==================== logic_unit_arbiter
Figure 1. Power grid (logic_unit_arbiter).
Scale bar: 20 um. Pins as bars on the die edge.
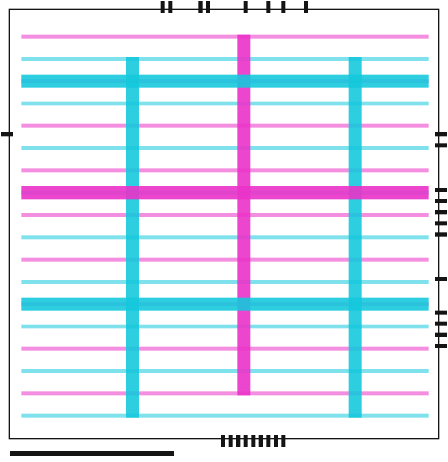

<file path="src/rtl/logic_unit_arbiter.sv">
// Two-requester arbiter in front of the shared registered logic unit.
// Define RR_ARB_EN for round-robin; default build is fixed priority (req0 wins).
module logic_unit_arbiter #(
  parameter int unsigned SETTLE_CYCLES = 1
) (
  input  logic       clk,
  input  logic       clr,
  input  logic       req0,
  input  logic       a0,
  input  logic       b0,
  input  logic       req1,
  input  logic       a1,
  input  logic       b1,
  output logic       ack0,
  output logic       ack1,
  output logic [3:0] y_out,
  output logic       busy,
  output logic       unit_a,
  output logic       unit_b,
  input  logic [3:0] unit_y,
  output logic       unit_clr,
  output logic [7:0] txn_count
);

  typedef enum logic [1:0] {
    IDLE,
    LOAD,
    SETTLE,
    RESP
  } state_t;

  localparam logic [3:0] CNT_INIT = 4'(SETTLE_CYCLES - 1);

  state_t     state_q;
  state_t     state_d;
  logic       grant_q;
  logic       win;
  logic       any_req;
  logic [3:0] cnt_q;

  assign any_req = req0 | req1;

`ifdef RR_ARB_EN
  logic last_q;

  // On contention the requester not served last wins.
  always_comb begin
    win = !req0;
    if (req0 && req1) win = ~last_q;
  end

  always_ff @(posedge clk or posedge clr) begin
    if (clr) begin
      last_q <= 1'b1;
    end else if (state_q == RESP) begin
      last_q <= grant_q;
    end
  end
`else
  always_comb begin
    win = !req0;
  end
`endif

  always_comb begin
    state_d = state_q;
    unique case (state_q)
      IDLE:    if (any_req) state_d = LOAD;
      LOAD:    state_d = SETTLE;
      SETTLE:  if (cnt_q == 4'd0) state_d = RESP;
      RESP:    state_d = IDLE;
      default: state_d = IDLE;
    endcase
  end

  always_ff @(posedge clk or posedge clr) begin
    if (clr) begin
      state_q   <= IDLE;
      grant_q   <= 1'b0;
      unit_a    <= 1'b0;
      unit_b    <= 1'b0;
      cnt_q     <= 4'd0;
      y_out     <= 4'b0000;
      txn_count <= 8'd0;
    end else begin
      state_q <= state_d;
      unique case (state_q)
        IDLE: begin
          if (any_req) begin
            grant_q <= win;
            unit_a  <= win ? a1 : a0;
            unit_b  <= win ? b1 : b0;
          end
        end
        LOAD: cnt_q <= CNT_INIT;
        SETTLE: begin
          if (cnt_q != 4'd0) begin
            cnt_q <= cnt_q - 4'd1;
          end else begin
            y_out     <= unit_y;
            txn_count <= txn_count + 8'd1;
          end
        end
        default: ;
      endcase
    end
  end

  assign ack0     = (state_q == RESP) && !grant_q;
  assign ack1     = (state_q == RESP) && grant_q;
  assign busy     = (state_q != IDLE);
  assign unit_clr = clr;

endmodule

</file>
<file path="config.mk">
export PLATFORM = sky130hd
export DESIGN_NAME = logic_unit_arbiter
export DESIGN_NICKNAME = d
export VERILOG_FILES = /design/src/rtl/logic_unit_arbiter.sv
export SDC_FILE = /design/constraint.sdc
export NUM_CORES = 1
export LEC_CHECK = 0
export CAP_MARGIN = 20
export CORE_UTILIZATION = 42
export CTS_CLUSTER_DIAMETER = 50
export DETAILED_ROUTE_END_ITERATION = 8
export PLACE_DENSITY = 0.8
export SYNTH_ARGS = -nofsm -noshare
export SYNTH_HDL_FRONTEND = slang
export SYNTH_SLANG_ARGS = --single-unit
</file>
<file path="constraint.sdc">
create_clock -name clk -period 1.6 [get_ports clk]
set_input_delay 0.32 -clock clk [delete_from_list [all_inputs] [get_ports clk]]
set_output_delay 0.32 -clock clk [all_outputs]
set_load 0.01 [all_outputs]
</file>
==================== sd_rom_arbiter
$ cat config.mk
export PLATFORM = sky130hd
export DESIGN_NAME = sd_rom_arbiter
export DESIGN_NICKNAME = d
export VERILOG_FILES = /design/src/rtl/sd_rom_arbiter.sv
export SDC_FILE = /design/constraint.sdc
export NUM_CORES = 1
export LEC_CHECK = 0
export CAP_MARGIN = 20
export CORE_MARGIN = 2
export CORE_UTILIZATION = 32
export CTS_BUF_LIST = sky130_fd_sc_hd__clkbuf_8
export DETAILED_ROUTE_END_ITERATION = 16
export SLEW_MARGIN = 20
export SYNTH_ARGS = -nofsm -noshare
export SYNTH_HDL_FRONTEND = slang
export SYNTH_SLANG_ARGS = --single-unit
$ cat constraint.sdc
create_clock -name clk -period 4.75 [get_ports clk]
set_input_delay 1.425 -clock clk [delete_from_list [all_inputs] [get_ports clk]]
set_output_delay 1.425 -clock clk [all_outputs]
set_load 0.005 [all_outputs]
$ cat src/rtl/sd_rom_arbiter.sv
// Two-port read arbiter in front of a paged SD ROM. It grants one requester
// at a time, drives the ROM address/enable, and waits out the ROM settle
// time. It then waits for the ROM to report not-busy, or gives up after a
// bounded number of cycles and returns 8'hff with a sticky error flag.
module sd_rom_arbiter #(
  parameter int unsigned SETTLE_CYCLES  = 2,
  parameter int unsigned PRIORITY_MODE  = 0,
  parameter logic [23:0] TIMEOUT_CYCLES = 24'd12000000
) (
  input  logic        clk,
  input  logic        reset,
  input  logic        req0,
  input  logic [23:0] addr0,
  output logic        ack0,
  input  logic        req1,
  input  logic [23:0] addr1,
  output logic        ack1,
  output logic [7:0]  rdata,
  output logic [23:0] sd_address,
  output logic        sd_enable,
  input  logic        sd_busy,
  input  logic [7:0]  sd_data,
  output logic        timeout_err
);

  localparam logic [1:0] ST_IDLE   = 2'd0;
  localparam logic [1:0] ST_SETTLE = 2'd1;
  localparam logic [1:0] ST_WAIT   = 2'd2;

  localparam logic [3:0] SETTLE_LOAD = 4'(SETTLE_CYCLES);
  localparam bit         FIXED_PRIO  = (PRIORITY_MODE == 1);

  logic [1:0]  r_state;
  logic [3:0]  r_settle;
  logic [23:0] r_wait;
  logic        r_grant;
  logic        r_lastGrant;
  logic [23:0] r_sdAddress;
  logic        r_sdEnable;
  logic        r_ack0;
  logic        r_ack1;
  logic [7:0]  r_rdata;
  logic        r_timeoutErr;

  logic        w_anyReq;
  logic        w_pick1;
  logic        w_grant;
  logic        w_settleDone;
  logic [23:0] w_waitNext;
  logic        w_hit;
  logic        w_timeout;
  logic        w_done;

  // A requester still holds req during its ack cycle, so no new grant is
  // made while an ack is out; this gives the IDLE re-arbitration cycle.
  // lastGrant = 1 means port 1 was served last, so port 0 wins the next tie.
  always_comb begin
    w_anyReq     = req0 | req1;
    if (FIXED_PRIO) begin
      w_pick1 = req1 & ~req0;
    end else begin
      w_pick1 = req1 & (~req0 | ~r_lastGrant);
    end
    w_grant      = (r_state == ST_IDLE) & w_anyReq & ~r_ack0 & ~r_ack1;
    w_settleDone = (r_state == ST_SETTLE) & (r_settle == 4'd1);
    w_waitNext   = r_wait + 24'd1;
    w_hit        = (r_state == ST_WAIT) & ~sd_busy;
    w_timeout    = (r_state == ST_WAIT) & sd_busy & (w_waitNext == TIMEOUT_CYCLES);
    w_done       = w_hit | w_timeout;
  end

  // Main sequencing: IDLE -> SETTLE -> WAIT -> IDLE.
  always_ff @(posedge clk) begin
    if (!reset) begin
      r_state <= ST_IDLE;
    end else begin
      case (r_state)
        ST_IDLE:   if (w_grant)      r_state <= ST_SETTLE;
        ST_SETTLE: if (w_settleDone) r_state <= ST_WAIT;
        ST_WAIT:   if (w_done)       r_state <= ST_IDLE;
        default:                     r_state <= ST_IDLE;
      endcase
    end
  end

  // Settle countdown after each new address, and busy-cycle count inside WAIT.
  always_ff @(posedge clk) begin
    if (!reset) begin
      r_settle <= 4'd0;
      r_wait   <= 24'd0;
    end else begin
      if (w_grant) begin
        r_settle <= SETTLE_LOAD;
      end else if (r_state == ST_SETTLE) begin
        r_settle <= r_settle - 4'd1;
      end
      if (w_settleDone) begin
        r_wait <= 24'd0;
      end else if ((r_state == ST_WAIT) && sd_busy) begin
        r_wait <= w_waitNext;
      end
    end
  end

  // Grant bookkeeping and the ROM-side address/enable; the address holds
  // its last value between transactions.
  always_ff @(posedge clk) begin
    if (!reset) begin
      r_grant     <= 1'b0;
      r_lastGrant <= 1'b1;
      r_sdAddress <= 24'd0;
      r_sdEnable  <= 1'b0;
    end else if (w_grant) begin
      r_grant     <= w_pick1;
      r_lastGrant <= w_pick1;
      r_sdAddress <= w_pick1 ? addr1 : addr0;
      r_sdEnable  <= 1'b1;
    end else if (w_done) begin
      r_sdEnable  <= 1'b0;
    end
  end

  // Completion: one-cycle ack to the winner, read data capture, and the
  // sticky timeout flag.
  always_ff @(posedge clk) begin
    if (!reset) begin
      r_ack0       <= 1'b0;
      r_ack1       <= 1'b0;
      r_rdata      <= 8'd0;
      r_timeoutErr <= 1'b0;
    end else begin
      r_ack0 <= w_done & ~r_grant;
      r_ack1 <= w_done & r_grant;
      if (w_hit) begin
        r_rdata <= sd_data;
      end else if (w_timeout) begin
        r_rdata      <= 8'hff;
        r_timeoutErr <= 1'b1;
      end
    end
  end

  assign ack0        = r_ack0;
  assign ack1        = r_ack1;
  assign rdata       = r_rdata;
  assign sd_address  = r_sdAddress;
  assign sd_enable   = r_sdEnable;
  assign timeout_err = r_timeoutErr;

endmodule

==================== serial_subtractor
**src/rtl/serial_subtractor_pkg.sv**
```systemverilog
// Shared definitions for the bit-serial subtractor: FSM state encoding and
// the signed-overflow rule applied to the finished difference.
package serial_subtractor_pkg;

    typedef enum logic [1:0] {
        ST_IDLE  = 2'd0,
        ST_SHIFT = 2'd1,
        ST_DONE  = 2'd2
    } state_t;

    // A - B overflows when the operands differ in sign and the result's sign
    // differs from the minuend's sign.
    function automatic logic sub_overflow(input logic amsb, input logic bmsb, input logic dmsb);
        return (amsb != bmsb) && (dmsb != amsb);
    endfunction

endpackage

```
**src/rtl/serial_subtractor_cell.sv**
```systemverilog
// One-bit full subtractor: d = a - b - bin, with borrow out.
module full_subtractor_cell (
    input  logic a,
    input  logic b,
    input  logic bin,
    output logic d,
    output logic bout
);

    logic axb_s;

    assign axb_s = a ^ b;
    assign d     = axb_s ^ bin;
    assign bout  = (~a & b) | (~axb_s & bin);

endmodule

```
**src/rtl/serial_subtractor.sv**
```systemverilog
// Bit-serial two's-complement subtractor D = A - B, LSB first, one bit per
// clock, using a single full-subtractor cell and operand/result shift regs.
module serial_subtractor
    import serial_subtractor_pkg::*;
#(
    parameter int WIDTH = 8
) (
    input  logic             clk,
    input  logic             rst,
    input  logic             start,
    input  logic [WIDTH-1:0] A,
    input  logic [WIDTH-1:0] B,
    output logic             busy,
    output logic             done,
    output logic [WIDTH-1:0] D,
    output logic             Bout,
    output logic             V
);

    localparam int CNT_W = $clog2(WIDTH + 1);

    state_t             state_q,  state_d;
    logic [WIDTH-1:0]   a_sh_q,   a_sh_d;
    logic [WIDTH-1:0]   b_sh_q,   b_sh_d;
    logic [WIDTH-1:0]   res_q,    res_d;
    logic               amsb_q,   amsb_d;
    logic               bmsb_q,   bmsb_d;
    logic               borrow_q, borrow_d;
    logic [CNT_W-1:0]   cnt_q,    cnt_d;
    logic               busy_q,   busy_d;
    logic               done_q,   done_d;
    logic [WIDTH-1:0]   diff_q,   diff_d;
    logic               bout_q,   bout_d;
    logic               ovf_q,    ovf_d;

    logic               cell_d_s;
    logic               cell_bo_s;
    logic [WIDTH-1:0]   res_shift_s;
    logic               last_bit_s;

    full_subtractor_cell u_cell (
        .a    (a_sh_q[0]),
        .b    (b_sh_q[0]),
        .bin  (borrow_q),
        .d    (cell_d_s),
        .bout (cell_bo_s)
    );

    // New difference bit enters at the MSB; after WIDTH shifts the LSB has reached bit 0.
    assign res_shift_s = {cell_d_s, res_q[WIDTH-1:1]};
    assign last_bit_s  = (cnt_q == CNT_W'(WIDTH - 1));

    // State and datapath registers; reset wins over any other input.
    always_ff @(posedge clk) begin
        if (rst) begin
            state_q  <= ST_IDLE;
            a_sh_q   <= '0;
            b_sh_q   <= '0;
            res_q    <= '0;
            amsb_q   <= 1'b0;
            bmsb_q   <= 1'b0;
            borrow_q <= 1'b0;
            cnt_q    <= '0;
            busy_q   <= 1'b0;
            done_q   <= 1'b0;
            diff_q   <= '0;
            bout_q   <= 1'b0;
            ovf_q    <= 1'b0;
        end else begin
            state_q  <= state_d;
            a_sh_q   <= a_sh_d;
            b_sh_q   <= b_sh_d;
            res_q    <= res_d;
            amsb_q   <= amsb_d;
            bmsb_q   <= bmsb_d;
            borrow_q <= borrow_d;
            cnt_q    <= cnt_d;
            busy_q   <= busy_d;
            done_q   <= done_d;
            diff_q   <= diff_d;
            bout_q   <= bout_d;
            ovf_q    <= ovf_d;
        end
    end

    // Next-state logic: accept only in IDLE, shift WIDTH bits, one DONE cycle.
    always_comb begin
        state_d = state_q;
        case (state_q)
            ST_IDLE: begin
                if (start) begin
                    state_d = ST_SHIFT;
                end else begin
                    state_d = ST_IDLE;
                end
            end
            ST_SHIFT: begin
                if (last_bit_s) begin
                    state_d = ST_DONE;
                end else begin
                    state_d = ST_SHIFT;
                end
            end
            ST_DONE: state_d = ST_IDLE;
            default: state_d = ST_IDLE;
        endcase
    end

    // Datapath next values: operand load, serial shift, and result capture on DONE entry.
    always_comb begin
        a_sh_d   = a_sh_q;
        b_sh_d   = b_sh_q;
        res_d    = res_q;
        amsb_d   = amsb_q;
        bmsb_d   = bmsb_q;
        borrow_d = borrow_q;
        cnt_d    = cnt_q;
        diff_d   = diff_q;
        bout_d   = bout_q;
        ovf_d    = ovf_q;
        case (state_q)
            ST_IDLE: begin
                if (start) begin
                    a_sh_d   = A;
                    b_sh_d   = B;
                    amsb_d   = A[WIDTH-1];
                    bmsb_d   = B[WIDTH-1];
                    borrow_d = 1'b0;
                    cnt_d    = '0;
                end else begin
                    cnt_d    = cnt_q;
                end
            end
            ST_SHIFT: begin
                a_sh_d   = {1'b0, a_sh_q[WIDTH-1:1]};
                b_sh_d   = {1'b0, b_sh_q[WIDTH-1:1]};
                res_d    = res_shift_s;
                borrow_d = cell_bo_s;
                cnt_d    = cnt_q + CNT_W'(1);
                if (last_bit_s) begin
                    diff_d = res_shift_s;
                    bout_d = cell_bo_s;
                    ovf_d  = sub_overflow(amsb_q, bmsb_q, cell_d_s);
                end else begin
                    diff_d = diff_q;
                end
            end
            ST_DONE: begin
                cnt_d = cnt_q;
            end
            default: begin
                cnt_d = '0;
            end
        endcase
    end

    // Status outputs follow the state being entered so they are flop-driven and aligned with it.
    always_comb begin
        busy_d = (state_d == ST_SHIFT);
        done_d = (state_d == ST_DONE);
    end

    assign busy = busy_q;
    assign done = done_q;
    assign D    = diff_q;
    assign Bout = bout_q;
    assign V    = ovf_q;

endmodule

```
**config.mk**
```make
export PLATFORM = sky130hd
export DESIGN_NAME = serial_subtractor
export DESIGN_NICKNAME = d
export VERILOG_FILES = /design/src/rtl/serial_subtractor_pkg.sv /design/src/rtl/serial_subtractor_cell.sv /design/src/rtl/serial_subtractor.sv
export SDC_FILE = /design/constraint.sdc
export NUM_CORES = 1
export LEC_CHECK = 0
export CORE_MARGIN = 2
export CORE_UTILIZATION = 52
export DETAILED_ROUTE_END_ITERATION = 12
export GPL_ROUTABILITY_DRIVEN = 1
export PLACE_DENSITY = 0.78
export SLEW_MARGIN = 20
export SYNTH_ARGS = -nofsm -noshare
export SYNTH_HDL_FRONTEND = slang
export SYNTH_SLANG_ARGS = --single-unit
```
**constraint.sdc**
```tcl
create_clock -name clk -period 1.9 [get_ports clk]
set_input_delay 0.38 -clock clk [delete_from_list [all_inputs] [get_ports clk]]
set_output_delay 0.38 -clock clk [all_outputs]
set_load 0.03 [all_outputs]
```
Figure 2. Clock network drawn from the DEF (serial_subtractor).
Scale bar: 20 um.
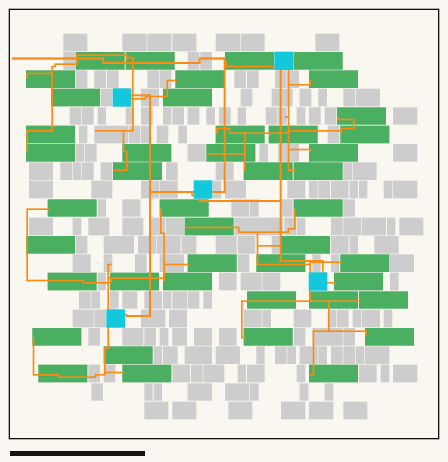
Orange marks clock wires, length 486 um. Green marks flip-flops, count 44. Cyan marks clock-net drivers, count 5.
Position of the flops: spread over the die. There are 6 routed clock nets.

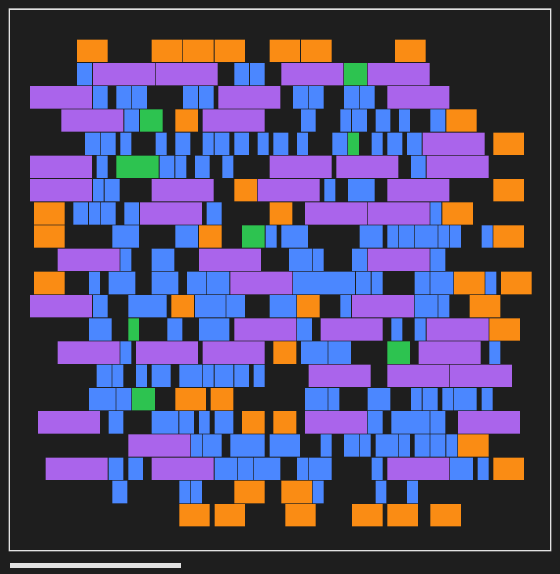
Figure 3: serial_subtractor, cells coloured by class.
Scale bar: 20 um.
Orange marks remaining buffers and delay cells, cells 40. Green marks clock drivers and dummy loads, cells 8. Purple marks registers, cells 44. Blue marks remaining logic cells, cells 151.
Rows: 21
Placeable Area: 3360 um2
sequential fraction of total cell area: 0.400
post-layout util: 0.655

==> flow_metrics.env, serial_subtractor <==
# implementation run metrics
export IMPL_critPathMaxStageDelay_ns=0.68
export IMPL_yosysTopAreaCell="dfxtp_1"
export IMPL_final_min_clock_period_ns=1.78
export IMPL_flop_area_um2=881
export IMPL_ys_area_um2=1830
export IMPL_cts_resized_gates=0
export IMPL_ys_seq_share=0.482
export IMPL_p_comb_mw=0.219
export IMPL_top_logic_kind="AND-OR/OR-AND gates"
export IMPL_hp_class="flop to flop"
export IMPL_fp_util=0.543
export IMPL_wl_met1_um=1860
export IMPL_avgSynthCellArea_um2=8.58
export IMPL_power_density_nw_per_um2=760
export IMPL_clk_pin_slew_worst_paths_ns=0.12
export IMPL_floorplan_nets=234
export IMPL_ys_sh_simple=0.194
export IMPL_required_ns=1.52
export IMPL_wl_met3_um=155
export IMPL_synthTopCellsByCount="dfxtp_1 (44), a21oi_1 (35), nand2_1 (31)"
export IMPL_critical_path_depth=1
export IMPL_inverters=3
export IMPL_ant_nets=0
export IMPL_viasPerCell=5.40
export IMPL_ys_sh_xor=0.00479
export IMPL_mostFrequentLayoutCell="dfxtp_1"
export IMPL_cts_root_buf="clkbuf_4"
export IMPL_hold_violations=0
export IMPL_tns_ns=0
export IMPL_cp_endpoint="Bout"
export IMPL_layout_nets=263
export IMPL_track_usage=0.208
export IMPL_area_leaders="dfxtp_1 (48%), a21oi_1 (9.6%), nand2_1 (6.4%), a211oi_1 (6.2%), nor2_1 (3.9%)"
export IMPL_buffer_area_frac=0.170
export IMPL_netlist_instances=213
export IMPL_io_pins=31
export IMPL_use_met1=0.262
export IMPL_gp_congestion=0.795
export IMPL_status="complete, no violations"
export IMPL_final_cells=289
export IMPL_cts_setup_buffers=0
export IMPL_top_power_group="registers"
export IMPL_dp_cells=281
export IMPL_cp_arrival_ns=1.40
export IMPL_critPathBufInv=1
export IMPL_comb_area_um2=820
export IMPL_compound_area_frac=0.231
export IMPL_pwr_share_clk=0.279
export IMPL_p_sw_mw=0.428
export IMPL_drive_above_1_share=0.0864
export IMPL_synthFlopType="dfxtp_1"
export IMPL_setup_violations_final=0
export IMPL_grt_max_degree=31
export IMPL_met2_usage=0.330
export IMPL_p_int_mw=1.25
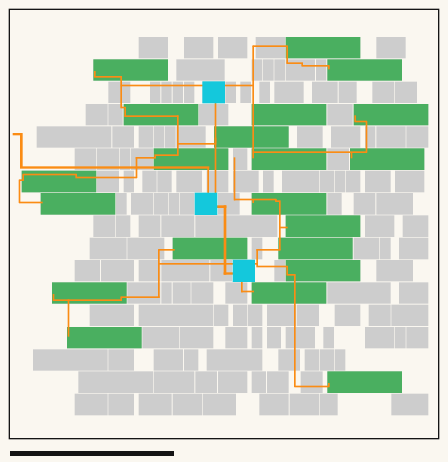
Figure 4: logic_unit_arbiter, clock network drawn from the DEF.
Scale bar: 20 um.
Green marks flip-flops, count 21. Orange marks clock wires, length 267 um. Cyan marks clock-net drivers, count 3.
There are 4 routed clock nets.

About Figure 1:
Magenta marks VDD. Cyan marks VSS.
18 met1 rails follow the rows. 3 straps on met5.
chip width: 52.2 um
Placeable Area: 2300 um2
die y size: 52.2 um
peak supply drop: 1.02 mV

==> flow_metrics.env, logic_unit_arbiter <==
# implementation run metrics
export IMPL_synth_top_cell_by_count="nand2_1"
export IMPL_violations="negative setup slack"
export IMPL_grt_max_degree=22
export IMPL_fin_ws_ns=-0.0130
export IMPL_grt_setup_unrepaired="true"
export IMPL_setup_violations_final=1
export IMPL_numSynthFlops=21
export IMPL_p_comb_mw=1.63
export IMPL_final_area_um2=1760
export IMPL_status="complete, but fails checks"
export IMPL_worst_r2r_path_depth=5
export IMPL_hp_class="input pin to asynchronous set/reset pin"
export IMPL_pwr_share_clk=0.098
export IMPL_comb_area_share=0.339
export IMPL_ys_sh_simple=0.203
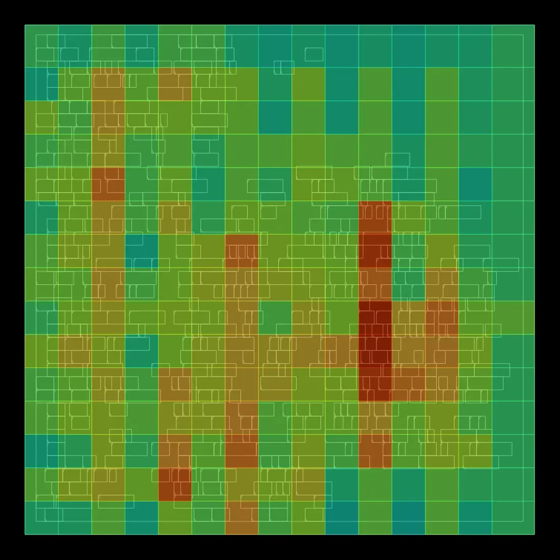
Figure 5: sd_rom_arbiter, track usage over the die.
gr usage total: 0.153
GR Util met1: 0.189
post-layout util: 0.448
met3 Track Usage GR: 0.0810

==> flow_metrics.env, sd_rom_arbiter <==
# implementation run metrics
export IMPL_status="complete, no violations"
export IMPL_cap_violations=0
export IMPL_viasPerCell=4.92
export IMPL_ys_area_um2=3290
export IMPL_numCtsBuffers=9
export IMPL_mux_area_frac=0.0795
export IMPL_cp_endpoint="ack1"
export IMPL_whs_endpoint="ack1"
export IMPL_sh_seq_area=0.300
export IMPL_synthTopCellsByCount="dfxtp_1 (68), nor2_1 (58), nand2_1 (41)"
export IMPL_cts_tree="built"
export IMPL_fin_skew_ns=0.0145
export IMPL_met2_usage=0.231
export IMPL_cts_root_buf="clkbuf_8"
export IMPL_antenna_found_initial=0
export IMPL_comb_area_um2=1790
export IMPL_required_ns=5.01
export IMPL_p_comb_frac=0.157
export IMPL_hold_start="r_grant"
export IMPL_comb_area_share=0.395
export IMPL_critPathLaunchType="input pin"
export IMPL_power_density_nw_per_um2=293
export IMPL_firstDrtPassIters=4
export IMPL_place_ws_ns=0.970
export IMPL_critical_path_depth=7
export IMPL_post_drt_wl_per_cell_um=13.4
export IMPL_worst_r2r_path_depth=7
export IMPL_critPathSlowestCell="clkdlybuf4s50_1"
export IMPL_p_sw_mw=0.332
export IMPL_pg_clk_mw=0.502
export IMPL_top_power_group="registers"
export IMPL_cts_setup_buffers=0
export IMPL_cts_resized_gates=0
export IMPL_logic_gates=283
export IMPL_drc_errors=0
export IMPL_hp_class="flop to flop"
export IMPL_dp_cells=593
export IMPL_placed_cell_area_um2=4340
export IMPL_num_rows=37
export IMPL_drt_wl_total_um=8140

==================== mem_stage
Figure 6. Clock network drawn from the DEF (mem_stage).
Scale bar: 50 um.
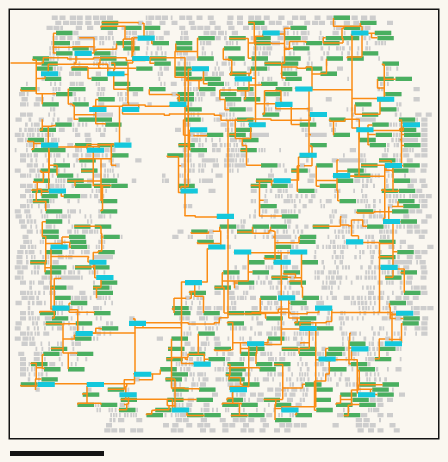

[src/rtl/mem_stage_pkg.sv]
// Memory stage shared definitions: opcodes, byte enables,
// FSM encoding and opcode classification helpers.
package mem_stage_pkg;

  localparam int XLEN = 32;

  localparam logic [5:0] OP_NOP = 6'h00;
  localparam logic [5:0] OP_LH  = 6'h21;
  localparam logic [5:0] OP_LW  = 6'h23;
  localparam logic [5:0] OP_SH  = 6'h29;
  localparam logic [5:0] OP_SW  = 6'h2b;
  localparam logic [5:0] OP_LD  = 6'h37;
  localparam logic [5:0] OP_SD  = 6'h3f;

  localparam logic [XLEN-1:0] NOP_WORD = {OP_NOP, 26'b0};

  localparam logic [3:0] BE_NONE = 4'b0000;
  localparam logic [3:0] BE_LO   = 4'b0011;
  localparam logic [3:0] BE_HI   = 4'b1100;
  localparam logic [3:0] BE_WORD = 4'b1111;

  typedef enum logic [1:0] {
    IDLE = 2'd0,
    ACC1 = 2'd1,
    ACC2 = 2'd2
  } state_t;

  function automatic logic is_load(input logic [5:0] op);
    return (op == OP_LW) || (op == OP_LH) || (op == OP_LD);
  endfunction

  function automatic logic is_store(input logic [5:0] op);
    return (op == OP_SW) || (op == OP_SH) || (op == OP_SD);
  endfunction

  function automatic logic is_mem(input logic [5:0] op);
    return is_load(op) || is_store(op);
  endfunction

  function automatic logic is_half(input logic [5:0] op);
    return (op == OP_LH) || (op == OP_SH);
  endfunction

  function automatic logic is_double(input logic [5:0] op);
    return (op == OP_LD) || (op == OP_SD);
  endfunction

  function automatic logic misaligned(
    input logic [5:0] op,
    input logic [2:0] a
  );
    logic [2:0] m;
    if (is_double(op))    m = 3'b111;
    else if (is_half(op)) m = 3'b001;
    else                  m = 3'b011;
    return |(a & m);
  endfunction

endpackage

[src/rtl/mem_load_align.sv]
// Load data lane select: word pass-through or
// sign-extended halfword picked by address bit 1.
module mem_load_align #(
  parameter int WIDTH = 32
) (
  input  logic [WIDTH-1:0] rdata,
  input  logic             half,
  input  logic             hi,
  output logic [WIDTH-1:0] data
);

  logic [15:0] lane;

  assign lane = hi ? rdata[31:16] : rdata[15:0];
  assign data = half ? {{(WIDTH-16){lane[15]}}, lane} : rdata;

endmodule

[src/rtl/mem_stage.sv]
// Memory pipeline stage: req/ack data-memory access for
// LW/LH/LD/SW/SH/SD, pass-through for everything else.
module mem_stage
  import mem_stage_pkg::*;
#(
  parameter int               WIDTH  = XLEN,
  parameter logic [WIDTH-1:0] NOP_IR = NOP_WORD
) (
  input  logic               clk,
  input  logic               rst,
  input  logic [WIDTH-1:0]   IR_in,
  input  logic [WIDTH-3:0]   PC_in,
  input  logic [WIDTH-1:0]   Z_in,
  input  logic [2*WIDTH-1:0] SD_in,
  output logic [WIDTH-1:0]   IR_out,
  output logic [WIDTH-3:0]   PC_out,
  output logic [WIDTH-1:0]   Z_out,
  output logic [WIDTH-1:0]   Z2_out,
  output logic               IsStall,
  output logic               AddrErr,
  output logic               mem_req,
  output logic               mem_we,
  output logic [WIDTH-1:0]   mem_addr,
  output logic [3:0]         mem_be,
  output logic [WIDTH-1:0]   mem_wdata,
  input  logic [WIDTH-1:0]   mem_rdata,
  input  logic               mem_ack
);

  state_t state, state_nx;

  logic [WIDTH-1:0]   ir_q, addr_q, word0_q;
  logic [WIDTH-3:0]   pc_q;
  logic [2*WIDTH-1:0] sd_q;

  logic [WIDTH-1:0]   cur_ir, cur_z, acc_addr, ld_data;
  logic [WIDTH-3:0]   cur_pc;
  logic [2*WIDTH-1:0] cur_sd;
  logic [5:0]         op;
  logic               idle, second, last;
  logic               bad, go, req, ack, done;

  // In IDLE the live inputs drive the access; afterwards only the latched copy.
  assign idle   = (state == IDLE);
  assign cur_ir = idle ? IR_in : ir_q;
  assign cur_pc = idle ? PC_in : pc_q;
  assign cur_z  = idle ? Z_in  : addr_q;
  assign cur_sd = idle ? SD_in : sd_q;
  assign op     = cur_ir[WIDTH-1 -: 6];

  assign second = (state == ACC2);
  assign last   = !is_double(op) || second;
  assign bad    = idle && is_mem(op) && misaligned(op, cur_z[2:0]);
  assign go     = is_mem(op) && !bad;
  assign req    = go && !rst;
  assign ack    = req && mem_ack;
  assign done   = ack && last;

  assign acc_addr = cur_z + {{(WIDTH-3){1'b0}}, second, 2'b00};

  mem_load_align #(
    .WIDTH (WIDTH)
  ) u_align (
    .rdata (mem_rdata),
    .half  (is_half(op)),
    .hi    (cur_z[1]),
    .data  (ld_data)
  );

  always_ff @(posedge clk or posedge rst) begin
    if (rst) state <= IDLE;
    else     state <= state_nx;
  end

  always_comb begin
    state_nx = state;
    unique case (state)
      IDLE: if (go)  state_nx = ack ? (last ? IDLE : ACC2) : ACC1;
      ACC1: if (ack) state_nx = last ? IDLE : ACC2;
      ACC2: if (ack) state_nx = IDLE;
      default:       state_nx = IDLE;
    endcase
  end

  always_comb begin
    mem_req   = 1'b0;
    mem_we    = 1'b0;
    mem_addr  = '0;
    mem_be    = BE_NONE;
    mem_wdata = '0;
    IsStall   = req && !done;
    if (req) begin
      mem_req  = 1'b1;
      mem_we   = is_store(op);
      mem_addr = {acc_addr[WIDTH-1:2], 2'b00};
      if (is_half(op)) mem_be = cur_z[1] ? BE_HI : BE_LO;
      else             mem_be = BE_WORD;
      if (is_store(op)) begin
        if (is_half(op))  mem_wdata = {2{cur_sd[15:0]}};
        else if (second)  mem_wdata = cur_sd[2*WIDTH-1:WIDTH];
        else              mem_wdata = cur_sd[WIDTH-1:0];
      end
    end
  end

  always_ff @(posedge clk or posedge rst) begin
    if (rst) begin
      ir_q    <= NOP_IR;
      pc_q    <= '0;
      addr_q  <= '0;
      sd_q    <= '0;
      word0_q <= '0;
      IR_out  <= NOP_IR;
      PC_out  <= '0;
      Z_out   <= '0;
      Z2_out  <= '0;
      AddrErr <= 1'b0;
    end else begin
      AddrErr <= bad;
      if (idle) begin
        ir_q   <= IR_in;
        pc_q   <= PC_in;
        addr_q <= Z_in;
        sd_q   <= SD_in;
      end
      if (ack && !last) word0_q <= mem_rdata;
      if (done) begin
        IR_out <= cur_ir;
        PC_out <= cur_pc;
        if (is_store(op))      Z_out <= cur_z;
        else if (is_double(op)) Z_out <= word0_q;
        else                   Z_out <= ld_data;
        Z2_out <= (is_double(op) && !is_store(op)) ? mem_rdata : '0;
      end else if (go) begin
        IR_out <= NOP_IR;
        Z_out  <= '0;
        Z2_out <= '0;
      end else if (bad) begin
        IR_out <= NOP_IR;
        PC_out <= PC_in;
        Z_out  <= '0;
        Z2_out <= '0;
      end else begin
        IR_out <= IR_in;
        PC_out <= PC_in;
        Z_out  <= Z_in;
        Z2_out <= '0;
      end
    end
  end

endmodule

[config.mk]
export PLATFORM = sky130hd
export DESIGN_NAME = mem_stage
export DESIGN_NICKNAME = d
export VERILOG_FILES = /design/src/rtl/mem_stage_pkg.sv /design/src/rtl/mem_load_align.sv /design/src/rtl/mem_stage.sv
export SDC_FILE = /design/constraint.sdc
export NUM_CORES = 1
export LEC_CHECK = 0
export ABC_AREA = 1
export CAP_MARGIN = 10
export CORE_MARGIN = 2
export CORE_UTILIZATION = 30
export CTS_CLUSTER_DIAMETER = 40
export DETAILED_ROUTE_END_ITERATION = 16
export PLACE_DENSITY = 0.57
export SLEW_MARGIN = 10
export SYNTH_ARGS = -nofsm -noshare
export SYNTH_HDL_FRONTEND = slang
export SYNTH_SLANG_ARGS = --single-unit
[constraint.sdc]
create_clock -name clk -period 26.6 [get_ports clk]
set_input_delay 2.66 -clock clk [delete_from_list [all_inputs] [get_ports clk]]
set_output_delay 2.66 -clock clk [all_outputs]
set_load 0.02 [all_outputs]
==================== adc_serial_rx_flat
==> src/rtl/adc_rx_pkg.sv <==
// Shared types and constants for the serial ADC receiver.
// It covers the FSM state encoding, the frame geometry and the default timing parameters.
package adc_rx_pkg;

    localparam int FRAME_BITS           = 16;
    localparam int SAMPLE_BITS          = 12;
    localparam int LEAD_BITS            = FRAME_BITS - SAMPLE_BITS;
    localparam int DEFAULT_HALF_DIV     = 25;
    localparam int DEFAULT_QUIET_HALVES = 2;

    typedef enum logic [1:0] {
        IDLE,
        QUIET,
        SHIFT,
        DONE
    } state_t;

endpackage

==> src/rtl/adc_serial_rx_if.sv <==
// Bus between the ADC receiver (master) and its ADC/consumer side (slave).
// Defining ADC_RX_FRAME_CHECK_EN adds the frame_err signal.
interface adc_serial_rx_if;
    import adc_rx_pkg::*;

    logic                   enable;
    logic                   sdata;
    logic                   sclk;
    logic                   cs;
    logic [SAMPLE_BITS-1:0] sample;
    logic                   data_ready;
    logic [FRAME_BITS-1:0]  shift_dbg;

`ifdef ADC_RX_FRAME_CHECK_EN
    logic                   frame_err;

    modport master (input enable, sdata,
                    output sclk, cs, sample, data_ready, shift_dbg, frame_err);
    modport slave  (output enable, sdata,
                    input sclk, cs, sample, data_ready, shift_dbg, frame_err);
`else
    modport master (input enable, sdata,
                    output sclk, cs, sample, data_ready, shift_dbg);
    modport slave  (output enable, sdata,
                    input sclk, cs, sample, data_ready, shift_dbg);
`endif

endinterface

==> src/rtl/adc_rx_tickgen.sv <==
// Half-period counter: counts 0..HALF_DIV-1 and ticks on the terminal count.
// While clear is high, the count is held at zero and no tick is produced.
module adc_rx_tickgen
    import adc_rx_pkg::*;
#(
    parameter int HALF_DIV = DEFAULT_HALF_DIV
) (
    input  logic clk,
    input  logic reset,
    input  logic clear,
    output logic tick
);

    localparam logic [7:0] LAST = 8'(HALF_DIV - 1);

    logic [7:0] count;

    always_ff @(posedge clk or posedge reset) begin
        if (reset) begin
            count <= '0;
        end else if (clear || count == LAST) begin
            count <= '0;
        end else begin
            count <= count + 8'd1;
        end
    end

    assign tick = !clear && (count == LAST);

endmodule

==> src/rtl/adc_serial_rx.sv <==
// Serial ADC receiver: it generates cs and sclk, shifts in 16-bit frames and presents sample with a one-clk data_ready.
// Defining ADC_RX_FRAME_CHECK_EN adds frame_err, which flags non-zero leading frame bits.
module adc_serial_rx
    import adc_rx_pkg::*;
#(
    parameter int HALF_DIV     = DEFAULT_HALF_DIV,
    parameter int QUIET_HALVES = DEFAULT_QUIET_HALVES
) (
    input  logic           clk,
    input  logic           reset,
    adc_serial_rx_if.master bus
);

    localparam int              KW     = $clog2(2 * FRAME_BITS + 1);
    localparam logic [KW-1:0]   K_LAST = KW'(2 * FRAME_BITS - 1);
    localparam logic [3:0]      Q_LAST = 4'(QUIET_HALVES - 1);

    state_t                state;
    logic [KW-1:0]         k;
    logic [3:0]            halves;
    logic [FRAME_BITS-1:0] shift;
    logic                  tick;
    logic                  tick_clear;

    // Every state exit from QUIET or SHIFT coincides with the terminal count, so
    // holding the counter clear outside those states restarts it on each entry.
    assign tick_clear = (state != QUIET) && (state != SHIFT);

    adc_rx_tickgen #(
        .HALF_DIV (HALF_DIV)
    ) u_tickgen (
        .clk   (clk),
        .reset (reset),
        .clear (tick_clear),
        .tick  (tick)
    );

    assign bus.shift_dbg = shift;

    always_ff @(posedge clk or posedge reset) begin
        if (reset) begin
            state          <= IDLE;
            k              <= '0;
            halves         <= '0;
            shift          <= '0;
            bus.cs         <= 1'b1;
            bus.sclk       <= 1'b1;
            bus.sample     <= '0;
            bus.data_ready <= 1'b0;
`ifdef ADC_RX_FRAME_CHECK_EN
            bus.frame_err  <= 1'b0;
`endif
        end else begin
            bus.data_ready <= 1'b0;
            case (state)
                IDLE: begin
                    halves <= '0;
                    if (bus.enable) begin
                        state <= QUIET;
                    end
                end
                QUIET: begin
                    if (tick) begin
                        if (halves == Q_LAST) begin
                            halves <= '0;
                            if (bus.enable) begin
                                state  <= SHIFT;
                                bus.cs <= 1'b0;
                                k      <= '0;
                            end else begin
                                state <= IDLE;
                            end
                        end else begin
                            halves <= halves + 4'd1;
                        end
                    end
                end
                // k counts completed half-periods: odd ticks lower sclk, even ticks raise it and capture sdata.
                SHIFT: begin
                    if (tick) begin
                        k <= k + 1'b1;
                        if (!k[0]) begin
                            bus.sclk <= 1'b0;
                        end else begin
                            bus.sclk <= 1'b1;
                            shift    <= {shift[FRAME_BITS-2:0], bus.sdata};
                            if (k == K_LAST) begin
                                state  <= DONE;
                                bus.cs <= 1'b1;
                            end
                        end
                    end
                end
                DONE: begin
                    bus.sample     <= shift[SAMPLE_BITS-1:0];
                    bus.data_ready <= 1'b1;
`ifdef ADC_RX_FRAME_CHECK_EN
                    bus.frame_err  <= (shift[FRAME_BITS-1 -: LEAD_BITS] != '0);
`endif
                    halves         <= '0;
                    state          <= QUIET;
                end
                default: begin
                    state <= IDLE;
                end
            endcase
        end
    end

endmodule

==> src/flat_wrapper.sv <==
// flat-port wrapper written by rule: the top's interface ports become plain ports
module adc_serial_rx_flat import adc_rx_pkg::*;
#(
    parameter int HALF_DIV     = DEFAULT_HALF_DIV,
    parameter int QUIET_HALVES = DEFAULT_QUIET_HALVES
)
  (clk, reset, bus_enable, bus_sdata, bus_sclk, bus_cs, bus_sample, bus_data_ready, bus_shift_dbg);
  adc_serial_rx_if bus_i ();
  input  logic clk;
  input  logic reset;
  input wire logic [$bits(bus_i.enable)-1:0] bus_enable;
  input wire logic [$bits(bus_i.sdata)-1:0] bus_sdata;
  output wire logic [$bits(bus_i.sclk)-1:0] bus_sclk;
  output wire logic [$bits(bus_i.cs)-1:0] bus_cs;
  output wire logic [$bits(bus_i.sample)-1:0] bus_sample;
  output wire logic [$bits(bus_i.data_ready)-1:0] bus_data_ready;
  output wire logic [$bits(bus_i.shift_dbg)-1:0] bus_shift_dbg;
  assign bus_i.enable = bus_enable;
  assign bus_i.sdata = bus_sdata;
  assign bus_sclk = bus_i.sclk;
  assign bus_cs = bus_i.cs;
  assign bus_sample = bus_i.sample;
  assign bus_data_ready = bus_i.data_ready;
  assign bus_shift_dbg = bus_i.shift_dbg;
  adc_serial_rx #(.HALF_DIV(HALF_DIV), .QUIET_HALVES(QUIET_HALVES)) u_core (.clk(clk), .reset(reset), .bus(bus_i));
endmodule
==> config.mk <==
export PLATFORM = sky130hd
export DESIGN_NAME = adc_serial_rx_flat
export DESIGN_NICKNAME = d
export VERILOG_FILES = /design/src/rtl/adc_rx_pkg.sv /design/src/rtl/adc_serial_rx_if.sv /design/src/rtl/adc_rx_tickgen.sv /design/src/rtl/adc_serial_rx.sv /design/src/flat_wrapper.sv
export SDC_FILE = /design/constraint.sdc
export NUM_CORES = 1
export LEC_CHECK = 0
export CAP_MARGIN = 5
export CORE_ASPECT_RATIO = 2
export CORE_MARGIN = 2
export CORE_UTILIZATION = 28
export CTS_BUF_LIST = sky130_fd_sc_hd__clkbuf_4 sky130_fd_sc_hd__clkbuf_8 sky130_fd_sc_hd__clkbuf_16
export DETAILED_ROUTE_END_ITERATION = 12
export PLACE_DENSITY = 0.57
export RECOVER_POWER = 50
export SYNTH_ARGS = -nofsm -noshare
export SYNTH_HDL_FRONTEND = slang
export SYNTH_SLANG_ARGS = --single-unit
==> constraint.sdc <==
create_clock -name clk -period 2.8 [get_ports clk]
set_input_delay 0.56 -clock clk [delete_from_list [all_inputs] [get_ports clk]]
set_output_delay 0.56 -clock clk [all_outputs]
set_load 0.02 [all_outputs]
==================== abus_cmd_queue_flat
File: config.mk
export PLATFORM = sky130hd
export DESIGN_NAME = abus_cmd_queue_flat
export DESIGN_NICKNAME = d
export VERILOG_FILES = /design/src/rtl/abus_cmd_queue_pkg.sv /design/src/rtl/abus_cmd_queue_if.sv /design/src/rtl/abus_sync_fifo.sv /design/src/rtl/abus_cmd_queue.sv /design/src/flat_wrapper.sv
export SDC_FILE = /design/constraint.sdc
export NUM_CORES = 1
export LEC_CHECK = 0
export CELL_PAD_IN_SITES_DETAIL_PLACEMENT = 1
export CELL_PAD_IN_SITES_GLOBAL_PLACEMENT = 1
export CORE_AREA = 2 2 130 132
export CTS_CLUSTER_SIZE = 40
export DETAILED_ROUTE_END_ITERATION = 6
export DIE_AREA = 0 0 132 134
export PLACE_DENSITY_LB_ADDON = 0.1
export SLEW_MARGIN = 20
export SYNTH_ARGS = -nofsm -noshare
export SYNTH_HDL_FRONTEND = slang
export SYNTH_SLANG_ARGS = --single-unit
File: constraint.sdc
create_clock -name abus_clk -period 4.9 [get_ports abus_clk]
set_input_delay 0.49 -clock abus_clk [delete_from_list [all_inputs] [get_ports abus_clk]]
set_output_delay 0.49 -clock abus_clk [all_outputs]
set_load 0.02 [all_outputs]
File: src/rtl/abus_cmd_queue_pkg.sv
// Shared encodings for the abus command queue: FSM states and response status codes.
// Status 2'b11 is reserved and never produced.
package abus_cmd_queue_pkg;

  typedef enum logic [2:0] {
    ST_IDLE,
    ST_ISSUE,
    ST_WAIT,
    ST_ABORT,
    ST_ABWAIT,
    ST_RESP
  } state_t;

  typedef enum logic [1:0] {
    RSP_OK         = 2'b00,
    RSP_TIMEOUT    = 2'b01,
    RSP_RETRIED_OK = 2'b10,
    RSP_RSVD       = 2'b11
  } status_t;

  function automatic status_t done_status(input logic retried);
    return retried ? RSP_RETRIED_OK : RSP_OK;
  endfunction

endpackage

File: src/rtl/abus_cmd_queue_if.sv
// Client command/response port plus master order port of the abus command queue.
// slave = the queue itself, master = the client/master environment driving it.
interface abus_cmd_queue_if #(
  parameter int ADDR_WIDTH = 16,
  parameter int DATA_WIDTH = 16
);
  logic                  cmd_valid;
  logic                  cmd_ready;
  logic                  cmd_write;
  logic [ADDR_WIDTH-1:0] cmd_addr;
  logic [DATA_WIDTH-1:0] cmd_wdata;
  logic                  rsp_valid;
  logic                  rsp_ready;
  logic [1:0]            rsp_status;
  logic [DATA_WIDTH-1:0] rsp_rdata;
  logic                  mst_write;
  logic                  mst_read;
  logic                  mst_abort;
  logic [ADDR_WIDTH-1:0] mst_address;
  logic [DATA_WIDTH-1:0] mst_wdata;
  logic [DATA_WIDTH-1:0] mst_rdata;
  logic                  mst_new_rdata;
  logic                  mst_done;

  modport slave (
    input  cmd_valid, cmd_write, cmd_addr, cmd_wdata, rsp_ready,
           mst_rdata, mst_new_rdata, mst_done,
    output cmd_ready, rsp_valid, rsp_status, rsp_rdata,
           mst_write, mst_read, mst_abort, mst_address, mst_wdata
  );

  modport master (
    output cmd_valid, cmd_write, cmd_addr, cmd_wdata, rsp_ready,
           mst_rdata, mst_new_rdata, mst_done,
    input  cmd_ready, rsp_valid, rsp_status, rsp_rdata,
           mst_write, mst_read, mst_abort, mst_address, mst_wdata
  );
endinterface

File: src/rtl/abus_sync_fifo.sv
// Generic synchronous FIFO with full/empty flags; head word is readable combinationally.
// Latency: a pushed word is visible at the head one cycle later.
// Backpressure: pushes while full and pops while empty are ignored.
module abus_sync_fifo #(
  parameter int WIDTH = 8,
  parameter int DEPTH = 4
) (
  input  logic             clk,
  input  logic             rst,
  input  logic             push,
  input  logic [WIDTH-1:0] push_dat,
  input  logic             pop,
  output logic [WIDTH-1:0] pop_dat,
  output logic             full,
  output logic             empty
);
  localparam int AW = $clog2(DEPTH);

  logic [WIDTH-1:0] mem [DEPTH];
  logic [AW:0]      wr_ptr;
  logic [AW:0]      rd_ptr;
  logic             do_push;
  logic             do_pop;

  // Extra pointer MSB tells full from empty when the index bits match.
  assign empty   = (wr_ptr == rd_ptr);
  assign full    = (wr_ptr[AW] != rd_ptr[AW]) && (wr_ptr[AW-1:0] == rd_ptr[AW-1:0]);
  assign do_push = push && !full;
  assign do_pop  = pop && !empty;
  assign pop_dat = mem[rd_ptr[AW-1:0]];

  always_ff @(posedge clk) begin
    if (rst) begin
      wr_ptr <= '0;
      rd_ptr <= '0;
    end else begin
      if (do_push) wr_ptr <= wr_ptr + (AW+1)'(1);
      if (do_pop)  rd_ptr <= rd_ptr + (AW+1)'(1);
    end
  end

  always_ff @(posedge clk) begin
    if (do_push) mem[wr_ptr[AW-1:0]] <= push_dat;
  end

endmodule

File: src/rtl/abus_cmd_queue.sv
// Buffers client commands, issues them to the abus master one at a time, aborts on timeout, returns one response each.
// Latency: k+3 cycles accept-to-rsp_valid (empty FIFO, done k cycles after issue). Retry after abort: ABUS_CMD_QUEUE_RETRY_EN.
// Backpressure: cmd_ready = FIFO not full; a response held by rsp_ready low stalls further issue.
module abus_cmd_queue
  import abus_cmd_queue_pkg::*;
#(
  parameter int ADDR_WIDTH = 16,
  parameter int DATA_WIDTH = 16,
  parameter int FIFO_DEPTH = 4,
  parameter int TIMEOUT    = 64,
  parameter int MAX_RETRY  = 2
) (
  input logic             abus_clk,
  input logic             abus_rst,
  abus_cmd_queue_if.slave bus
);
  localparam int CMD_W = 1 + ADDR_WIDTH + DATA_WIDTH;
  localparam int CNT_W = $clog2(TIMEOUT);
  localparam int RTY_W = (MAX_RETRY > 0) ? $clog2(MAX_RETRY + 1) : 1;
`ifdef ABUS_CMD_QUEUE_RETRY_EN
  localparam bit RETRY_EN = 1'b1;
`else
  localparam bit RETRY_EN = 1'b0;
`endif

  state_t                state, state_nxt;
  status_t               status_q, status_nxt;
  logic                  wr_q, wr_nxt;
  logic [ADDR_WIDTH-1:0] addr_q, addr_nxt;
  logic [DATA_WIDTH-1:0] wdata_q, wdata_nxt;
  logic [DATA_WIDTH-1:0] rdata_q, rdata_nxt;
  logic [CNT_W-1:0]      to_cnt, to_cnt_nxt;
  logic [RTY_W-1:0]      rtry, rtry_nxt;
  logic                  rearm, rearm_nxt;
  logic [CMD_W-1:0]      fifo_dat;
  logic                  fifo_full, fifo_empty, fifo_pop;
  logic                  rd_capture, retries_left;

  abus_sync_fifo #(.WIDTH(CMD_W), .DEPTH(FIFO_DEPTH)) u_fifo (
    .clk      (abus_clk),
    .rst      (abus_rst),
    .push     (bus.cmd_valid && !fifo_full),
    .push_dat ({bus.cmd_write, bus.cmd_addr, bus.cmd_wdata}),
    .pop      (fifo_pop),
    .pop_dat  (fifo_dat),
    .full     (fifo_full),
    .empty    (fifo_empty)
  );

  assign rd_capture   = !wr_q && bus.mst_new_rdata;
  assign retries_left = RETRY_EN && (rtry < RTY_W'(MAX_RETRY));

  always_comb begin
    state_nxt  = state;
    status_nxt = status_q;
    wr_nxt     = wr_q;
    addr_nxt   = addr_q;
    wdata_nxt  = wdata_q;
    rdata_nxt  = rdata_q;
    to_cnt_nxt = to_cnt;
    rtry_nxt   = rtry;
    rearm_nxt  = 1'b0;
    fifo_pop   = 1'b0;
    unique case (state)
      ST_IDLE: begin
        if (!fifo_empty) begin
          fifo_pop = 1'b1;
          {wr_nxt, addr_nxt, wdata_nxt} = fifo_dat;
          state_nxt = ST_ISSUE;
        end
      end
      ST_ISSUE: begin
        to_cnt_nxt = '0;
        rdata_nxt  = '0;
        state_nxt  = ST_WAIT;
      end
      // Counter is 0 in the first WAIT cycle, so the abort pulse lands TIMEOUT cycles after issue.
      ST_WAIT: begin
        to_cnt_nxt = to_cnt + CNT_W'(1);
        if (rd_capture) rdata_nxt = bus.mst_rdata;
        if (bus.mst_done) begin
          status_nxt = done_status(rtry != '0);
          state_nxt  = ST_RESP;
        end else if (to_cnt == CNT_W'(TIMEOUT - 2)) begin
          state_nxt = ST_ABORT;
        end
      end
      ST_ABORT: begin
        if (rd_capture) rdata_nxt = bus.mst_rdata;
        if (bus.mst_done) begin
          status_nxt = done_status(rtry != '0);
          state_nxt  = ST_RESP;
        end else begin
          state_nxt = ST_ABWAIT;
        end
      end
      // rearm holds one extra cycle so the master is back in idle before the re-issue.
      ST_ABWAIT: begin
        if (rearm) begin
          state_nxt = ST_ISSUE;
        end else if (bus.mst_done) begin
          if (retries_left) begin
            rtry_nxt  = rtry + RTY_W'(1);
            rearm_nxt = 1'b1;
          end else begin
            status_nxt = RSP_TIMEOUT;
            rdata_nxt  = '0;
            state_nxt  = ST_RESP;
          end
        end
      end
      ST_RESP: begin
        if (bus.rsp_ready) begin
          rtry_nxt  = '0;
          state_nxt = ST_IDLE;
        end
      end
      default: state_nxt = ST_IDLE;
    endcase
  end

  always_ff @(posedge abus_clk) begin
    if (abus_rst) begin
      state    <= ST_IDLE;
      status_q <= RSP_OK;
      wr_q     <= 1'b0;
      addr_q   <= '0;
      wdata_q  <= '0;
      rdata_q  <= '0;
      to_cnt   <= '0;
      rtry     <= '0;
      rearm    <= 1'b0;
    end else begin
      state    <= state_nxt;
      status_q <= status_nxt;
      wr_q     <= wr_nxt;
      addr_q   <= addr_nxt;
      wdata_q  <= wdata_nxt;
      rdata_q  <= rdata_nxt;
      to_cnt   <= to_cnt_nxt;
      rtry     <= rtry_nxt;
      rearm    <= rearm_nxt;
    end
  end

  assign bus.cmd_ready   = !fifo_full;
  assign bus.mst_write   = (state == ST_ISSUE) && wr_q;
  assign bus.mst_read    = (state == ST_ISSUE) && !wr_q;
  assign bus.mst_abort   = (state == ST_ABORT);
  assign bus.mst_address = addr_q;
  assign bus.mst_wdata   = wdata_q;
  assign bus.rsp_valid   = (state == ST_RESP);
  assign bus.rsp_status  = status_q;
  assign bus.rsp_rdata   = rdata_q;

endmodule

File: src/flat_wrapper.sv
// flat-port wrapper written by rule: the top's interface ports become plain ports
module abus_cmd_queue_flat import abus_cmd_queue_pkg::*;
#(
  parameter int ADDR_WIDTH = 16,
  parameter int DATA_WIDTH = 16,
  parameter int FIFO_DEPTH = 4,
  parameter int TIMEOUT    = 64,
  parameter int MAX_RETRY  = 2
)
  (abus_clk, abus_rst, bus_cmd_valid, bus_cmd_write, bus_cmd_addr, bus_cmd_wdata, bus_rsp_ready, bus_mst_rdata, bus_mst_new_rdata, bus_mst_done, bus_cmd_ready, bus_rsp_valid, bus_rsp_status, bus_rsp_rdata, bus_mst_write, bus_mst_read, bus_mst_abort, bus_mst_address, bus_mst_wdata);
  abus_cmd_queue_if #(.ADDR_WIDTH(ADDR_WIDTH), .DATA_WIDTH(DATA_WIDTH)) bus_i ();
  input logic abus_clk;
  input logic abus_rst;
  input wire logic [$bits(bus_i.cmd_valid)-1:0] bus_cmd_valid;
  input wire logic [$bits(bus_i.cmd_write)-1:0] bus_cmd_write;
  input wire logic [$bits(bus_i.cmd_addr)-1:0] bus_cmd_addr;
  input wire logic [$bits(bus_i.cmd_wdata)-1:0] bus_cmd_wdata;
  input wire logic [$bits(bus_i.rsp_ready)-1:0] bus_rsp_ready;
  input wire logic [$bits(bus_i.mst_rdata)-1:0] bus_mst_rdata;
  input wire logic [$bits(bus_i.mst_new_rdata)-1:0] bus_mst_new_rdata;
  input wire logic [$bits(bus_i.mst_done)-1:0] bus_mst_done;
  output wire logic [$bits(bus_i.cmd_ready)-1:0] bus_cmd_ready;
  output wire logic [$bits(bus_i.rsp_valid)-1:0] bus_rsp_valid;
  output wire logic [$bits(bus_i.rsp_status)-1:0] bus_rsp_status;
  output wire logic [$bits(bus_i.rsp_rdata)-1:0] bus_rsp_rdata;
  output wire logic [$bits(bus_i.mst_write)-1:0] bus_mst_write;
  output wire logic [$bits(bus_i.mst_read)-1:0] bus_mst_read;
  output wire logic [$bits(bus_i.mst_abort)-1:0] bus_mst_abort;
  output wire logic [$bits(bus_i.mst_address)-1:0] bus_mst_address;
  output wire logic [$bits(bus_i.mst_wdata)-1:0] bus_mst_wdata;
  assign bus_i.cmd_valid = bus_cmd_valid;
  assign bus_i.cmd_write = bus_cmd_write;
  assign bus_i.cmd_addr = bus_cmd_addr;
  assign bus_i.cmd_wdata = bus_cmd_wdata;
  assign bus_i.rsp_ready = bus_rsp_ready;
  assign bus_i.mst_rdata = bus_mst_rdata;
  assign bus_i.mst_new_rdata = bus_mst_new_rdata;
  assign bus_i.mst_done = bus_mst_done;
  assign bus_cmd_ready = bus_i.cmd_ready;
  assign bus_rsp_valid = bus_i.rsp_valid;
  assign bus_rsp_status = bus_i.rsp_status;
  assign bus_rsp_rdata = bus_i.rsp_rdata;
  assign bus_mst_write = bus_i.mst_write;
  assign bus_mst_read = bus_i.mst_read;
  assign bus_mst_abort = bus_i.mst_abort;
  assign bus_mst_address = bus_i.mst_address;
  assign bus_mst_wdata = bus_i.mst_wdata;
  abus_cmd_queue #(.ADDR_WIDTH(ADDR_WIDTH), .DATA_WIDTH(DATA_WIDTH), .FIFO_DEPTH(FIFO_DEPTH), .TIMEOUT(TIMEOUT), .MAX_RETRY(MAX_RETRY)) u_core (.abus_clk(abus_clk), .abus_rst(abus_rst), .bus(bus_i));
endmodule
==================== pipelined_barrel_shifter
**src/rtl/pipelined_barrel_shifter.sv**
```systemverilog
`default_nettype none
// +----------------------------------------------------------------------------+
// | pipelined_barrel_shifter: O-stage valid/ready barrel shifter (SRL/SLL/SRA/ |
// | ROR); stage k shifts by 2**k. Macro PIPELINED_BARREL_SHIFTER_ROTATE_EN     |
// | enables rotate-right.                                  Rev 1.0             |
// +----------------------------------------------------------------------------+
module pipelined_barrel_shifter #(
  parameter int N = 32,
  parameter int O = $clog2(N),
  parameter int T = 4
) (
  input  logic         clk,
  input  logic         rst_n,
  input  logic         in_valid,
  output logic         in_ready,
  input  logic [N-1:0] in_a,
  input  logic [O-1:0] in_b,
  input  logic [1:0]   in_op,
  input  logic [T-1:0] in_tag,
  output logic         out_valid,
  input  logic         out_ready,
  output logic [N-1:0] out_c,
  output logic [T-1:0] out_tag,
  output logic         out_err
);

  localparam logic [1:0] c_op_srl = 2'b00;
  localparam logic [1:0] c_op_sll = 2'b01;
  localparam logic [1:0] c_op_sra = 2'b10;
  localparam logic [1:0] c_op_ror = 2'b11;

  function automatic logic [N-1:0] f_shift(input logic [N-1:0] d, input logic en,
                                           input logic [1:0] op, input int sh);
    logic [N-1:0] r;
    r = d;
    case (op)
      c_op_srl: if (en) r = d >> sh;
      c_op_sll: if (en) r = d << sh;
      c_op_sra: if (en) r = $signed(d) >>> sh;
      default: begin
`ifdef PIPELINED_BARREL_SHIFTER_ROTATE_EN
        if (en) r = (d >> sh) | (d << (N - sh));
`else
        r = '0;
`endif
      end
    endcase
    return r;
  endfunction

  logic [O-1:0] r_valid;
  logic [O-1:0] r_err;
  logic [N-1:0] r_data [O];
  logic [O-1:0] r_amt  [O];
  logic [1:0]   r_op   [O];
  logic [T-1:0] r_tag  [O];

  logic [O-1:0] w_space;
  logic [O-1:0] w_v_in;
  logic [O-1:0] w_err_in;
  logic [N-1:0] w_d_in   [O];
  logic [O-1:0] w_amt_in [O];
  logic [1:0]   w_op_in  [O];
  logic [T-1:0] w_tag_in [O];
  logic [N-1:0] w_shift  [O];

  for (genvar k = 0; k < O; k++) begin : g_stage
    if (k == 0) begin : g_head
      assign w_v_in[k]   = in_valid;
      assign w_d_in[k]   = in_a;
      assign w_amt_in[k] = in_b;
      assign w_op_in[k]  = in_op;
      assign w_tag_in[k] = in_tag;
`ifdef PIPELINED_BARREL_SHIFTER_ROTATE_EN
      assign w_err_in[k] = 1'b0;
`else
      assign w_err_in[k] = (in_op == c_op_ror);
`endif
    end else begin : g_body
      assign w_v_in[k]   = r_valid[k-1];
      assign w_d_in[k]   = r_data[k-1];
      assign w_amt_in[k] = r_amt[k-1];
      assign w_op_in[k]  = r_op[k-1];
      assign w_tag_in[k] = r_tag[k-1];
      assign w_err_in[k] = r_err[k-1];
    end
    // A stage may load when it, or any stage downstream of it, has a hole or the sink drains.
    assign w_space[k] = out_ready | ~(&r_valid[O-1:k]);
    assign w_shift[k] = f_shift(w_d_in[k], w_amt_in[k][0], w_op_in[k], 1 << k);
  end

  always_ff @(posedge clk) begin
    if (!rst_n) begin
      r_valid <= '0;
      r_err   <= '0;
      for (int k = 0; k < O; k++) begin
        r_data[k] <= '0;
        r_amt[k]  <= '0;
        r_op[k]   <= '0;
        r_tag[k]  <= '0;
      end
    end else begin
      for (int k = 0; k < O; k++) begin
        if (w_space[k]) begin
          r_valid[k] <= w_v_in[k];
          // Payload only moves with a valid op so the output holds its last value across bubbles.
          if (w_v_in[k]) begin
            r_data[k] <= w_shift[k];
            r_amt[k]  <= w_amt_in[k] >> 1;
            r_op[k]   <= w_op_in[k];
            r_tag[k]  <= w_tag_in[k];
            r_err[k]  <= w_err_in[k];
          end
        end
      end
    end
  end

  assign in_ready  = rst_n & w_space[0];
  assign out_valid = r_valid[O-1];
  assign out_c     = r_data[O-1];
  assign out_tag   = r_tag[O-1];
  assign out_err   = r_err[O-1];

  logic w_unused;
  assign w_unused = ^{r_amt[O-1], r_op[O-1]};

endmodule
`default_nettype wire

```
**config.mk**
```make
export PLATFORM = sky130hd
export DESIGN_NAME = pipelined_barrel_shifter
export DESIGN_NICKNAME = d
export VERILOG_FILES = /design/src/rtl/pipelined_barrel_shifter.sv
export SDC_FILE = /design/constraint.sdc
export NUM_CORES = 1
export LEC_CHECK = 0
export CAP_MARGIN = 15
export CELL_PAD_IN_SITES_DETAIL_PLACEMENT = 1
export CELL_PAD_IN_SITES_GLOBAL_PLACEMENT = 2
export CORE_MARGIN = 5
export CORE_UTILIZATION = 43
export CTS_CLUSTER_SIZE = 10
export DETAILED_ROUTE_END_ITERATION = 6
export GPL_ROUTABILITY_DRIVEN = 0
export PLACE_DENSITY = 0.84
export RECOVER_POWER = 50
export SYNTH_ARGS = -nofsm -noshare
export SYNTH_HDL_FRONTEND = slang
export SYNTH_SLANG_ARGS = --single-unit
```
**constraint.sdc**
```tcl
create_clock -name clk -period 3.6 [get_ports clk]
set_input_delay 0.72 -clock clk [delete_from_list [all_inputs] [get_ports clk]]
set_output_delay 0.72 -clock clk [all_outputs]
set_load 0.02 [all_outputs]
```

==> layout pictures side by side <==
Metal layers overlaid.
Plate I
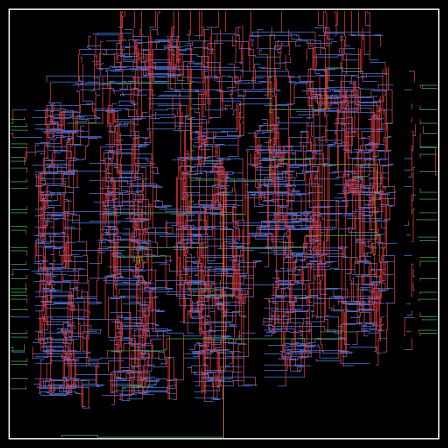
Plate II
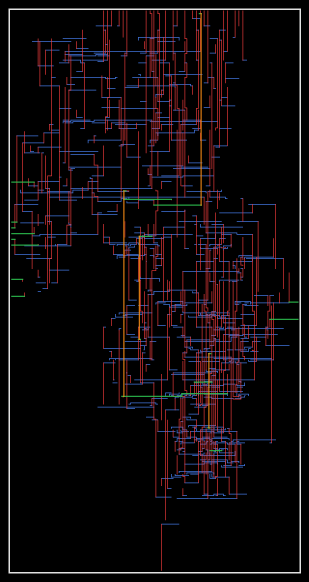
Plate III
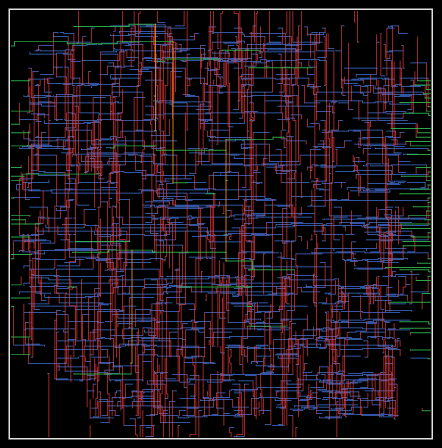
Plate IV
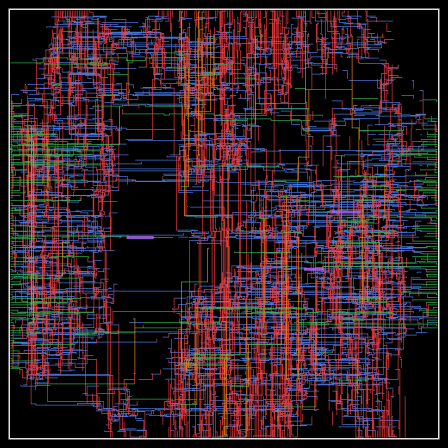
- least wire: Plate II
- Plate I = pipelined_barrel_shifter
- Plate II = adc_serial_rx_flat
- Plate IV = mem_stage
- Plate III = abus_cmd_queue_flat

Key to Plate III:
Red marks M2, wire length 8300 um. Orange marks M4, wire length 151 um. Green marks M3, wire length 708 um. Blue marks M1, wire length 6970 um.

Figure 7. Cells coloured by class (adc_serial_rx_flat).
Scale bar: 20 um.
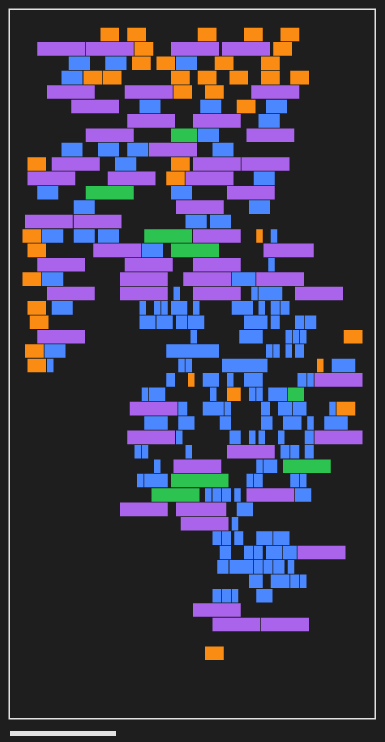
Blue marks remaining logic cells, cells 144. Orange marks remaining buffers and delay cells, cells 38. Purple marks registers, cells 51. Green marks clock drivers and dummy loads, cells 8.
sequential fraction of total cell area: 0.428
Rows: 47
Placeable Area: 8230 um2

==> flow_metrics.env, adc_serial_rx_flat <==
# implementation run metrics
export IMPL_die_h_um=134
export IMPL_tightest_slew_ns=0.930
export IMPL_yosysCellCount=199
export IMPL_hold_violations=0
export IMPL_buffer_area_frac=0.120
export IMPL_final_area_um2=2990
export IMPL_netlist_instances=199
export IMPL_flop_count=51
export IMPL_status="complete, no violations"
export IMPL_numCtsBuffers=5
export IMPL_fp_util=0.287
export IMPL_synthFlopType="dfrtp_1"
export IMPL_utilization=0.363
export IMPL_num_antenna_cells=0
export IMPL_top_layer="met4"
export IMPL_drt_wl_total_um=4820
export IMPL_path_max_fanout=17
export IMPL_antenna_found_initial=0
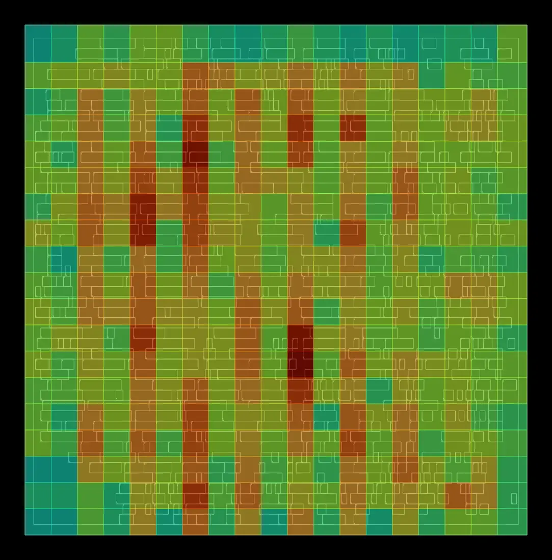
Figure 8: abus_cmd_queue_flat, track usage over the die.
gr usage total: 0.193
GR Util met1: 0.234

==> flow_metrics.env, abus_cmd_queue_flat <==
# implementation run metrics
export IMPL_numSynthFlops=197
export IMPL_period_used=0.588
export IMPL_grt_setup_unrepaired="false"
export IMPL_area_leaders="edfxtp_1 (51%), dfxtp_1 (17%), mux4_2 (9.6%), nand2_1 (4.5%), a21oi_2 (2.5%)"
export IMPL_placed_cell_area_um2=8930
export IMPL_buffers_excl_clock=112
export IMPL_ys_area_um2=7740
export IMPL_drc_errors=0
export IMPL_setup_violations_final=0
export IMPL_yosysTopAreaCellShare=0.512
export IMPL_critical_path_depth=3
export IMPL_mux_area_frac=0.124
export IMPL_area_delta_synth_final_pct=23.4
export IMPL_warnings=30
export IMPL_io_buffers=108
export IMPL_first_iter_violations=207
export IMPL_cts_resized_gates=0
export IMPL_ir_drop_mv=0.293
export IMPL_hold_ws_ns=0.459
export IMPL_die_h_um=134
export IMPL_largest_cell_class="registers"
export IMPL_min_delay_path_depth=2
export IMPL_cts_setup_buffers=0
export IMPL_largest_reg_flops=132
export IMPL_busiest_layer="met2"
export IMPL_critPathSlowestCell="dfxtp_1"
export IMPL_drt_wl_total_um=16100
export IMPL_floorplan_nets=574
export IMPL_wl_met3_um=708
export IMPL_critPathLaunchType="flop"
export IMPL_wl_met1_um=6970
export IMPL_mostFrequentLayoutCell="edfxtp_1"
export IMPL_grt_pass1_wl_um=25900
export IMPL_dieArea_um2=17700
export IMPL_clock_area_frac=0.0642
export IMPL_tns_ns=0
export IMPL_cp_startpoint="u_core.state[0]"
export IMPL_core_area_um2=16300
export IMPL_ys_seq_share=0.680
export IMPL_pg_seq_mw=2.10
export IMPL_cts_root_buf="clkbuf_16"
export IMPL_place_ws_ns=2.10
export IMPL_first_global_vias=4823
export IMPL_inverters=6
export IMPL_slew_limit_headroom=0.378
export IMPL_hold_start="u_core.bus.mst_address[11]"
export IMPL_io_pins=110
export IMPL_clock_buffers=19
export IMPL_status="complete, no violations"
export IMPL_ys_sh_simple=0.0883
export IMPL_drv_slew=0
export IMPL_cts_htree_levels=4
export IMPL_met3_usage=0.0510
export IMPL_comb_area_um2=2260
export IMPL_yosysUniqueCellTypes=44
export IMPL_sh_seq_area=0.552
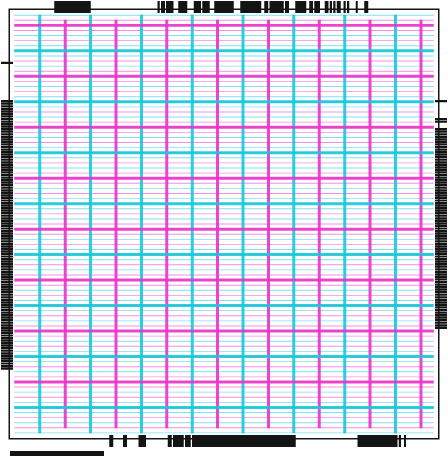
Figure 9: mem_stage, power grid.
Scale bar: 50 um. Pins as bars on the die edge.
Magenta marks VDD. Cyan marks VSS.
The core has 82 rows. 16 straps on met4. 16 straps on met5. 391 signal pins sit on the boundary.

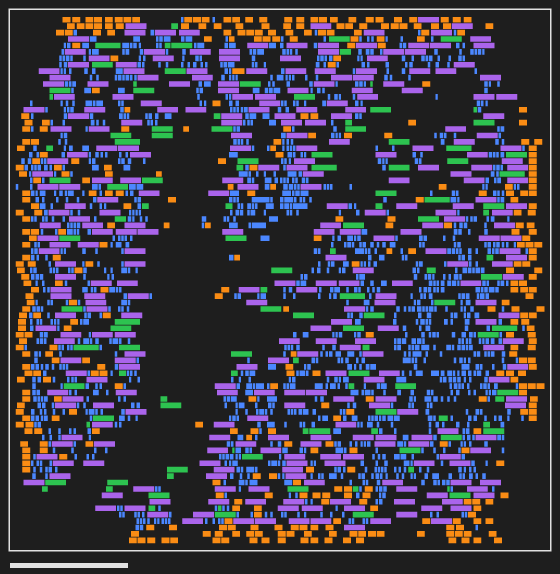
Figure 10: mem_stage, cells coloured by class.
Scale bar: 50 um.
Green marks clock drivers and dummy loads, cells 114. Blue marks remaining logic cells, cells 1430. Purple marks registers, cells 319. Orange marks remaining buffers and delay cells, cells 403.
post-layout util: 0.433
Placeable Area: 50000 um2
Rows: 82

## Picture notes: Figure 6
Orange marks clock wires, length 5190 um. Cyan marks clock-net drivers, count 61. Green marks flip-flops, count 319.
There are 62 routed clock nets. Position of the flops: spread over the die.
Clk power: 0.826 mW
Late-Pin Clk Latency: 0.62 ns
Layout Skew: 0.0317 ns
clock share of power: 0.587

==> flow_metrics.env, mem_stage <==
# implementation run metrics
export IMPL_avgSynthCellArea_um2=8.10
export IMPL_inverters=151
export IMPL_wl_met3_um=4150
export IMPL_largest_reg_flops=64
export IMPL_numCtsBuffers=61
export IMPL_status="complete, no violations"
export IMPL_hold_violations=0
export IMPL_hold_ws_ns=0.466
export IMPL_flop_area_um2=7980
export IMPL_nWellTaps=672
export IMPL_dieArea_um2=52200
export IMPL_fin_ws_ns=16.91
export IMPL_num_antenna_cells=5
export IMPL_io_pins=391
export IMPL_grt_max_degree=134
export IMPL_cts_root_buf="clkbuf_16"
export IMPL_top_power_group="clock"
export IMPL_cp_endpoint="mem_wdata[6]"
export IMPL_largest_cell_class="registers"
export IMPL_buffers_excl_clock=403
export IMPL_mux_area_frac=0
export IMPL_top_layer="met5"
export IMPL_dp_cells=2823
export IMPL_p_int_mw=1.08
export IMPL_drive_above_1_share=0.0843
export IMPL_post_drt_wl_per_cell_um=18.8
export IMPL_ys_sh_simple=0.261
export IMPL_edf_count=0
export IMPL_fill_cells=4967
export IMPL_path_max_fanout=53
export IMPL_critPathMaxStageDelay_ns=0.66
export IMPL_power_density_nw_per_um2=65.0
export IMPL_clock_area_frac=0.102
export IMPL_layout_nets=2410
export IMPL_setup_violations_final=0
export IMPL_synthFlopType="dfrtp_1"
export IMPL_firstDrtPassIters=6
export IMPL_cp_end_kind="output port"
export IMPL_min_delay_path_depth=2
export IMPL_required_ns=23.94
export IMPL_ir_drop_mv=0.0474
export IMPL_comb_area_share=0.278
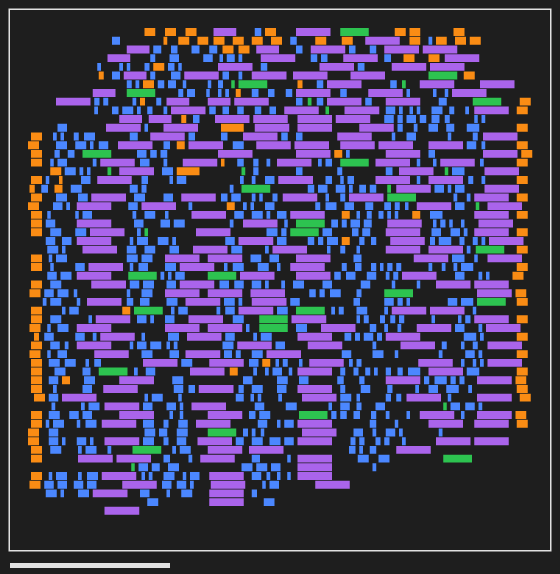
Figure 11: pipelined_barrel_shifter, cells coloured by class.
Scale bar: 50 um.
Blue marks remaining logic cells, cells 617. Purple marks registers, cells 208. Orange marks remaining buffers and delay cells, cells 106. Green marks clock drivers and dummy loads, cells 37.
Placeable Area: 25000 um2
sequential fraction of total cell area: 0.503
Rows: 58
post-layout util: 0.489
final instance area: 12200 um2

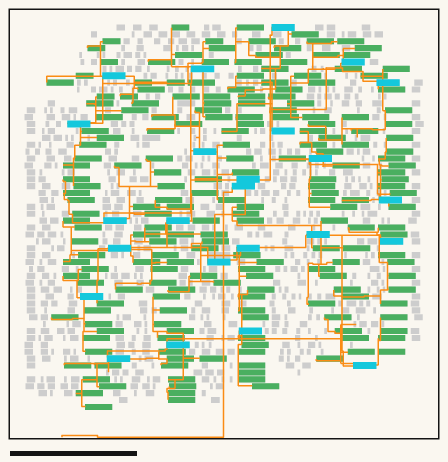
Figure 12: pipelined_barrel_shifter, clock network drawn from the DEF.
Scale bar: 50 um.
Orange marks clock wires, length 2740 um. Cyan marks clock-net drivers, count 24. Green marks flip-flops, count 208.
There are 25 routed clock nets. Position of the flops: spread over the die.
Late-Pin Clk Latency: 0.51 ns
Layout Skew: 0.0206 ns
clock share of power: 0.355
Clk power: 2.15 mW

==> flow_metrics.env, pipelined_barrel_shifter <==
# implementation run metrics
export IMPL_io_buffers=85
export IMPL_tightest_slew_ns=1.09
export IMPL_status="complete, no violations"
export IMPL_track_usage=0.161
export IMPL_place_ws_ns=0.551
export IMPL_met2_length_um=11900
export IMPL_fp_util=0.434
export IMPL_die_x_um=169
export IMPL_top_layer="met4"
export IMPL_drc_errors=0
export IMPL_yosysWarnings=0
export IMPL_regMostFlops="r_data"
export IMPL_largest_cell_class="registers"
export IMPL_critPathTopFamily="buffers and inverters"
export IMPL_mostFrequentLayoutCell="edfxtp_1"
export IMPL_cpMostUsedCell="clkdlybuf4s50_1"
export IMPL_cts_tree="built"
export IMPL_worstPathCellList="clkdlybuf4s50_1 -> nand3b_1 -> nor2_2 -> nor2b_1 -> clkdlybuf4s50_1"
export IMPL_required_ns=2.88
export IMPL_comb_area_um2=3960
export IMPL_yosysCellCount=951
export IMPL_reg2reg_from="r_valid[3]"
export IMPL_top_power_group="registers"
export IMPL_cp_arrival_ns=2.34
export IMPL_nWellTaps=330
export IMPL_busiest_layer="met2"
export IMPL_dp_cells=1261
export IMPL_largest_reg_flops=160
export IMPL_hold_violations=0
export IMPL_critical_path_depth=5
export IMPL_first_iter_violations=435
export IMPL_compound_area_frac=0.142
export IMPL_period_used=0.849
export IMPL_synthesis_area_um2=10800
export IMPL_min_delay_path_depth=2
export IMPL_ys_sh_xor=0
export IMPL_floorplan_nets=998
export IMPL_cts_sinks=208
export IMPL_critPathBufInv=2
export IMPL_use_met1=0.213
export IMPL_synthFlopType="edfxtp_1"


==> gallery <==
Power grid.
(a)
Scale bar: 50 um. Pins as bars on the die edge.
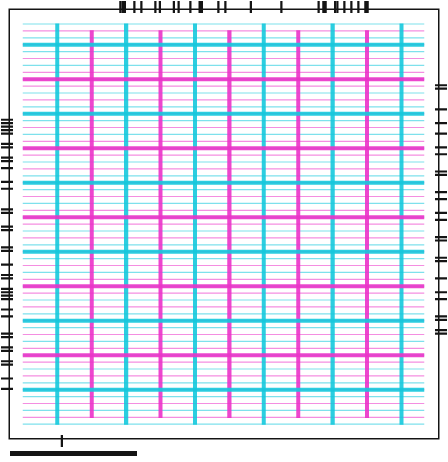
(b)
Scale bar: 50 um. Pins as bars on the die edge.
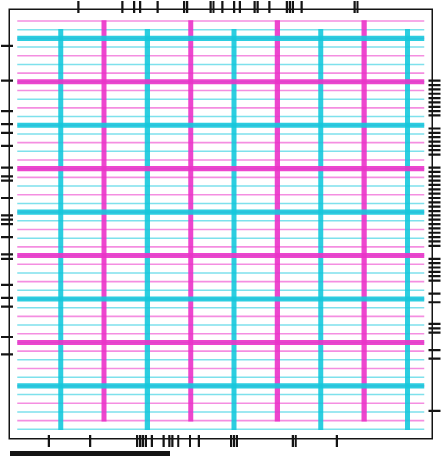
(c)
Scale bar: 20 um. Pins as bars on the die edge.
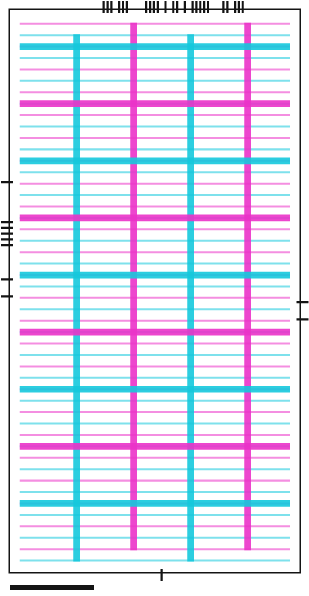
(d)
Scale bar: 20 um. Pins as bars on the die edge.
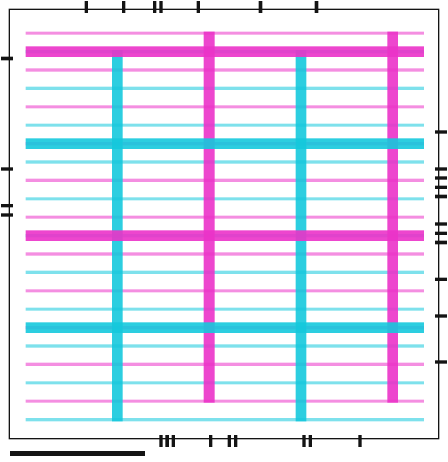
(e)
Scale bar: 20 um. Pins as bars on the die edge.
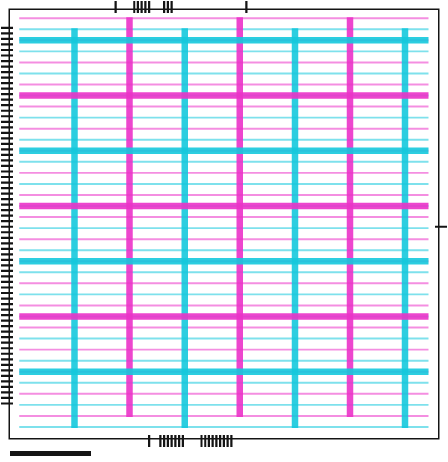
abus_cmd_queue_flat is (b).
serial_subtractor is (d).
pipelined_barrel_shifter is (a).
adc_serial_rx_flat is (c).
sd_rom_arbiter is (e).
The one with the largest die is (a).

Key to (c):
Cyan marks VSS. Magenta marks VDD.
35 signal pins sit on the boundary. The core has 47 rows. 48 met1 rails follow the rows.


==> notes/layouts.md <==
Pictures saved along the way, in no particular order.

Cells coloured by class.
picture 1
Scale bar: 20 um.
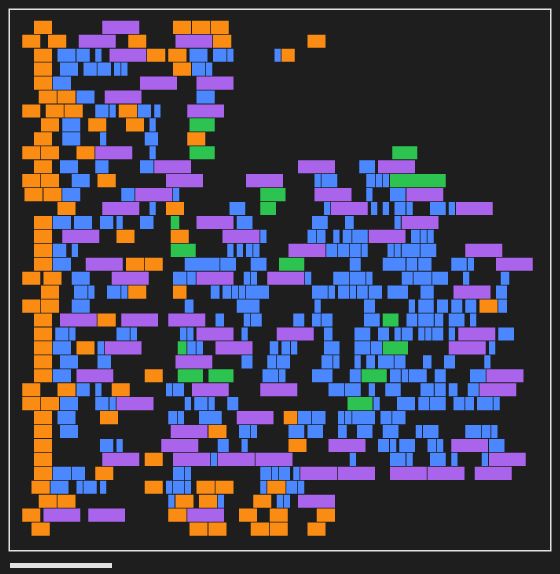
picture 2
Scale bar: 20 um.
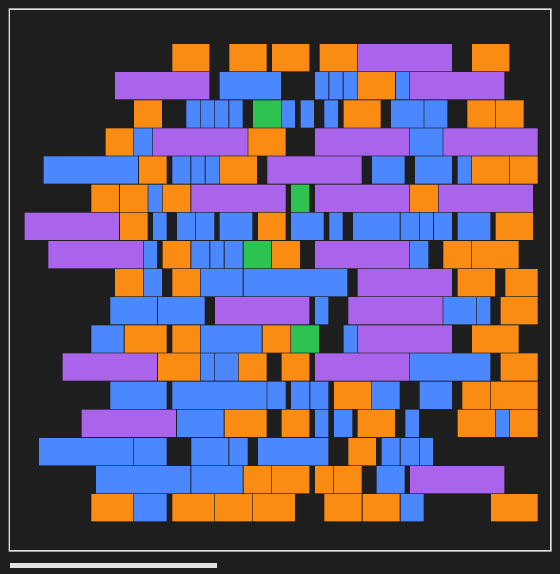
picture 3
Scale bar: 50 um.
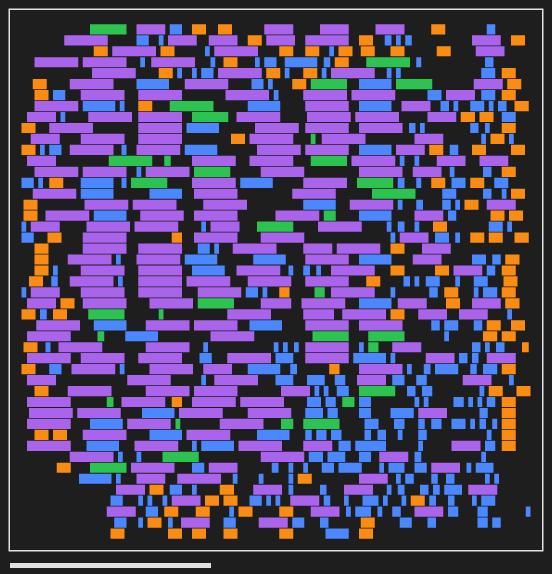
The one with the smallest die is picture 2.
The one with the highest utilization is picture 2.
| from | picture |
|---|---|
| sd_rom_arbiter | picture 1 |
| logic_unit_arbiter | picture 2 |
| abus_cmd_queue_flat | picture 3 |

Power and IR drop assume default switching activity.
